# ---- block 1 ----
===== config.mk =====
export PLATFORM = sky130hd
export DESIGN_NAME = sap_memory_unit_flat
export DESIGN_NICKNAME = d
export VERILOG_FILES = /design/src/rtl/sap1_pkg.sv /design/src/rtl/sap_memory_unit_if.sv /design/src/rtl/sap_ram16x8.sv /design/src/rtl/sap_memory_unit.sv /design/src/flat_wrapper.sv
export SDC_FILE = /design/constraint.sdc
export NUM_CORES = 1
export LEC_CHECK = 0
export CAP_MARGIN = 40
export CELL_PAD_IN_SITES_DETAIL_PLACEMENT = 1
export CELL_PAD_IN_SITES_GLOBAL_PLACEMENT = 2
export CORE_ASPECT_RATIO = 0.8
export CORE_MARGIN = 2
export CORE_UTILIZATION = 40
export DETAILED_ROUTE_END_ITERATION = 8
export GPL_ROUTABILITY_DRIVEN = 0
export GPL_TIMING_DRIVEN = 0
export PLACE_DENSITY_LB_ADDON = 0.1
export SLEW_MARGIN = 25
export SYNTH_ARGS = -nofsm -noshare
export SYNTH_HDL_FRONTEND = slang
export SYNTH_SLANG_ARGS = --single-unit

===== constraint.sdc =====
create_clock -name clk -period 2.9 [get_ports clk]
set_input_delay 0.29 -clock clk [delete_from_list [all_inputs] [get_ports clk]]
set_output_delay 0.29 -clock clk [all_outputs]
set_load 0.005 [all_outputs]

===== src/rtl/sap1_pkg.sv =====
// Shared SAP-1 definitions: control-word bit positions, opcodes, widths,
// memory-stage FSM states and the demo program used when SAP_MEM_INIT_EN is defined.
package sap1_pkg;

    localparam int DEF_ADDR_W = 4;
    localparam int DEF_DATA_W = 8;

    // Control word bit indices, MSB first
    localparam int CW_HLT       = 11;
    localparam int CW_PC_INC    = 10;
    localparam int CW_PC_EN     = 9;
    localparam int CW_MEM_LOAD  = 8;
    localparam int CW_MEM_EN    = 7;
    localparam int CW_IR_LOAD   = 6;
    localparam int CW_IR_EN     = 5;
    localparam int CW_A_LOAD    = 4;
    localparam int CW_A_EN      = 3;
    localparam int CW_B_LOAD    = 2;
    localparam int CW_ADDER_SUB = 1;
    localparam int CW_ADDER_EN  = 0;

    localparam logic [3:0] OP_LDA = 4'h0;
    localparam logic [3:0] OP_ADD = 4'h1;
    localparam logic [3:0] OP_SUB = 4'h2;
    localparam logic [3:0] OP_HLT = 4'hF;

    typedef enum logic [1:0] {
        ST_RUN,
        ST_PROG,
        ST_WAIT,
        ST_SYNC
    } mem_state_t;

    // LDA 9; ADD A; SUB B; HLT; data words at 9..B
    localparam logic [7:0] DEMO_PROG [0:15] = '{
        8'h09, 8'h1A, 8'h2B, 8'hF0, 8'h00, 8'h00, 8'h00, 8'h00,
        8'h00, 8'h10, 8'h14, 8'h18, 8'h00, 8'h00, 8'h00, 8'h00
    };

endpackage


===== src/rtl/sap_memory_unit_if.sv =====
// Host programming handshake for the SAP-1 memory stage.
interface sap_memory_unit_if #(
    parameter int ADDR_W = sap1_pkg::DEF_ADDR_W,
    parameter int DATA_W = sap1_pkg::DEF_DATA_W
);
    logic              prog_mode;
    logic              prog_valid;
    logic              prog_ready;
    logic [ADDR_W-1:0] prog_addr;
    logic [DATA_W-1:0] prog_data;

    modport master (
        output prog_mode, prog_valid, prog_addr, prog_data,
        input  prog_ready
    );

    modport slave (
        input  prog_mode, prog_valid, prog_addr, prog_data,
        output prog_ready
    );
endinterface


===== src/rtl/sap_ram16x8.sv =====
// SAP-1 program/data RAM: synchronous write, combinational read, reset-time init.
// Define SAP_MEM_INIT_EN to reset to the demo program instead of all zeros.
module sap_ram16x8
    import sap1_pkg::*;
#(
    parameter int ADDR_W = DEF_ADDR_W,
    parameter int DATA_W = DEF_DATA_W
) (
    input  logic              clk,
    input  logic              rst_n,
    input  logic              we,
    input  logic [ADDR_W-1:0] waddr,
    input  logic [DATA_W-1:0] wdata,
    input  logic [ADDR_W-1:0] raddr,
    output logic [DATA_W-1:0] rdata
);
    localparam int DEPTH = 2 ** ADDR_W;

    logic [DATA_W-1:0] mem_words [DEPTH];

    // Each word is its own register so reset can load a per-address constant
    for (genvar gi = 0; gi < DEPTH; gi++) begin : g_word
`ifdef SAP_MEM_INIT_EN
        localparam logic [DATA_W-1:0] INIT_WORD = DATA_W'(DEMO_PROG[gi]);
`else
        localparam logic [DATA_W-1:0] INIT_WORD = '0;
`endif
        logic [DATA_W-1:0] word_reg;

        always_ff @(posedge clk or negedge rst_n) begin
            if (!rst_n) begin
                word_reg <= INIT_WORD;
            end else if (we && (waddr == ADDR_W'(gi))) begin
                word_reg <= wdata;
            end
        end

        assign mem_words[gi] = word_reg;
    end

    assign rdata = mem_words[raddr];

endmodule


===== src/rtl/sap_memory_unit.sv =====
// SAP-1 memory stage: MAR + 16x8 RAM with a host programming port that holds the CPU.
// Define SAP_MEM_INIT_EN to reset the RAM to the demo program.
module sap_memory_unit
    import sap1_pkg::*;
#(
    parameter int ADDR_W = DEF_ADDR_W,
    parameter int DATA_W = DEF_DATA_W
) (
    input  logic               clk,
    input  logic               rst_n,
    input  logic [DATA_W-1:0]  bus_in,
    input  logic               mem_load,
    input  logic               mem_en,
    sap_memory_unit_if.slave   prog,
    output logic               cpu_hold,
    output logic [DATA_W-1:0]  bus_out,
    output logic               bus_drive,
    output logic [ADDR_W-1:0]  mar_q,
    output logic [ADDR_W:0]    prog_count
);
    localparam logic [ADDR_W:0] COUNT_MAX = {1'b1, {ADDR_W{1'b0}}};

    mem_state_t        state_reg;
    logic [ADDR_W-1:0] mar_reg;
    logic [ADDR_W:0]   count_reg;
    logic              hold_reg;
    logic              ram_we;
    logic [DATA_W-1:0] ram_rdata;
    logic              unused_bus_hi;

    assign unused_bus_hi = &{1'b0, bus_in[DATA_W-1:ADDR_W]};

    always_ff @(posedge clk or negedge rst_n) begin
        if (!rst_n) begin
            state_reg <= ST_RUN;
            mar_reg   <= '0;
            count_reg <= '0;
            hold_reg  <= 1'b0;
        end else begin
            case (state_reg)
                ST_RUN: begin
                    if (mem_load) mar_reg <= bus_in[ADDR_W-1:0];
                    if (prog.prog_mode) begin
                        state_reg <= ST_PROG;
                        count_reg <= '0;
                        hold_reg  <= 1'b1;
                    end
                end
                ST_PROG: begin
                    if (prog.prog_valid && (count_reg != COUNT_MAX))
                        count_reg <= count_reg + (ADDR_W+1)'(1);
                    // A write arriving with the mode drop is still taken
                    if (!prog.prog_mode)       state_reg <= ST_SYNC;
                    else if (prog.prog_valid)  state_reg <= ST_WAIT;
                end
                ST_WAIT: begin
                    state_reg <= prog.prog_mode ? ST_PROG : ST_SYNC;
                end
                ST_SYNC: begin
                    mar_reg   <= '0;
                    state_reg <= ST_RUN;
                    hold_reg  <= 1'b0;
                end
                default: state_reg <= ST_RUN;
            endcase
        end
    end

    assign ram_we          = (state_reg == ST_PROG) && prog.prog_valid;
    assign prog.prog_ready = (state_reg == ST_PROG);

    sap_ram16x8 #(
        .ADDR_W (ADDR_W),
        .DATA_W (DATA_W)
    ) u_ram (
        .clk   (clk),
        .rst_n (rst_n),
        .we    (ram_we),
        .waddr (prog.prog_addr),
        .wdata (prog.prog_data),
        .raddr (mar_reg),
        .rdata (ram_rdata)
    );

    // Zero-latency read: the controller loads IR/A/B in the same state as MEM_EN
    assign bus_drive  = (state_reg == ST_RUN) && mem_en;
    assign bus_out    = bus_drive ? ram_rdata : '0;
    assign cpu_hold   = hold_reg;
    assign mar_q      = mar_reg;
    assign prog_count = count_reg;

endmodule


===== src/flat_wrapper.sv =====
// flat-port wrapper written by rule: the top's interface ports become plain ports
module sap_memory_unit_flat import sap1_pkg::*;
#(
    parameter int ADDR_W = DEF_ADDR_W,
    parameter int DATA_W = DEF_DATA_W
)
  (clk, rst_n, bus_in, mem_load, mem_en, cpu_hold, bus_out, bus_drive, mar_q, prog_count, prog_prog_mode, prog_prog_valid, prog_prog_addr, prog_prog_data, prog_prog_ready);
  sap_memory_unit_if #(.ADDR_W(ADDR_W), .DATA_W(DATA_W)) prog_i ();
  input  logic clk;
  input  logic rst_n;
  input  logic [DATA_W-1:0] bus_in;
  input  logic mem_load;
  input  logic mem_en;
  output logic cpu_hold;
  output logic [DATA_W-1:0] bus_out;
  output logic bus_drive;
  output logic [ADDR_W-1:0] mar_q;
  output logic [ADDR_W:0] prog_count;
  input wire logic [$bits(prog_i.prog_mode)-1:0] prog_prog_mode;
  input wire logic [$bits(prog_i.prog_valid)-1:0] prog_prog_valid;
  input wire logic [$bits(prog_i.prog_addr)-1:0] prog_prog_addr;
  input wire logic [$bits(prog_i.prog_data)-1:0] prog_prog_data;
  output wire logic [$bits(prog_i.prog_ready)-1:0] prog_prog_ready;
  assign prog_i.prog_mode = prog_prog_mode;
  assign prog_i.prog_valid = prog_prog_valid;
  assign prog_i.prog_addr = prog_prog_addr;
  assign prog_i.prog_data = prog_prog_data;
  assign prog_prog_ready = prog_i.prog_ready;
  sap_memory_unit #(.ADDR_W(ADDR_W), .DATA_W(DATA_W)) u_core (.clk(clk), .rst_n(rst_n), .bus_in(bus_in), .mem_load(mem_load), .mem_en(mem_en), .prog(prog_i), .cpu_hold(cpu_hold), .bus_out(bus_out), .bus_drive(bus_drive), .mar_q(mar_q), .prog_count(prog_count));
endmodule

# ---- block 2 ----
--- src/rtl/gpio_pulpino_endpoint_if.sv ---
// Bus bundle between the GPIO endpoint and its surroundings: io-side byte handshakes in both
// directions plus the PULPino-side word streams and TX status.
interface gpio_pulpino_endpoint_if;
  logic [7:0]  gpio_data_in;
  logic [1:0]  data_in_io_turn;
  logic [1:0]  data_in_pulpino_turn;
  logic [31:0] rx_word;
  logic        rx_valid;
  logic        rx_ready;
  logic [7:0]  gpio_data_out;
  logic [1:0]  data_out_pulpino_turn;
  logic [1:0]  data_out_io_turn;
  logic [31:0] tx_word;
  logic        tx_valid;
  logic        tx_ready;
  logic        tx_done;
  logic        tx_error;
  logic        err_clr;

  modport slave (
    input  gpio_data_in, data_in_io_turn, rx_ready, data_out_io_turn, tx_word, tx_valid,
           err_clr,
    output data_in_pulpino_turn, rx_word, rx_valid, gpio_data_out, data_out_pulpino_turn,
           tx_ready, tx_done, tx_error
  );

  modport master (
    output gpio_data_in, data_in_io_turn, rx_ready, data_out_io_turn, tx_word, tx_valid,
           err_clr,
    input  data_in_pulpino_turn, rx_word, rx_valid, gpio_data_out, data_out_pulpino_turn,
           tx_ready, tx_done, tx_error
  );
endinterface

--- src/rtl/gpio_pulpino_endpoint.sv ---
// Byte-wise token handshake bridge between an io side (USB) and PULPino: assembles 4 received
// bytes into a word and serialises transmit words into 4 acknowledged bytes.
module gpio_pulpino_endpoint #(
  parameter int unsigned SYNC_STAGES    = 2,
  parameter int unsigned TIMEOUT_CYCLES = 1024
) (
  input logic                    clk,
  input logic                    reset_i,
  gpio_pulpino_endpoint_if.slave bus
);

  typedef enum logic [1:0] {TxIdle, TxSetup, TxWait} tx_state_e;

  localparam int unsigned SyncW       = 12;
  localparam bit          TimeoutEn   = (TIMEOUT_CYCLES != 0);
  localparam logic [31:0] TimeoutLast = 32'(TIMEOUT_CYCLES) - 32'd1;

  // Input synchroniser: io data and both io tokens travel together through the same stages.
  logic [SyncW-1:0] sync_q [SYNC_STAGES];
  logic [SyncW-1:0] sync_d [SYNC_STAGES];
  logic [7:0]       in_data_s;
  logic [1:0]       in_tok_s;
  logic [1:0]       out_ack_s;

  always_comb begin
    sync_d[0] = {bus.gpio_data_in, bus.data_in_io_turn, bus.data_out_io_turn};
    for (int unsigned i = 1; i < SYNC_STAGES; i++) begin
      sync_d[i] = sync_q[i-1];
    end
  end

  always_ff @(posedge clk or posedge reset_i) begin
    if (reset_i) begin
      for (int unsigned i = 0; i < SYNC_STAGES; i++) begin
        sync_q[i] <= '0;
      end
    end else begin
      sync_q <= sync_d;
    end
  end

  assign {in_data_s, in_tok_s, out_ack_s} = sync_q[SYNC_STAGES-1];

  // RX path
  logic [31:0] rx_word_q, rx_word_d;
  logic        rx_valid_q, rx_valid_d;
  logic [1:0]  rx_cnt_q, rx_cnt_d;
  logic [1:0]  in_turn_q, in_turn_d;
  logic        rx_new;
  logic        rx_room;

  assign rx_new  = ((in_tok_s == 2'b01) || (in_tok_s == 2'b10)) && (in_tok_s != in_turn_q);
  assign rx_room = !rx_valid_q || bus.rx_ready;

  always_comb begin
    rx_word_d  = rx_word_q;
    rx_valid_d = rx_valid_q;
    rx_cnt_d   = rx_cnt_q;
    in_turn_d  = in_turn_q;
    if (rx_valid_q && bus.rx_ready) begin
      rx_valid_d = 1'b0;
    end
    if (in_tok_s == 2'b00) begin
      // Abort drops the partial word only; a completed word waiting for the consumer survives.
      rx_cnt_d  = 2'd0;
      in_turn_d = 2'b00;
    end else if (rx_new && rx_room) begin
      rx_word_d[{rx_cnt_q, 3'b000} +: 8] = in_data_s;
      in_turn_d = in_tok_s;
      rx_cnt_d  = rx_cnt_q + 2'd1;
      if (rx_cnt_q == 2'd3) begin
        rx_valid_d = 1'b1;
      end
    end
  end

  always_ff @(posedge clk or posedge reset_i) begin
    if (reset_i) begin
      rx_word_q  <= '0;
      rx_valid_q <= 1'b0;
      rx_cnt_q   <= 2'd0;
      in_turn_q  <= 2'b00;
    end else begin
      rx_word_q  <= rx_word_d;
      rx_valid_q <= rx_valid_d;
      rx_cnt_q   <= rx_cnt_d;
      in_turn_q  <= in_turn_d;
    end
  end

  // TX path
  tx_state_e   tx_state_q, tx_state_d;
  logic [31:0] tx_word_q, tx_word_d;
  logic [1:0]  tx_byte_q, tx_byte_d;
  logic [1:0]  byte_nxt;
  logic [7:0]  out_data_q, out_data_d;
  logic [1:0]  out_turn_q, out_turn_d;
  logic [1:0]  next_tok_q, next_tok_d;
  logic [31:0] wait_cnt_q, wait_cnt_d;
  logic        tx_done_q, tx_done_d;
  logic        tx_error_q, tx_error_d;

  assign byte_nxt = tx_byte_q + 2'd1;

  always_comb begin
    tx_state_d = tx_state_q;
    tx_word_d  = tx_word_q;
    tx_byte_d  = tx_byte_q;
    out_data_d = out_data_q;
    out_turn_d = out_turn_q;
    next_tok_d = next_tok_q;
    wait_cnt_d = wait_cnt_q;
    tx_done_d  = 1'b0;
    tx_error_d = tx_error_q && !bus.err_clr;
    unique case (tx_state_q)
      TxIdle: begin
        if (bus.tx_valid) begin
          tx_word_d  = bus.tx_word;
          out_data_d = bus.tx_word[7:0];
          tx_byte_d  = 2'd0;
          tx_state_d = TxSetup;
        end
      end
      TxSetup: begin
        // Data has been stable for a cycle; now publish the token (01 and 10 alternate).
        out_turn_d = next_tok_q;
        next_tok_d = ~next_tok_q;
        wait_cnt_d = '0;
        tx_state_d = TxWait;
      end
      TxWait: begin
        if (out_ack_s == out_turn_q) begin
          if (tx_byte_q == 2'd3) begin
            tx_done_d  = 1'b1;
            tx_state_d = TxIdle;
          end else begin
            tx_byte_d  = byte_nxt;
            out_data_d = tx_word_q[{byte_nxt, 3'b000} +: 8];
            tx_state_d = TxSetup;
          end
        end else if (TimeoutEn && (wait_cnt_q == TimeoutLast)) begin
          tx_error_d = 1'b1;
          out_turn_d = 2'b00;
          next_tok_d = 2'b01;
          tx_state_d = TxIdle;
        end else begin
          wait_cnt_d = wait_cnt_q + 32'd1;
        end
      end
      default: tx_state_d = TxIdle;
    endcase
  end

  always_ff @(posedge clk or posedge reset_i) begin
    if (reset_i) begin
      tx_state_q <= TxIdle;
      tx_word_q  <= '0;
      tx_byte_q  <= 2'd0;
      out_data_q <= '0;
      out_turn_q <= 2'b00;
      next_tok_q <= 2'b01;
      wait_cnt_q <= '0;
      tx_done_q  <= 1'b0;
      tx_error_q <= 1'b0;
    end else begin
      tx_state_q <= tx_state_d;
      tx_word_q  <= tx_word_d;
      tx_byte_q  <= tx_byte_d;
      out_data_q <= out_data_d;
      out_turn_q <= out_turn_d;
      next_tok_q <= next_tok_d;
      wait_cnt_q <= wait_cnt_d;
      tx_done_q  <= tx_done_d;
      tx_error_q <= tx_error_d;
    end
  end

  assign bus.data_in_pulpino_turn  = in_turn_q;
  assign bus.rx_word               = rx_word_q;
  assign bus.rx_valid              = rx_valid_q;
  assign bus.gpio_data_out         = out_data_q;
  assign bus.data_out_pulpino_turn = out_turn_q;
  assign bus.tx_ready              = (tx_state_q == TxIdle);
  assign bus.tx_done               = tx_done_q;
  assign bus.tx_error              = tx_error_q;

endmodule
--- src/flat_wrapper.sv ---
// flat-port wrapper written by rule: the top's interface ports become plain ports
module gpio_pulpino_endpoint_flat 
#(
  parameter int unsigned SYNC_STAGES    = 2,
  parameter int unsigned TIMEOUT_CYCLES = 1024
)
  (clk, reset_i, bus_gpio_data_in, bus_data_in_io_turn, bus_rx_ready, bus_data_out_io_turn, bus_tx_word, bus_tx_valid, bus_err_clr, bus_data_in_pulpino_turn, bus_rx_word, bus_rx_valid, bus_gpio_data_out, bus_data_out_pulpino_turn, bus_tx_ready, bus_tx_done, bus_tx_error);
  gpio_pulpino_endpoint_if bus_i ();
  input logic clk;
  input logic reset_i;
  input wire logic [$bits(bus_i.gpio_data_in)-1:0] bus_gpio_data_in;
  input wire logic [$bits(bus_i.data_in_io_turn)-1:0] bus_data_in_io_turn;
  input wire logic [$bits(bus_i.rx_ready)-1:0] bus_rx_ready;
  input wire logic [$bits(bus_i.data_out_io_turn)-1:0] bus_data_out_io_turn;
  input wire logic [$bits(bus_i.tx_word)-1:0] bus_tx_word;
  input wire logic [$bits(bus_i.tx_valid)-1:0] bus_tx_valid;
  input wire logic [$bits(bus_i.err_clr)-1:0] bus_err_clr;
  output wire logic [$bits(bus_i.data_in_pulpino_turn)-1:0] bus_data_in_pulpino_turn;
  output wire logic [$bits(bus_i.rx_word)-1:0] bus_rx_word;
  output wire logic [$bits(bus_i.rx_valid)-1:0] bus_rx_valid;
  output wire logic [$bits(bus_i.gpio_data_out)-1:0] bus_gpio_data_out;
  output wire logic [$bits(bus_i.data_out_pulpino_turn)-1:0] bus_data_out_pulpino_turn;
  output wire logic [$bits(bus_i.tx_ready)-1:0] bus_tx_ready;
  output wire logic [$bits(bus_i.tx_done)-1:0] bus_tx_done;
  output wire logic [$bits(bus_i.tx_error)-1:0] bus_tx_error;
  assign bus_i.gpio_data_in = bus_gpio_data_in;
  assign bus_i.data_in_io_turn = bus_data_in_io_turn;
  assign bus_i.rx_ready = bus_rx_ready;
  assign bus_i.data_out_io_turn = bus_data_out_io_turn;
  assign bus_i.tx_word = bus_tx_word;
  assign bus_i.tx_valid = bus_tx_valid;
  assign bus_i.err_clr = bus_err_clr;
  assign bus_data_in_pulpino_turn = bus_i.data_in_pulpino_turn;
  assign bus_rx_word = bus_i.rx_word;
  assign bus_rx_valid = bus_i.rx_valid;
  assign bus_gpio_data_out = bus_i.gpio_data_out;
  assign bus_data_out_pulpino_turn = bus_i.data_out_pulpino_turn;
  assign bus_tx_ready = bus_i.tx_ready;
  assign bus_tx_done = bus_i.tx_done;
  assign bus_tx_error = bus_i.tx_error;
  gpio_pulpino_endpoint #(.SYNC_STAGES(SYNC_STAGES), .TIMEOUT_CYCLES(TIMEOUT_CYCLES)) u_core (.clk(clk), .reset_i(reset_i), .bus(bus_i));
endmodule
--- config.mk ---
export PLATFORM = sky130hd
export DESIGN_NAME = gpio_pulpino_endpoint_flat
export DESIGN_NICKNAME = d
export VERILOG_FILES = /design/src/rtl/gpio_pulpino_endpoint_if.sv /design/src/rtl/gpio_pulpino_endpoint.sv /design/src/flat_wrapper.sv
export SDC_FILE = /design/constraint.sdc
export NUM_CORES = 1
export LEC_CHECK = 0
export CORE_AREA = 8 8 132 104
export CTS_BUF_LIST = sky130_fd_sc_hd__clkbuf_16
export CTS_CLUSTER_DIAMETER = 150
export DETAILED_ROUTE_END_ITERATION = 12
export DIE_AREA = 0 0 140 112
export PLACE_DENSITY = 0.85
export RECOVER_POWER = 50
export SYNTH_ARGS = -nofsm -noshare
export SYNTH_HDL_FRONTEND = slang
export SYNTH_SLANG_ARGS = --single-unit
--- constraint.sdc ---
create_clock -name clk -period 11.2 [get_ports clk]
set_clock_uncertainty 0.15 [all_clocks]
set_input_delay 1.12 -clock clk [delete_from_list [all_inputs] [get_ports clk]]
set_output_delay 1.12 -clock clk [all_outputs]
set_load 0.05 [all_outputs]
# ---- block 3 ----
## src/rtl/param_sync_fifo_if.sv

```systemverilog
// Producer/consumer bundle for param_sync_fifo. The master side drives requests.
// The slave side (the FIFO) drives data, count and status flags.
interface param_sync_fifo_if #(
  parameter int unsigned WIDTH = 8,
  parameter int unsigned DEPTH = 16
) ();
  logic                     wr_en;
  logic [WIDTH-1:0]         wr_data;
  logic                     rd_en;
  logic [WIDTH-1:0]         rd_data;
  logic                     full;
  logic                     empty;
  logic                     almost_full;
  logic                     almost_empty;
  logic [$clog2(DEPTH):0]   count;
  logic                     overflow;
  logic                     underflow;
  logic                     err_clr;

  modport master (
    output wr_en, wr_data, rd_en, err_clr,
    input  rd_data, full, empty, almost_full, almost_empty, count, overflow, underflow
  );

  modport slave (
    input  wr_en, wr_data, rd_en, err_clr,
    output rd_data, full, empty, almost_full, almost_empty, count, overflow, underflow
  );
endinterface

```

## src/rtl/param_sync_fifo.sv

```systemverilog
// Parametrised single-clock FIFO with registered status flags, fill count,
// sticky error flags and an optional first-word-fall-through read port.
module param_sync_fifo #(
  parameter int unsigned WIDTH    = 8,
  parameter int unsigned DEPTH    = 16,
  parameter int unsigned AF_LEVEL = DEPTH - 2,
  parameter int unsigned AE_LEVEL = 2,
  parameter bit          FWFT     = 1'b0
) (
  input logic              clk,
  input logic              reset,
  param_sync_fifo_if.slave bus
);

  localparam int unsigned AW = $clog2(DEPTH);
  localparam int unsigned CW = AW + 1;
  localparam logic [CW-1:0] AfLvl = CW'(AF_LEVEL);
  localparam logic [CW-1:0] AeLvl = CW'(AE_LEVEL);
  localparam logic [CW-1:0] FullLvl = CW'(DEPTH);

  logic [WIDTH-1:0] r_mem [DEPTH];
  logic [AW-1:0]    r_wptr;
  logic [AW-1:0]    r_rptr;
  logic [CW-1:0]    r_count;
  logic             r_full;
  logic             r_empty;
  logic             r_af;
  logic             r_ae;
  logic             r_ovf;
  logic             r_unf;

  logic             w_wr_acc;
  logic             w_rd_acc;
  logic [CW-1:0]    w_count_nxt;

  assign w_wr_acc = bus.wr_en && !r_full;
  assign w_rd_acc = bus.rd_en && !r_empty;

  always_comb begin
    w_count_nxt = r_count;
    if (w_wr_acc && !w_rd_acc) begin
      w_count_nxt = r_count + CW'(1);
    end else if (!w_wr_acc && w_rd_acc) begin
      w_count_nxt = r_count - CW'(1);
    end
  end

  // Storage carries no reset; validity is tracked entirely by pointers and count.
  always_ff @(posedge clk) begin
    if (w_wr_acc) begin
      r_mem[r_wptr] <= bus.wr_data;
    end
  end

  always_ff @(posedge clk or posedge reset) begin
    if (reset) begin
      r_wptr  <= '0;
      r_rptr  <= '0;
      r_count <= '0;
      r_full  <= 1'b0;
      r_empty <= 1'b1;
      r_af    <= 1'b0;
      r_ae    <= 1'b1;
      r_ovf   <= 1'b0;
      r_unf   <= 1'b0;
    end else begin
      if (w_wr_acc) begin
        r_wptr <= r_wptr + AW'(1);
      end
      if (w_rd_acc) begin
        r_rptr <= r_rptr + AW'(1);
      end
      r_count <= w_count_nxt;
      r_full  <= (w_count_nxt == FullLvl);
      r_empty <= (w_count_nxt == '0);
      r_af    <= (w_count_nxt >= AfLvl);
      r_ae    <= (w_count_nxt <= AeLvl);
      // A new error in the same cycle as err_clr keeps the flag set.
      r_ovf   <= (r_ovf && !bus.err_clr) || (bus.wr_en && r_full);
      r_unf   <= (r_unf && !bus.err_clr) || (bus.rd_en && r_empty);
    end
  end

  if (FWFT) begin : g_fwft
    assign bus.rd_data = r_mem[r_rptr];
  end else begin : g_std
    logic [WIDTH-1:0] r_rd_data;

    always_ff @(posedge clk or posedge reset) begin
      if (reset) begin
        r_rd_data <= '0;
      end else if (w_rd_acc) begin
        r_rd_data <= r_mem[r_rptr];
      end
    end

    assign bus.rd_data = r_rd_data;
  end

  assign bus.count        = r_count;
  assign bus.full         = r_full;
  assign bus.empty        = r_empty;
  assign bus.almost_full  = r_af;
  assign bus.almost_empty = r_ae;
  assign bus.overflow     = r_ovf;
  assign bus.underflow    = r_unf;

endmodule

```

## src/flat_wrapper.sv

```systemverilog
// flat-port wrapper written by rule: the top's interface ports become plain ports
module param_sync_fifo_flat 
#(
  parameter int unsigned WIDTH    = 8,
  parameter int unsigned DEPTH    = 16,
  parameter int unsigned AF_LEVEL = DEPTH - 2,
  parameter int unsigned AE_LEVEL = 2,
  parameter bit          FWFT     = 1'b0
)
  (clk, reset, bus_wr_en, bus_wr_data, bus_rd_en, bus_err_clr, bus_rd_data, bus_full, bus_empty, bus_almost_full, bus_almost_empty, bus_count, bus_overflow, bus_underflow);
  param_sync_fifo_if #(.WIDTH(WIDTH), .DEPTH(DEPTH)) bus_i ();
  input logic clk;
  input logic reset;
  input wire logic [$bits(bus_i.wr_en)-1:0] bus_wr_en;
  input wire logic [$bits(bus_i.wr_data)-1:0] bus_wr_data;
  input wire logic [$bits(bus_i.rd_en)-1:0] bus_rd_en;
  input wire logic [$bits(bus_i.err_clr)-1:0] bus_err_clr;
  output wire logic [$bits(bus_i.rd_data)-1:0] bus_rd_data;
  output wire logic [$bits(bus_i.full)-1:0] bus_full;
  output wire logic [$bits(bus_i.empty)-1:0] bus_empty;
  output wire logic [$bits(bus_i.almost_full)-1:0] bus_almost_full;
  output wire logic [$bits(bus_i.almost_empty)-1:0] bus_almost_empty;
  output wire logic [$bits(bus_i.count)-1:0] bus_count;
  output wire logic [$bits(bus_i.overflow)-1:0] bus_overflow;
  output wire logic [$bits(bus_i.underflow)-1:0] bus_underflow;
  assign bus_i.wr_en = bus_wr_en;
  assign bus_i.wr_data = bus_wr_data;
  assign bus_i.rd_en = bus_rd_en;
  assign bus_i.err_clr = bus_err_clr;
  assign bus_rd_data = bus_i.rd_data;
  assign bus_full = bus_i.full;
  assign bus_empty = bus_i.empty;
  assign bus_almost_full = bus_i.almost_full;
  assign bus_almost_empty = bus_i.almost_empty;
  assign bus_count = bus_i.count;
  assign bus_overflow = bus_i.overflow;
  assign bus_underflow = bus_i.underflow;
  param_sync_fifo #(.WIDTH(WIDTH), .DEPTH(DEPTH), .AF_LEVEL(AF_LEVEL), .AE_LEVEL(AE_LEVEL), .FWFT(FWFT)) u_core (.clk(clk), .reset(reset), .bus(bus_i));
endmodule
```

## config.mk

```make
export PLATFORM = sky130hd
export DESIGN_NAME = param_sync_fifo_flat
export DESIGN_NICKNAME = d
export VERILOG_FILES = /design/src/rtl/param_sync_fifo_if.sv /design/src/rtl/param_sync_fifo.sv /design/src/flat_wrapper.sv
export SDC_FILE = /design/constraint.sdc
export NUM_CORES = 1
export LEC_CHECK = 0
export ABC_AREA = 1
export CORE_ASPECT_RATIO = 1.4
export CORE_MARGIN = 2
export CORE_UTILIZATION = 60
export CTS_CLUSTER_SIZE = 25
export DETAILED_ROUTE_END_ITERATION = 8
export GPL_ROUTABILITY_DRIVEN = 0
export PLACE_DENSITY = 0.79
export SKIP_CTS_REPAIR_TIMING = 1
export SLEW_MARGIN = 10
export SYNTH_ARGS = -nofsm -noshare
export SYNTH_HDL_FRONTEND = slang
export SYNTH_SLANG_ARGS = --single-unit
export TNS_END_PERCENT = 1
```

## constraint.sdc

```tcl
create_clock -name clk -period 4.1 [get_ports clk]
set_input_delay 1.23 -clock clk [delete_from_list [all_inputs] [get_ports clk]]
set_output_delay 1.23 -clock clk [all_outputs]
set_load 0.01 [all_outputs]
```


==> layout pictures side by side <==
Wiring heat map.
Plate I
18 x 25 tiles, from dark blue (low) to red (high), scaled to the fullest tile. Values are wire area over tile area, all layers added.
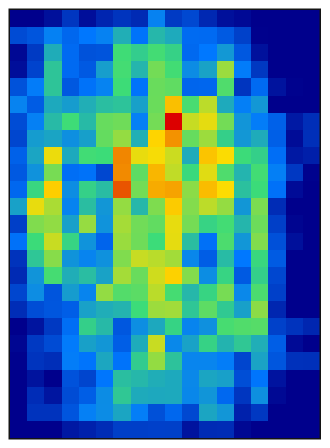
Plate II
29 x 24 tiles, from dark blue (low) to red (high), scaled to the fullest tile. Values are wire area over tile area, all layers added.
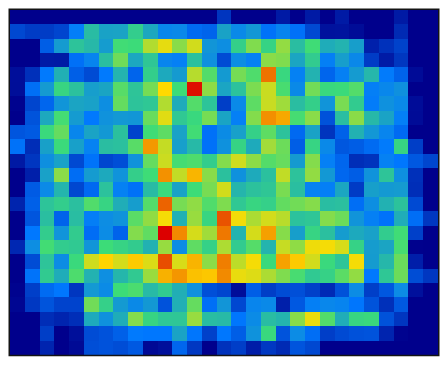
Plate III
28 x 22 tiles, from dark blue (low) to red (high), scaled to the fullest tile. Values are wire area over tile area, all layers added.
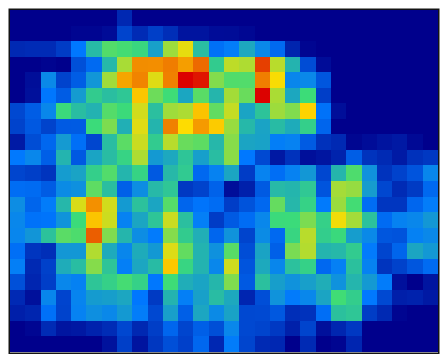
For block 1, see Plate II.
For block 3, see Plate I.
For block 2, see Plate III.

block_2/ff_map.png
Bar = 50 µm. Other sequential cells in the stronger grey, the rest of the logic in the fainter grey.
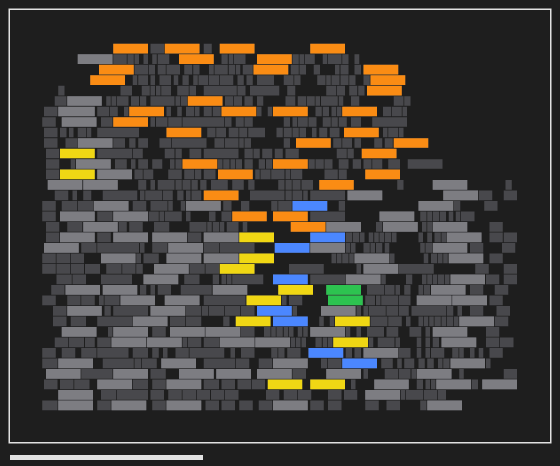
Green marks u_core.rx_cnt_q, placed flops 2. Blue marks u_core.in_data_s, placed flops 8. Yellow marks u_core.sync_d, placed flops 12. Orange marks u_core.wait_cnt_q, placed flops 32.
Another 89 sequential cells are not coloured.

==> results.yml, block 2 <==
# synthesis and place-and-route metrics
run:
  log.warning_count: 34
  max_cap_viol_count: 4
placed_design:
  post-place-cells: 834
  detailedPlace.worstSlack_ns: 7.97
  globalplace.congestion: 0.874
yosys:
  synth_top_cell_by_area: "sky130_fd_sc_hd__dfrtp_1"
  postSynthAreaPerCell_um2: 10.8
  synthAdderAreaFrac_pct: 2.44
routing:
  dr.max_layer_used: "met4"
  vias: 5322
  met3_wirelength_mm: 1.26
die:
  die_width_um: 140
  core_util_floorplan_pct: 56.9
final_layout:
  total_area_of_sequential_cells_um2: 3580
  flop-count: 143
  final_cell_area_um2: 8280
grt:
  globalRouteMet3Util_pct: 6.33
  grt_start_max_net_pins: 79
cts:
  cts_buffers: 17
  cts_hold_buf: 0
critical_path:
  critical_path.startpoint_type: "flip-flop"
  timing.critical_path.required_ns: 11.40
  crit_buf_inv: 3
  worstSetupEndpoint: "u_core.wait_cnt_q[10]"
hold_path:
  hp-class: "reg -> reg"
sta:
  setup_viol: 0
  timing.final.ws_setup_ns: 6.92
  worst_hold_slack_ns: 0.196
  timing.setup.tns_ns: 0
  finalMaxSlewViolations: 160
run_status:
  failed_checks: "max-capacitance violations, max-slew violations"
  status: "finished, violations left"
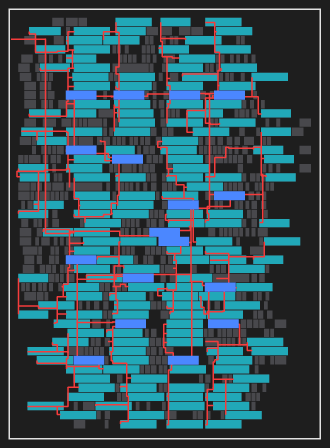
block_3/clock_wires.png
Blue marks clock-net drivers, count 17. Cyan marks flip-flops, count 155. Red marks clock wires, length 1,490 µm.
There are 18 routed clock nets.

==> results.yml, block 3 <==
# synthesis and place-and-route metrics
run_status:
  status: "complete, no violations"
yosys:
  synthTopCellsByArea: "sky130_fd_sc_hd__edfxtp_1 59%, sky130_fd_sc_hd__nand2_1 13%, sky130_fd_sc_hd__dfrtp_1 9.6%"
  mappedNetlistNets: 616
  synth_simple_gate_area_share_pct: 23.3
  ys_seq_elements: 155
  ys_seq_share_pct: 69.4
  postSynthAreaPerCell_um2: 10.9
  number_of_flops_mapped_to_enable_cells_by_yosys: 128
final_layout:
  largest_register: "u_core.r_mem"
  layout.clock.cell_area_share_pct: 8.06
  total_area_of_sequential_cells_um2: 4520
  largest_reg_flops: 128
  drive_gt1_share_pct: 8.78
  finalNonFillerCells: 779
cts:
  cts-root-to-sink-buffers: 2
  cts.clk_slew.worst_paths_ns: 0.06
  clock_tree_from_tritoncts: "yes"
sta:
  setup_viol: 0
  post-route-min-period_ns: 2.92
  hold_violation_count_in_the_final_report: 0
die:
  ios: 32
  coreArea_um2: 10700
power_and_ir_drop:
  p_int_mw: 3.52
  power.sequential.total_mw: 2.15
routing:
  detail_route.drc_violations: 0
  dr.pass1.iters: 6
placed_design:
  detailedPlace.worstSlack_ns: 0.792
grt:
  use_met2_pct: 46.8
  global_route_wire_length_before_repair_mm: 23.8
  grt_start_max_net_pins: 67
critical_path:
  critical_path_end_type: "flip-flop"
  reg2reg_depth: 6
block_1/clock_wires.png
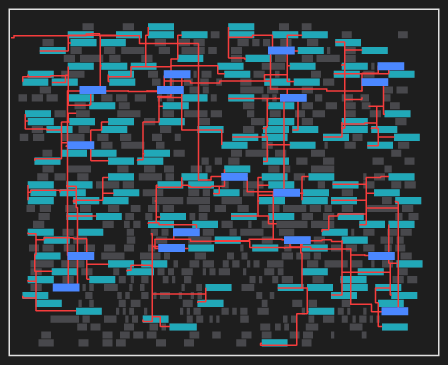
Blue marks clock-net drivers, count 17. Cyan marks flip-flops, count 140. Red marks clock wires, length 1,940 µm.
There are 18 routed clock nets. Position of the flops: widely spread.

==> results.yml, block 1 <==
# synthesis and place-and-route metrics
run_status:
  status: "complete, no violations"
hold_path:
  hp-class: "in -> async"
sta:
  maxClockFrequency_ghz: 0.352
  finalClockPeriodUsage_pct: 97.8
  post-route-min-period_ns: 2.84
yosys:
  yosys_warnings: 0
  ys_top_logic_family: "multiplexers"
  async_flop_share_pct: 100
  mappedNetlistNets: 479
cts:
  worstSkewPairLatency_ns: 0.43
final_layout:
  flop-count: 140
  fillers: 1545
  dominant_cells: "sequential cells"
  fin_nets: 558
critical_path:
  worstPathMaxFanout: 8
  regToRegEndpoint: "u_core.u_ram.g_word[1].word_reg[5]"
placed_design:
  dpl.hpwl_mm: 12.1
  postPlaceCellArea_um2: 7280
run:
  max_cap_viol_count: 0
routing:
  route.detailed.wl_per_inst_um: 24.2
die:
  ios: 46
power_and_ir_drop:
  report.power.total_mw: 8.13

# ---- block 4 ----
block_4/route_heat.png
24 x 17 tiles, from dark blue (low) to red (high), scaled to the fullest tile. Values are wire area over tile area, all layers added.
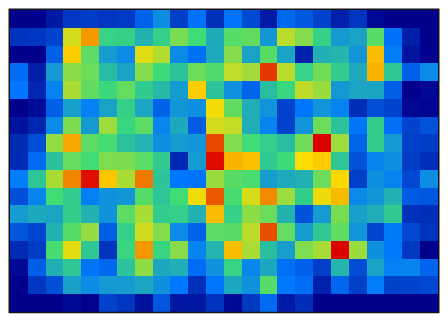

`src/rtl/bin_to_bcd_seq.sv`:
```
// Sequential double-dabble binary-to-BCD converter, one bit per clock, start/busy/done handshake.
// Optional two's-complement input with sign flag when SIGNED_EN is defined; otherwise neg is tied 0.
module bin_to_bcd_seq #(
  parameter int WIDTH  = 32,
  parameter int DIGITS = 8
) (
  input  logic                  clk,
  input  logic                  rst_n,
  input  logic                  start,
  input  logic [WIDTH-1:0]      bin,
  output logic                  busy,
  output logic                  done,
  output logic [4*DIGITS-1:0]   bcd,
  output logic                  ovf,
  output logic                  neg
);

  localparam int SCR_DIGITS = 10;
  localparam int SCR_W      = 4 * SCR_DIGITS;
  localparam logic [5:0] CNT_LAST = 6'(WIDTH - 1);

  typedef enum logic [1:0] {
    S_IDLE,
    S_SHIFT,
    S_DONE
  } state_t;

  state_t                state_q, state_d;
  logic [WIDTH-1:0]      shreg_q, shreg_d;
  logic [SCR_W-1:0]      scratch_q, scratch_d;
  logic [5:0]            cnt_q, cnt_d;
  logic [4*DIGITS-1:0]   bcd_q, bcd_d;
  logic                  ovf_q, ovf_d;
  logic                  done_q, done_d;
  logic [WIDTH-1:0]      load_val;
  logic [SCR_W-1:0]      scratch_adj;
  logic                  ovf_hi;

  // Every digit is <=9 here, so the +3 correction can never carry out of its nibble.
  function automatic logic [SCR_W-1:0] add3_digits(input logic [SCR_W-1:0] s);
    logic [SCR_W-1:0] r;
    r = s;
    for (int i = 0; i < SCR_DIGITS; i++) begin
      if (s[4*i +: 4] >= 4'd5) begin
        r[4*i +: 4] = s[4*i +: 4] + 4'd3;
      end
    end
    return r;
  endfunction

  always_comb begin
    scratch_adj = add3_digits(scratch_q);
  end

  always_comb begin
    ovf_hi = 1'b0;
    for (int i = DIGITS; i < SCR_DIGITS; i++) begin
      ovf_hi = ovf_hi | (|scratch_q[4*i +: 4]);
    end
  end

`ifdef SIGNED_EN
  logic neg_pend_q, neg_pend_d;
  logic neg_q, neg_d;

  // Negating the most negative value yields its correct unsigned magnitude.
  always_comb begin
    load_val = bin[WIDTH-1] ? ((~bin) + WIDTH'(1)) : bin;
  end
`else
  always_comb begin
    load_val = bin;
  end
`endif

  always_comb begin
    state_d   = state_q;
    shreg_d   = shreg_q;
    scratch_d = scratch_q;
    cnt_d     = cnt_q;
    bcd_d     = bcd_q;
    ovf_d     = ovf_q;
    done_d    = 1'b0;
`ifdef SIGNED_EN
    neg_pend_d = neg_pend_q;
    neg_d      = neg_q;
`endif
    case (state_q)
      S_IDLE: begin
        if (start) begin
          shreg_d   = load_val;
          scratch_d = '0;
          cnt_d     = '0;
`ifdef SIGNED_EN
          neg_pend_d = bin[WIDTH-1];
`endif
          state_d   = S_SHIFT;
        end
      end
      S_SHIFT: begin
        scratch_d = {scratch_adj[SCR_W-2:0], shreg_q[WIDTH-1]};
        shreg_d   = shreg_q << 1;
        cnt_d     = cnt_q + 6'd1;
        if (cnt_q == CNT_LAST) begin
          state_d = S_DONE;
        end
      end
      S_DONE: begin
        bcd_d   = scratch_q[4*DIGITS-1:0];
        ovf_d   = ovf_hi;
        done_d  = 1'b1;
`ifdef SIGNED_EN
        neg_d   = neg_pend_q;
`endif
        state_d = S_IDLE;
      end
      default: begin
        state_d = S_IDLE;
      end
    endcase
  end

  always_ff @(posedge clk or negedge rst_n) begin
    if (!rst_n) begin
      state_q   <= S_IDLE;
      shreg_q   <= '0;
      scratch_q <= '0;
      cnt_q     <= '0;
      bcd_q     <= '0;
      ovf_q     <= 1'b0;
      done_q    <= 1'b0;
    end else begin
      state_q   <= state_d;
      shreg_q   <= shreg_d;
      scratch_q <= scratch_d;
      cnt_q     <= cnt_d;
      bcd_q     <= bcd_d;
      ovf_q     <= ovf_d;
      done_q    <= done_d;
    end
  end

`ifdef SIGNED_EN
  always_ff @(posedge clk or negedge rst_n) begin
    if (!rst_n) begin
      neg_pend_q <= 1'b0;
      neg_q      <= 1'b0;
    end else begin
      neg_pend_q <= neg_pend_d;
      neg_q      <= neg_d;
    end
  end

  assign neg = neg_q;
`else
  assign neg = 1'b0;
`endif

  assign busy = (state_q != S_IDLE);
  assign done = done_q;
  assign bcd  = bcd_q;
  assign ovf  = ovf_q;

endmodule

```
`config.mk`:
```
export PLATFORM = sky130hd
export DESIGN_NAME = bin_to_bcd_seq
export DESIGN_NICKNAME = d
export VERILOG_FILES = /design/src/rtl/bin_to_bcd_seq.sv
export SDC_FILE = /design/constraint.sdc
export NUM_CORES = 1
export LEC_CHECK = 0
export ABC_CLOCK_PERIOD_IN_PS = 1800
export CORE_ASPECT_RATIO = 0.7
export CORE_UTILIZATION = 55
export DETAILED_ROUTE_END_ITERATION = 10
export PLACE_DENSITY = 0.76
export SYNTH_ARGS = -nofsm -noshare
export SYNTH_HDL_FRONTEND = slang
export SYNTH_SLANG_ARGS = --single-unit
```
`constraint.sdc`:
```
create_clock -name clk -period 1.8 [get_ports clk]
set_input_delay 0.27 -clock clk [delete_from_list [all_inputs] [get_ports clk]]
set_output_delay 0.27 -clock clk [all_outputs]
set_load 0.05 [all_outputs]
```
# ---- block 5 ----
[config.mk]
export PLATFORM = sky130hd
export DESIGN_NAME = alu_out_sel
export DESIGN_NICKNAME = d
export VERILOG_FILES = /design/src/rtl/alu_out_sel.sv
export SDC_FILE = /design/constraint.sdc
export NUM_CORES = 1
export LEC_CHECK = 0
export CAP_MARGIN = 25
export CORE_UTILIZATION = 45
export DETAILED_ROUTE_END_ITERATION = 10
export PLACE_DENSITY = 0.95
export SKIP_CTS_REPAIR_TIMING = 1
export SLEW_MARGIN = 15
export SYNTH_ARGS = -nofsm -noshare
export SYNTH_HDL_FRONTEND = slang
export SYNTH_SLANG_ARGS = --single-unit
[constraint.sdc]
create_clock -name clk -period 3.3 [get_ports clk]
set_input_delay 0.99 -clock clk [delete_from_list [all_inputs] [get_ports clk]]
set_output_delay 0.99 -clock clk [all_outputs]
set_load 0.01 [all_outputs]
[src/rtl/alu_out_sel.sv]
// ALU result selector: registers the chosen operation result, builds the LED image and decimal
// points, and runs a bouncing one-hot LED scanner. Optional sticky flag: ALU_OUT_SEL_STICKY_EN.
module alu_out_sel #(
    parameter int unsigned WIDTH    = 8,
    parameter int unsigned SCAN_DIV = 4
) (
    input  logic                 clk,
    input  logic                 reset,
    input  logic                 in_valid,
    input  logic [3:0]           sel,
    input  logic [12*WIDTH-1:0]  res_bus,
    input  logic [3:0]           flags,
    output logic [WIDTH-1:0]     o_q,
    output logic [WIDTH+1:0]     led,
    output logic                 mul_dp,
    output logic                 div_dp,
`ifdef ALU_OUT_SEL_STICKY_EN
    output logic                 sticky_ovf,
`endif
    output logic                 out_valid
);

    localparam int unsigned LED_W = WIDTH + 2;
    localparam int unsigned POS_W = $clog2(LED_W);
    localparam int unsigned PRE_W = (SCAN_DIV > 1) ? $clog2(SCAN_DIV) : 1;

    typedef enum logic [1:0] {StIdle, StLeft, StRight} scan_state_e;

    scan_state_e      state_q, state_d;
    logic [POS_W-1:0] pos_q, pos_d;
    logic [PRE_W-1:0] presc_q, presc_d;
    logic [LED_W-1:0] scan_led;
    logic [WIDTH-1:0] res_slice;
    logic             flag_bit;

    always_comb begin
        res_slice = '0;
        for (int k = 0; k < 12; k++) begin
            if (sel == 4'(k)) res_slice = res_bus[k*WIDTH +: WIDTH];
        end
    end

    assign flag_bit = flags[sel[1:0]];

    // One scanner step; only applied while the scanner is running.
    always_comb begin
        state_d = state_q;
        pos_d   = pos_q;
        presc_d = presc_q;
        if (state_q != StIdle) begin
            if (presc_q == PRE_W'(SCAN_DIV - 1)) begin
                presc_d = '0;
                if (state_q == StLeft) begin
                    pos_d = pos_q + 1'b1;
                    if (pos_d == POS_W'(LED_W - 1)) state_d = StRight;
                end else begin
                    pos_d = pos_q - 1'b1;
                    if (pos_d == '0) state_d = StLeft;
                end
            end else begin
                presc_d = presc_q + 1'b1;
            end
        end
    end

    assign scan_led = {{(LED_W-1){1'b0}}, 1'b1} << pos_d;

    always_ff @(posedge clk) begin
        if (reset) begin
            o_q       <= '0;
            led       <= '0;
            mul_dp    <= 1'b1;
            div_dp    <= 1'b1;
            out_valid <= 1'b0;
            state_q   <= StIdle;
            pos_q     <= '0;
            presc_q   <= '0;
        end else begin
            out_valid <= in_valid;
            if (in_valid && sel == 4'd12) begin
                o_q    <= '0;
                mul_dp <= 1'b1;
                div_dp <= 1'b1;
                if (state_q == StIdle) begin
                    state_q <= StLeft;
                    pos_q   <= '0;
                    presc_q <= '0;
                    led     <= {{(LED_W-1){1'b0}}, 1'b1};
                end else begin
                    state_q <= state_d;
                    pos_q   <= pos_d;
                    presc_q <= presc_d;
                    led     <= scan_led;
                end
            end else if (in_valid) begin
                // Any other request stops the scanner; reserved codes leave outputs untouched.
                state_q <= StIdle;
                pos_q   <= '0;
                presc_q <= '0;
                if (sel <= 4'd11) begin
                    o_q    <= res_slice;
                    mul_dp <= ~((sel == 4'd2) & flags[2]);
                    div_dp <= ~((sel == 4'd3) & flags[3]);
                    if (sel <= 4'd3) led <= {flag_bit, 1'b0, res_slice};
                    else             led <= {2'b00, res_slice};
                end
            end else if (state_q != StIdle) begin
                state_q <= state_d;
                pos_q   <= pos_d;
                presc_q <= presc_d;
                led     <= scan_led;
            end
        end
    end

`ifdef ALU_OUT_SEL_STICKY_EN
    logic sticky_q, arm_q;

    // Clearing needs a sel 4 as the immediately preceding accepted request.
    always_ff @(posedge clk) begin
        if (reset) begin
            sticky_q <= 1'b0;
            arm_q    <= 1'b0;
        end else if (in_valid) begin
            arm_q <= (sel == 4'd4);
            if (sel <= 4'd2) begin
                if (flag_bit)   sticky_q <= 1'b1;
                else if (arm_q) sticky_q <= 1'b0;
            end
        end
    end

    assign sticky_ovf = sticky_q;
`endif

endmodule
# ---- block 6 ----
**config.mk**
```make
export PLATFORM = sky130hd
export DESIGN_NAME = uart_rx2_flat
export DESIGN_NICKNAME = d
export VERILOG_FILES = /design/src/rtl/uart_rx2_if.sv /design/src/rtl/uart_rx2.sv /design/src/flat_wrapper.sv
export SDC_FILE = /design/constraint.sdc
export NUM_CORES = 1
export LEC_CHECK = 0
export CORE_MARGIN = 2
export CORE_UTILIZATION = 62
export DETAILED_ROUTE_END_ITERATION = 16
export PLACE_DENSITY = 0.81
export SETUP_SLACK_MARGIN = 0.1
export SYNTH_ARGS = -nofsm -noshare
export SYNTH_HDL_FRONTEND = slang
export SYNTH_SLANG_ARGS = --single-unit
```
**constraint.sdc**
```tcl
create_clock -name CLK -period 3.1 [get_ports CLK]
set_input_delay 0.775 -clock CLK [delete_from_list [all_inputs] [get_ports CLK]]
set_output_delay 0.775 -clock CLK [all_outputs]
set_load 0.005 [all_outputs]
```
**src/rtl/uart_rx2_if.sv**
```systemverilog
// uart_rx2_if: groups the serial line input and the receive results of uart_rx2.
// latency: none (wires only).
// backpressure: none; the results are pulses and must be taken in the cycle they appear.
//   RX_DATA   : asynchronous serial line, idle high (driven by the line side)
//   RX_BYTE   : last correctly framed byte, held until the next one
//   RX_DV     : one-cycle pulse when RX_BYTE updates
//   FRAME_ERR : one-cycle pulse when the stop bit is sampled low
//   BUSY      : high while the receiver is not idle
`timescale 1ns/1ps
interface uart_rx2_if;
    logic       RX_DATA;
    logic [7:0] RX_BYTE;
    logic       RX_DV;
    logic       FRAME_ERR;
    logic       BUSY;

    // line side / consumer of the results
    modport master (
        output RX_DATA,
        input  RX_BYTE,
        input  RX_DV,
        input  FRAME_ERR,
        input  BUSY
    );

    // receiver side
    modport slave (
        input  RX_DATA,
        output RX_BYTE,
        output RX_DV,
        output FRAME_ERR,
        output BUSY
    );
endinterface

```
**src/rtl/uart_rx2.sv**
```systemverilog
// uart_rx2: 8N1 UART receiver with mid-bit sampling and a 2-flop line synchronizer.
// latency: RX_DV / FRAME_ERR pulse one cycle after the stop-bit sample (line delayed 2 cycles).
// backpressure: none; each result is a single-cycle pulse, RX_BYTE holds until the next good frame.
//   CLK   : single clock, rising edge
//   RST_N : asynchronous active-low reset
//   rx    : uart_rx2_if.slave (RX_DATA in; RX_BYTE, RX_DV, FRAME_ERR, BUSY out)
`timescale 1ns/1ps
module uart_rx2 #(
    parameter int unsigned F_CLK        = 12_000_000,
    parameter int unsigned UART_BAUD    = 9600,
    parameter int unsigned CLKS_PER_BIT = F_CLK / UART_BAUD,
    parameter int unsigned STOP_BITS    = 2
) (
    input  logic       CLK,
    input  logic       RST_N,
    uart_rx2_if.slave  rx
);

    // Reject parameter sets the sampling scheme cannot handle.
    if (CLKS_PER_BIT < 4 || STOP_BITS < 1 || UART_BAUD == 0 || F_CLK == 0) begin : g_bad_param
        $error("uart_rx2: CLKS_PER_BIT must be >= 4 and STOP_BITS >= 1");
    end

    localparam logic [31:0] CPB_M1 = CLKS_PER_BIT - 1;
    localparam logic [31:0] HALF   = (CLKS_PER_BIT - 1) / 2;

    typedef enum logic [2:0] {
        S_IDLE    = 3'd0,
        S_START   = 3'd1,
        S_DATA    = 3'd2,
        S_STOP    = 3'd3,
        S_CLEANUP = 3'd4
    } state_t;

    logic        rx_meta_q;
    logic        rx_s_q;
    state_t      state_q, state_d;
    logic [31:0] cnt_q, cnt_d;
    logic [2:0]  idx_q, idx_d;
    logic [7:0]  shift_q, shift_d;
    logic [7:0]  byte_q, byte_d;
    logic        dv_q, dv_d;
    logic        ferr_q, ferr_d;

    // State register, including the synchronizer (reset to the idle line level).
    always_ff @(posedge CLK or negedge RST_N) begin
        if (!RST_N) begin
            rx_meta_q <= 1'b1;
            rx_s_q    <= 1'b1;
            state_q   <= S_IDLE;
            cnt_q     <= '0;
            idx_q     <= '0;
            shift_q   <= '0;
            byte_q    <= '0;
            dv_q      <= 1'b0;
            ferr_q    <= 1'b0;
        end else begin
            rx_meta_q <= rx.RX_DATA;
            rx_s_q    <= rx_meta_q;
            state_q   <= state_d;
            cnt_q     <= cnt_d;
            idx_q     <= idx_d;
            shift_q   <= shift_d;
            byte_q    <= byte_d;
            dv_q      <= dv_d;
            ferr_q    <= ferr_d;
        end
    end

    // Next-state logic.
    always_comb begin
        state_d = state_q;
        cnt_d   = cnt_q;
        idx_d   = idx_q;
        shift_d = shift_q;
        byte_d  = byte_q;
        dv_d    = 1'b0;
        ferr_d  = 1'b0;

        unique case (state_q)
            S_IDLE: begin
                cnt_d = '0;
                idx_d = '0;
                if (!rx_s_q) begin
                    state_d = S_START;
                end
            end

            S_START: begin
                // Re-check the line half a bit in; a high level means the edge was a glitch.
                if (cnt_q == HALF) begin
                    cnt_d   = '0;
                    state_d = rx_s_q ? S_IDLE : S_DATA;
                end else begin
                    cnt_d = cnt_q + 32'd1;
                end
            end

            S_DATA: begin
                if (cnt_q == CPB_M1) begin
                    cnt_d          = '0;
                    shift_d[idx_q] = rx_s_q;
                    if (idx_q == 3'd7) begin
                        idx_d   = '0;
                        state_d = S_STOP;
                    end else begin
                        idx_d = idx_q + 3'd1;
                    end
                end else begin
                    cnt_d = cnt_q + 32'd1;
                end
            end

            S_STOP: begin
                // Only the first stop bit is checked; the rest overlap CLEANUP/IDLE so a
                // following start edge is never missed.
                if (cnt_q == CPB_M1) begin
                    cnt_d   = '0;
                    state_d = S_CLEANUP;
                    if (rx_s_q) begin
                        byte_d = shift_q;
                        dv_d   = 1'b1;
                    end else begin
                        ferr_d = 1'b1;
                    end
                end else begin
                    cnt_d = cnt_q + 32'd1;
                end
            end

            S_CLEANUP: begin
                // Hold here through a break so a stuck-low line yields one error, not many.
                cnt_d = '0;
                if (rx_s_q) begin
                    state_d = S_IDLE;
                end
            end

            default: begin
                state_d = S_IDLE;
                cnt_d   = '0;
                idx_d   = '0;
            end
        endcase
    end

    // Outputs.
    always_comb begin
        rx.RX_BYTE   = byte_q;
        rx.RX_DV     = dv_q;
        rx.FRAME_ERR = ferr_q;
        rx.BUSY      = (state_q != S_IDLE);
    end

endmodule

```
**src/flat_wrapper.sv**
```systemverilog
// flat-port wrapper written by rule: the top's interface ports become plain ports
module uart_rx2_flat 
#(
    parameter int unsigned F_CLK        = 12_000_000,
    parameter int unsigned UART_BAUD    = 9600,
    parameter int unsigned CLKS_PER_BIT = F_CLK / UART_BAUD,
    parameter int unsigned STOP_BITS    = 2
)
  (CLK, RST_N, rx_RX_DATA, rx_RX_BYTE, rx_RX_DV, rx_FRAME_ERR, rx_BUSY);
  uart_rx2_if rx_i ();
  input  logic CLK;
  input  logic RST_N;
  input wire logic [$bits(rx_i.RX_DATA)-1:0] rx_RX_DATA;
  output wire logic [$bits(rx_i.RX_BYTE)-1:0] rx_RX_BYTE;
  output wire logic [$bits(rx_i.RX_DV)-1:0] rx_RX_DV;
  output wire logic [$bits(rx_i.FRAME_ERR)-1:0] rx_FRAME_ERR;
  output wire logic [$bits(rx_i.BUSY)-1:0] rx_BUSY;
  assign rx_i.RX_DATA = rx_RX_DATA;
  assign rx_RX_BYTE = rx_i.RX_BYTE;
  assign rx_RX_DV = rx_i.RX_DV;
  assign rx_FRAME_ERR = rx_i.FRAME_ERR;
  assign rx_BUSY = rx_i.BUSY;
  uart_rx2 #(.F_CLK(F_CLK), .UART_BAUD(UART_BAUD), .CLKS_PER_BIT(CLKS_PER_BIT), .STOP_BITS(STOP_BITS)) u_core (.CLK(CLK), .RST_N(RST_N), .rx(rx_i));
endmodule
```
# ---- block 7 ----
===== config.mk =====
export PLATFORM = sky130hd
export DESIGN_NAME = panel_led_ctrl_flat
export DESIGN_NICKNAME = d
export VERILOG_FILES = /design/src/rtl/panel_led_ctrl_if.sv /design/src/rtl/panel_led_ctrl.sv /design/src/flat_wrapper.sv
export SDC_FILE = /design/constraint.sdc
export NUM_CORES = 1
export LEC_CHECK = 0
export ABC_CLOCK_PERIOD_IN_PS = 15900
export CAP_MARGIN = 20
export CORE_ASPECT_RATIO = 0.8
export CORE_UTILIZATION = 40
export CTS_BUF_LIST = sky130_fd_sc_hd__clkbuf_2
export DETAILED_ROUTE_END_ITERATION = 6
export GPL_ROUTABILITY_DRIVEN = 0
export SYNTH_ARGS = -nofsm -noshare
export SYNTH_HDL_FRONTEND = slang
export SYNTH_SLANG_ARGS = --single-unit

===== constraint.sdc =====
create_clock -name csi_MCLK_clk -period 15.9 [get_ports csi_MCLK_clk]
set_input_delay 4.77 -clock csi_MCLK_clk [delete_from_list [all_inputs] [get_ports csi_MCLK_clk]]
set_output_delay 4.77 -clock csi_MCLK_clk [all_outputs]
set_load 0.005 [all_outputs]

===== src/rtl/panel_led_ctrl_if.sv =====
// Register-slave bus bundle for panel_led_ctrl.
//   avs_ctrl_address   : word address (3 bits)
//   avs_ctrl_write     : write strobe, zero wait states
//   avs_ctrl_writedata : write data
//   avs_ctrl_read      : read strobe
//   avs_ctrl_readdata  : registered read data, valid one cycle after the strobe
// Modports: master (bus driver / testbench side), slave (panel_led_ctrl side).
interface panel_led_ctrl_if;
    logic [2:0]  avs_ctrl_address;
    logic        avs_ctrl_write;
    logic [31:0] avs_ctrl_writedata;
    logic        avs_ctrl_read;
    logic [31:0] avs_ctrl_readdata;

    modport master (
        output avs_ctrl_address,
        output avs_ctrl_write,
        output avs_ctrl_writedata,
        output avs_ctrl_read,
        input  avs_ctrl_readdata
    );

    modport slave (
        input  avs_ctrl_address,
        input  avs_ctrl_write,
        input  avs_ctrl_writedata,
        input  avs_ctrl_read,
        output avs_ctrl_readdata
    );
endinterface


===== src/rtl/panel_led_ctrl.sv =====
// RGB panel LED PWM controller with a small register slave.
//
// Ports:
//   csi_MCLK_clk      : clock, all state on the rising edge
//   rsi_MRST_reset    : asynchronous active-high reset
//   avs               : register slave (panel_led_ctrl_if.slave)
//   coe_led_r/g/b     : registered active-high PWM drive, one bit per LED
//   coe_frame         : one-cycle pulse when the PWM counter wraps to 0
//
// Register map (word addresses):
//   0 CTRL  : [0] enable, [31:16] prescaler P
//   1..4 LEDn: [7:0] R, [15:8] G, [23:16] B duty, [25:24] mode (0 off, 1 on, 2 blink, 3 off)
//   5 BLINK : [15:0] half-period H in frames (only with PANEL_LED_BLINK_EN)
//   others read 0, writes ignored.
//
// Configuration macro: PANEL_LED_BLINK_EN enables the BLINK register, the blink
// frame counter and blink mode 2. Without it mode 2 behaves as mode 1.
// PRESC_W is expected to be at most 16 (the width of the CTRL prescaler field).
module panel_led_ctrl #(
    parameter int unsigned NUM_LED = 4,
    parameter int unsigned PRESC_W = 16
) (
    input  logic               csi_MCLK_clk,
    input  logic               rsi_MRST_reset,
    panel_led_ctrl_if.slave    avs,
    output logic [NUM_LED-1:0] coe_led_r,
    output logic [NUM_LED-1:0] coe_led_g,
    output logic [NUM_LED-1:0] coe_led_b,
    output logic               coe_frame
);

    // Register file and shadows.
    logic               en_q, en_d;
    logic [PRESC_W-1:0] presc_q, presc_d;
    logic [25:0]        led_reg_q [NUM_LED];
    logic [25:0]        led_reg_d [NUM_LED];
    logic [25:0]        shadow_q [NUM_LED];
    logic [25:0]        shadow_d [NUM_LED];

    // Counters and outputs.
    logic [PRESC_W-1:0] presc_cnt_q, presc_cnt_d;
    logic [7:0]         pwm_q, pwm_d;
    logic [NUM_LED-1:0] r_q, r_d, g_q, g_d, b_q, b_d;
    logic               frame_q, frame_d;
    logic [31:0]        rdata_q, rdata_d;
    logic [31:0]        rd_word;
    logic               tick, wrap, run, blink_on;

`ifdef PANEL_LED_BLINK_EN
    logic [15:0] blink_h_q, blink_h_d;
    logic [15:0] blink_cnt_q, blink_cnt_d;
    logic        phase_q, phase_d;
    assign blink_on = phase_q;
`else
    assign blink_on = 1'b1;
`endif

    // Only some writedata bits are stored; the rest are intentionally dropped.
    logic unused_wdata;
    assign unused_wdata = ^avs.avs_ctrl_writedata;

    always_comb begin
        en_d        = en_q;
        presc_d     = presc_q;
        led_reg_d   = led_reg_q;
        shadow_d    = shadow_q;
        presc_cnt_d = presc_cnt_q;
        pwm_d       = pwm_q;
        rdata_d     = rdata_q;
        rd_word     = '0;
`ifdef PANEL_LED_BLINK_EN
        blink_h_d   = blink_h_q;
        blink_cnt_d = blink_cnt_q;
        phase_d     = phase_q;
`endif

        // Register writes.
        if (avs.avs_ctrl_write) begin
            if (avs.avs_ctrl_address == 3'd0) begin
                en_d    = avs.avs_ctrl_writedata[0];
                presc_d = avs.avs_ctrl_writedata[16 +: PRESC_W];
            end
`ifdef PANEL_LED_BLINK_EN
            if (avs.avs_ctrl_address == 3'd5) begin
                blink_h_d = avs.avs_ctrl_writedata[15:0];
            end
`endif
            for (int i = 0; i < NUM_LED; i++) begin
                if (avs.avs_ctrl_address == 3'(i + 1)) begin
                    led_reg_d[i] = avs.avs_ctrl_writedata[25:0];
                end
            end
        end

        // Read mux samples the pre-write values, so a same-cycle write reads old data.
        if (avs.avs_ctrl_address == 3'd0) begin
            rd_word[0]              = en_q;
            rd_word[16 +: PRESC_W]  = presc_q;
        end
`ifdef PANEL_LED_BLINK_EN
        if (avs.avs_ctrl_address == 3'd5) begin
            rd_word[15:0] = blink_h_q;
        end
`endif
        for (int i = 0; i < NUM_LED; i++) begin
            if (avs.avs_ctrl_address == 3'(i + 1)) begin
                rd_word[25:0] = led_reg_q[i];
            end
        end
        if (avs.avs_ctrl_read) begin
            rdata_d = rd_word;
        end

        // Live compare against P: a P lowered below the current count lets the
        // counter run on and wrap through its maximum value.
        tick = en_q && (presc_cnt_q == presc_q);
        wrap = tick && (pwm_q == 8'hFF);
        run  = en_q && en_d;

        if (!en_d) begin
            presc_cnt_d = '0;
            pwm_d       = '0;
`ifdef PANEL_LED_BLINK_EN
            blink_cnt_d = '0;
            phase_d     = 1'b0;
`endif
        end else if (!en_q) begin
            // Enable rising: fresh frame, shadows loaded now, blink starts active.
            presc_cnt_d = '0;
            pwm_d       = '0;
            shadow_d    = led_reg_q;
`ifdef PANEL_LED_BLINK_EN
            blink_cnt_d = '0;
            phase_d     = 1'b1;
`endif
        end else begin
            presc_cnt_d = tick ? '0 : presc_cnt_q + PRESC_W'(1);
            if (tick) begin
                pwm_d = pwm_q + 8'd1;
            end
            if (wrap) begin
                shadow_d = led_reg_q;
`ifdef PANEL_LED_BLINK_EN
                if (blink_cnt_q == blink_h_q) begin
                    blink_cnt_d = '0;
                    phase_d     = ~phase_q;
                end else begin
                    blink_cnt_d = blink_cnt_q + 16'd1;
                end
`endif
            end
        end

        // Outputs are registered from the current counter and shadow state.
        for (int i = 0; i < NUM_LED; i++) begin
            r_d[i] = run && ((shadow_q[i][25:24] == 2'd1) ||
                             ((shadow_q[i][25:24] == 2'd2) && blink_on)) &&
                     (pwm_q < shadow_q[i][7:0]);
            g_d[i] = run && ((shadow_q[i][25:24] == 2'd1) ||
                             ((shadow_q[i][25:24] == 2'd2) && blink_on)) &&
                     (pwm_q < shadow_q[i][15:8]);
            b_d[i] = run && ((shadow_q[i][25:24] == 2'd1) ||
                             ((shadow_q[i][25:24] == 2'd2) && blink_on)) &&
                     (pwm_q < shadow_q[i][23:16]);
        end
        frame_d = run && wrap;
    end

    always_ff @(posedge csi_MCLK_clk or posedge rsi_MRST_reset) begin
        if (rsi_MRST_reset) begin
            en_q        <= 1'b0;
            presc_q     <= '0;
            presc_cnt_q <= '0;
            pwm_q       <= '0;
            r_q         <= '0;
            g_q         <= '0;
            b_q         <= '0;
            frame_q     <= 1'b0;
            rdata_q     <= '0;
            for (int i = 0; i < NUM_LED; i++) begin
                led_reg_q[i] <= '0;
                shadow_q[i]  <= '0;
            end
`ifdef PANEL_LED_BLINK_EN
            blink_h_q   <= '0;
            blink_cnt_q <= '0;
            phase_q     <= 1'b0;
`endif
        end else begin
            en_q        <= en_d;
            presc_q     <= presc_d;
            presc_cnt_q <= presc_cnt_d;
            pwm_q       <= pwm_d;
            r_q         <= r_d;
            g_q         <= g_d;
            b_q         <= b_d;
            frame_q     <= frame_d;
            rdata_q     <= rdata_d;
            for (int i = 0; i < NUM_LED; i++) begin
                led_reg_q[i] <= led_reg_d[i];
                shadow_q[i]  <= shadow_d[i];
            end
`ifdef PANEL_LED_BLINK_EN
            blink_h_q   <= blink_h_d;
            blink_cnt_q <= blink_cnt_d;
            phase_q     <= phase_d;
`endif
        end
    end

    assign avs.avs_ctrl_readdata = rdata_q;
    assign coe_led_r             = r_q;
    assign coe_led_g             = g_q;
    assign coe_led_b             = b_q;
    assign coe_frame             = frame_q;

endmodule


===== src/flat_wrapper.sv =====
// flat-port wrapper written by rule: the top's interface ports become plain ports
module panel_led_ctrl_flat 
#(
    parameter int unsigned NUM_LED = 4,
    parameter int unsigned PRESC_W = 16
)
  (csi_MCLK_clk, rsi_MRST_reset, coe_led_r, coe_led_g, coe_led_b, coe_frame, avs_avs_ctrl_address, avs_avs_ctrl_write, avs_avs_ctrl_writedata, avs_avs_ctrl_read, avs_avs_ctrl_readdata);
  panel_led_ctrl_if avs_i ();
  input  logic csi_MCLK_clk;
  input  logic rsi_MRST_reset;
  output logic [NUM_LED-1:0] coe_led_r;
  output logic [NUM_LED-1:0] coe_led_g;
  output logic [NUM_LED-1:0] coe_led_b;
  output logic coe_frame;
  input wire logic [$bits(avs_i.avs_ctrl_address)-1:0] avs_avs_ctrl_address;
  input wire logic [$bits(avs_i.avs_ctrl_write)-1:0] avs_avs_ctrl_write;
  input wire logic [$bits(avs_i.avs_ctrl_writedata)-1:0] avs_avs_ctrl_writedata;
  input wire logic [$bits(avs_i.avs_ctrl_read)-1:0] avs_avs_ctrl_read;
  output wire logic [$bits(avs_i.avs_ctrl_readdata)-1:0] avs_avs_ctrl_readdata;
  assign avs_i.avs_ctrl_address = avs_avs_ctrl_address;
  assign avs_i.avs_ctrl_write = avs_avs_ctrl_write;
  assign avs_i.avs_ctrl_writedata = avs_avs_ctrl_writedata;
  assign avs_i.avs_ctrl_read = avs_avs_ctrl_read;
  assign avs_avs_ctrl_readdata = avs_i.avs_ctrl_readdata;
  panel_led_ctrl #(.NUM_LED(NUM_LED), .PRESC_W(PRESC_W)) u_core (.csi_MCLK_clk(csi_MCLK_clk), .rsi_MRST_reset(rsi_MRST_reset), .avs(avs_i), .coe_led_r(coe_led_r), .coe_led_g(coe_led_g), .coe_led_b(coe_led_b), .coe_frame(coe_frame));
endmodule


==> layout pictures side by side <==
Wiring heat map.
shot_01.png
15 x 15 tiles, from dark blue (low) to red (high), scaled to the fullest tile. Values are wire area over tile area, all layers added.
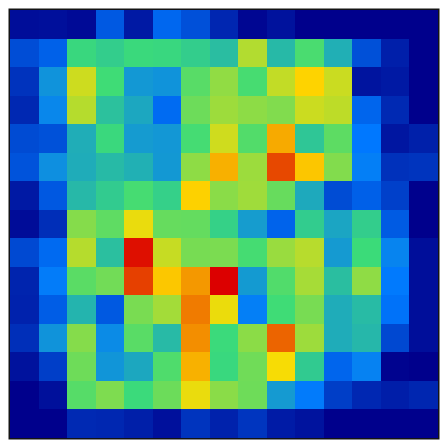
shot_02.png
21 x 17 tiles, from dark blue (low) to red (high), scaled to the fullest tile. Values are wire area over tile area, all layers added.
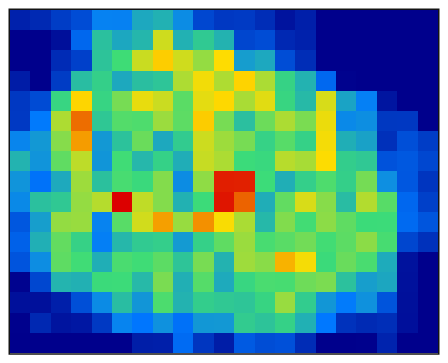
shot_03.png
16 x 16 tiles, from dark blue (low) to red (high), scaled to the fullest tile. Values are wire area over tile area, all layers added.
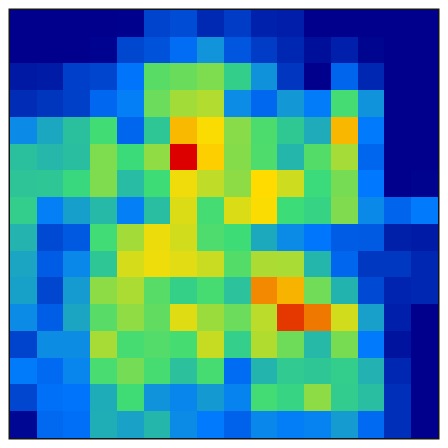
block 6 -> shot_01.png
block 7 -> shot_02.png
block 5 -> shot_03.png

block_6/ff_map.png
Bar = 20 µm. Other sequential cells in the stronger grey, the rest of the logic in the fainter grey.
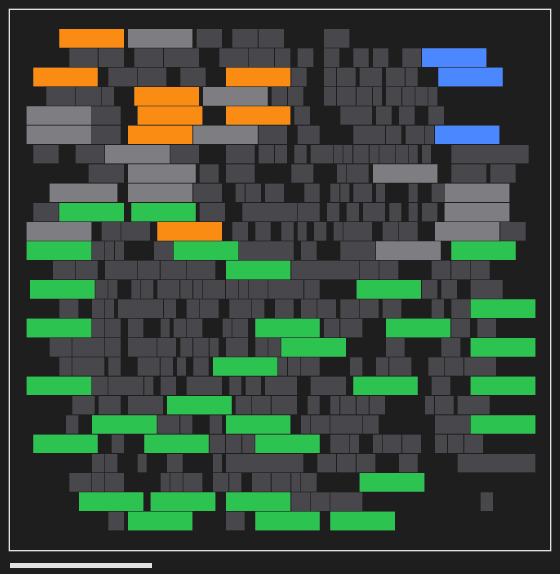
Blue marks u_core.idx_q, placed flops 3. Green marks u_core.cnt_q, placed flops 32. Orange marks u_core.rx.RX_BYTE, placed flops 8.
Another 15 sequential cells are not coloured.

==> results.yml, block 6 <==
# synthesis and place-and-route metrics
power_and_ir_drop:
  power.sequential.total_uw: 762
  switching_share_pct: 19.4
  power_switching_uw: 316
yosys:
  synth_xor_xnor_area_share_pct: 3.54
  synth_top_cell_by_area: "sky130_fd_sc_hd__dfrtp_1"
die:
  ios: 14
final_layout:
  comb.multi_input.count: 229
  signal_buffer_area_fraction_pct: 4.87
  largest_register: "u_core.cnt_q"
  final_cell_mix: "56 x sky130_fd_sc_hd__dfrtp_1, 18 x sky130_fd_sc_hd__nand2_1, 16 x sky130_fd_sc_hd__nand4_1, 16 x sky130_fd_sc_hd__nand3_1, 16 x sky130_fd_sc_hd__a21oi_1"
grt:
  grt_start_max_net_pins: 33
  globalRouteMet3Util_pct: 8.41
  grt_usage_pct: 26.2
  busiest_layer: "met2"
critical_path:
  reg2reg_depth: 4
sta:
  worst_hold_slack_ns: 0.352
run_status:
  status: "complete, no violations"
run:
  max_cap_viol_count: 0
routing:
  wirelength_met1_mm: 3.33
placed_design:
  dpl.hpwl_mm: 4.76
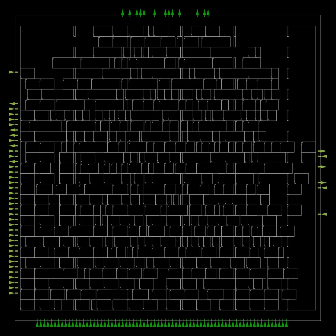
block_5/placed.png
well-tap cell count: 72
Fill cells: 436

==> results.yml, block 5 <==
# synthesis and place-and-route metrics
final_layout:
  sh_seq_area_pct: 14.3
  comb.multi_input.count: 278
critical_path:
  max_stage_delay_ns: 0.69
  crit_buf_inv: 1
  timing.critical_path.depth: 6
  timing.critical_path.required_ns: 3.50
  critPathArrivalTime_ns: 3.11
  reg2reg_depth: 7
  path_class: "in -> reg"
  critical_path.startpoint_type: "input pin"
yosys:
  portion_of_synthesized_cell_area_occupied_by_the_leading_cell_type_pct: 21.7
  synth_xor_xnor_area_share_pct: 1.31
  mappedNetlistNets: 458
power_and_ir_drop:
  pwr_density_cell_nw_per_um2: 270
  clock_power_uw: 324
placed_design:
  post-place-cells: 529
cts:
  worstSkewPairLatency_ns: 0.29
sta:
  maxSlewHeadroom_pct: 59.9
  timing.setup.tns_ns: 0
run_status:
  status: "complete, no violations"
hold_path:
  timing.hold.worst.start: "o_q[4]"
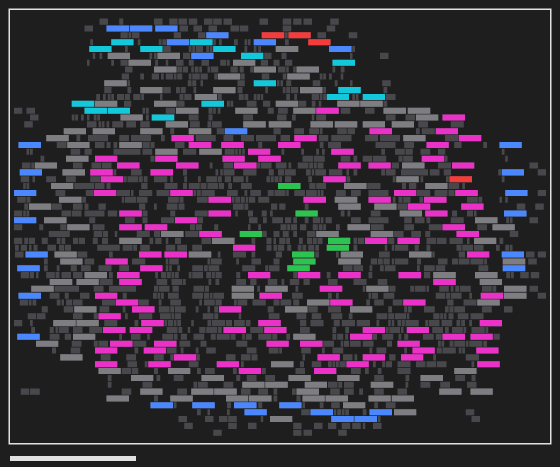
block_7/ff_map.png
Bar = 50 µm. Other sequential cells in the stronger grey, the rest of the logic in the fainter grey.
Blue marks u_core.avs.avs_ctrl_readdata, placed flops 32, where widely spread. Red marks u_core.coe_led_b, placed flops 4, where north. Cyan marks u_core.presc_q, placed flops 16. Magenta marks u_core.shadow_q, placed flops 104. Green marks u_core.pwm_q, placed flops 8, where centre.

==> results.yml, block 7 <==
# synthesis and place-and-route metrics
final_layout:
  flop-count: 294
  signal_buffer_area_fraction_pct: 5.98
  finalNonFillerCells: 1816
  total_area_of_sequential_cells_um2: 7360
  growth_of_design_area_from_synthesis_to_finish_pct: 13.3
  sh_seq_area_pct: 45.0
yosys:
  ys_seq_elements: 294
  async_flop_share_pct: 100
  yosys_warnings: 0
  portion_of_synthesized_cell_area_occupied_by_the_leading_cell_type_pct: 51.0
placed_design:
  dpl.hpwl_mm: 22.9
  port_buffers: 83
critical_path:
  worst_path_most_repeated_cell: "sky130_fd_sc_hd__buf_4"
  reg2reg_depth: 6
  critPathTopFamily: "buffers and inverters"
  path_class: "in -> reg"
cts:
  worstSkewPairLatency_ns: 0.88
  cts-root-to-sink-buffers: 3
  cts.clk_slew.worst_paths_ns: 0.09
power_and_ir_drop:
  report.power.total_mw: 2.05
  pwr-share-comb_pct: 23.5
  p_int_mw: 1.41
routing:
  wl_met2_mm: 14.6
  route.detailed.wl_per_inst_um: 19.4
hold_path:
  timing.hold.worst_endpoint: "u_core.shadow_q[92]"
grt:
  busiest_layer: "met1"
  global_route_wire_length_before_repair_mm: 55.9
  globalRoute.totalOverflow: 0
  number_of_global_route_vias_before_repair: 9601
  initial_antenna_violation_count: 1
sta:
  post-route-min-period_ns: 7.89
  hold_violation_count_in_the_final_report: 0
  maxSlewHeadroom_pct: 23.0
  maxClockFrequency_ghz: 0.127
run_status:
  status: "complete, no violations"
block_4/sizing.png
Bar = 20 µm.
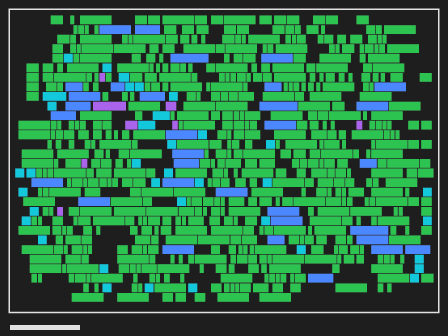
Cyan marks x3 and x4, cells 36, most used buf_4. Green marks x1 and smaller, cells 564, most used dfrtp_1. Blue marks x6 and larger, cells 32, most used clkbuf_16. Purple marks x2, cells 8, most used clkinv_2.

block_4/placed.png
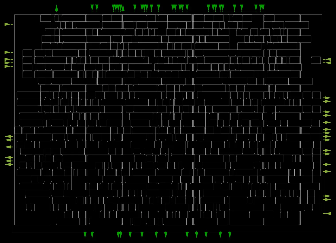
Core Box Area: 9720 µm²
proportion of cell area occupied by registers: 40.6%
flop count: 114
Cell Count, Final, Fillers Out: 768
total number of placement rows: 30

About block_4/route_heat.png:
27% of the tiles are over half the peak. The emptiest ninth of the die: south-east. The mean over all tiles is 0.18. The densest ninth of the die: centre.

==> results.yml, block 4 <==
# synthesis and place-and-route metrics
power_and_ir_drop:
  clock_power_mw: 3.42
  pwr-share-comb_pct: 35.1
  seq_power_share_pct: 34.7
  switching_share_pct: 34.7
  p_comb_mw: 3.99
  power_leader: "combinational logic"
final_layout:
  antenna_cells_inserted: 0
  comb-cell-share_pct: 33.4
  signal_buffer_area_fraction_pct: 12.7
  mi_logic_area_um2: 2350
  nClkBuffers: 22
  final_cell_mix: "113 x sky130_fd_sc_hd__dfrtp_1, 89 x sky130_fd_sc_hd__nand2_1, 76 x sky130_fd_sc_hd__o21ai_0, 43 x sky130_fd_sc_hd__inv_1, 33 x sky130_fd_sc_hd__clkdlybuf4s50_1"
critical_path:
  reg2reg_depth: 5
  crit_buf_inv: 2
  worstSetupStartpoint: "state_q[0]"
  timing.critical_path.depth: 3
  r2r-start: "scratch_q[20]"
  critPathArrivalTime_ns: 1.44
  timing.critical_path.required_ns: 1.53
  critical_path.startpoint_type: "flip-flop"
  max_stage_delay_ns: 0.48
grt:
  busiest_layer: "met2"
  grt.met1_usage_pct: 34.7
placed_design:
  postPlaceCellArea_um2: 6420
  post-place-cells: 735
sta:
  setup_viol: 0
  timing.setup.tns_ns: 0
  rsz0062_at_grt: "false"
  hold_violation_count_in_the_final_report: 0
yosys:
  ys_top_logic_family: "AND-OR/OR-AND gates"
  ys_seq_share_pct: 51.7
  post_synth_num_cell_types: 36
  portion_of_synthesized_cell_area_occupied_by_the_leading_cell_type_pct: 51.7
  netlist.top_cell.by_instances: "sky130_fd_sc_hd__dfrtp_1"
die:
  die_h_um: 85.8
  core_util_floorplan_pct: 56.7
routing:
  route.detailed.wl_per_inst_um: 15.8
  detail_route.drc_violations: 0
  wl_met2_mm: 5.54
cts:
  clock-sinks: 114
  cts-root-to-sink-buffers: 2
  clock_tree_from_tritoncts: "yes"
  cts_buffers: 17
run_status:
  status: "complete, no violations"


==> screenshots <==
Cell placement.
picture 1
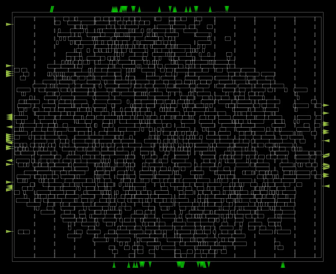
picture 2
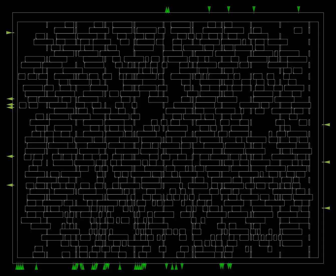
picture 3
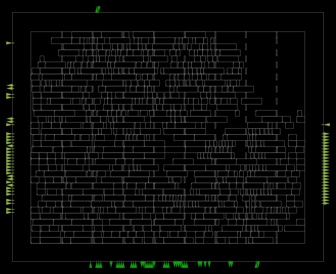
picture 4
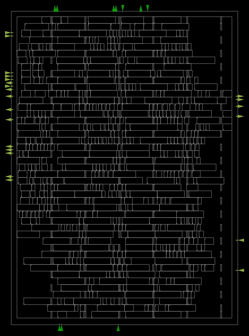
picture 5
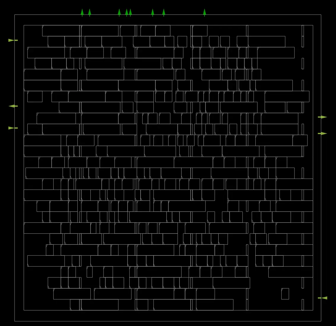
Picture 5 comes from block 6.
Picture 4 comes from block 3.
Picture 1 comes from block 7.
Picture 2 comes from block 1.
Picture 3 comes from block 2.


## Gallery

Drive-strength map.
(a)
Bar = 50 µm.
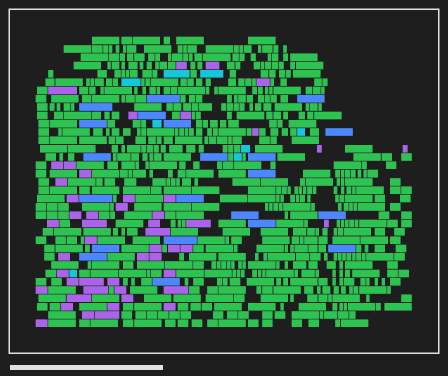
(b)
Bar = 50 µm.
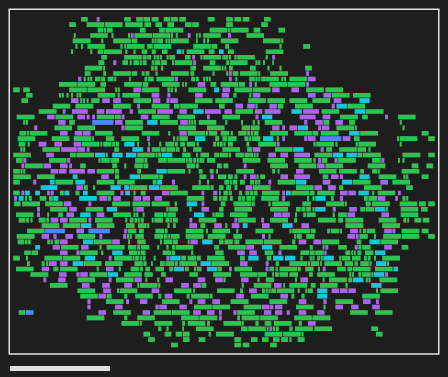
(c)
Bar = 20 µm.
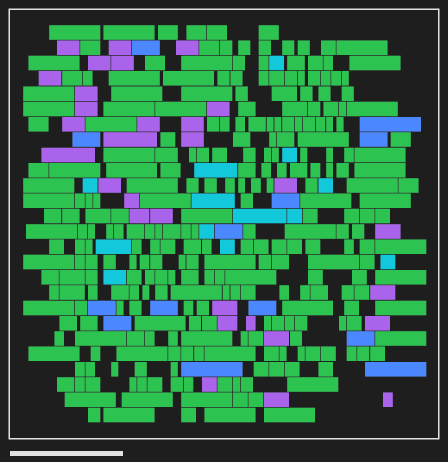
(d)
Bar = 20 µm.
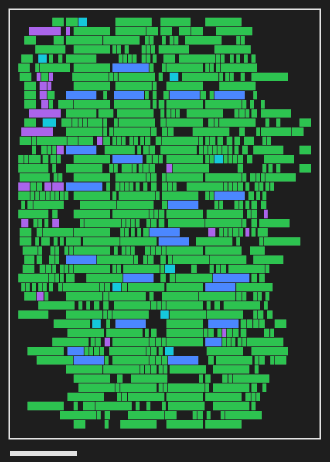
(e)
Bar = 50 µm.
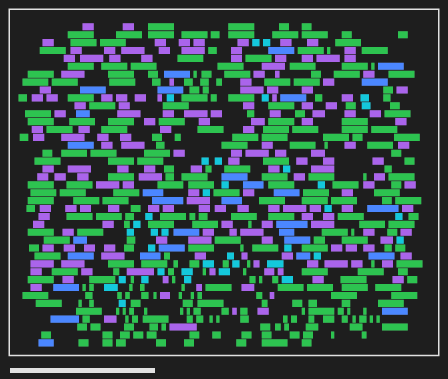
(f)
Bar = 20 µm.
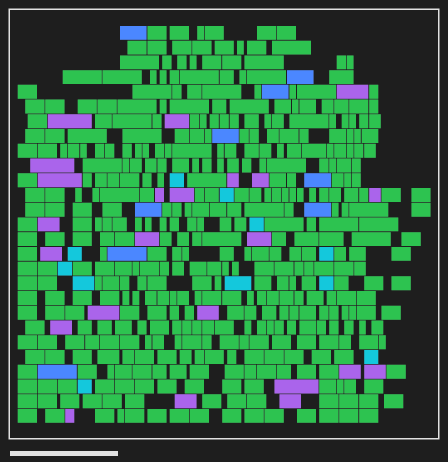
- block 6 = (c)
- block 1 = (e)
- block 7 = (b)
- block 3 = (d)
- block 2 = (a)
- block 5 = (f)
- fewest cells: (c)
- largest die: (b)

Key to (a):
Green marks x1 and smaller, cells 639, most used dfrtp_1. Cyan marks x3 and x4, cells 8. Blue marks x6 and larger, cells 21, most used clkbuf_16. Purple marks x2, cells 50, most used mux2_2.

No activity file was given, so power comes from the tool's default toggle rates.
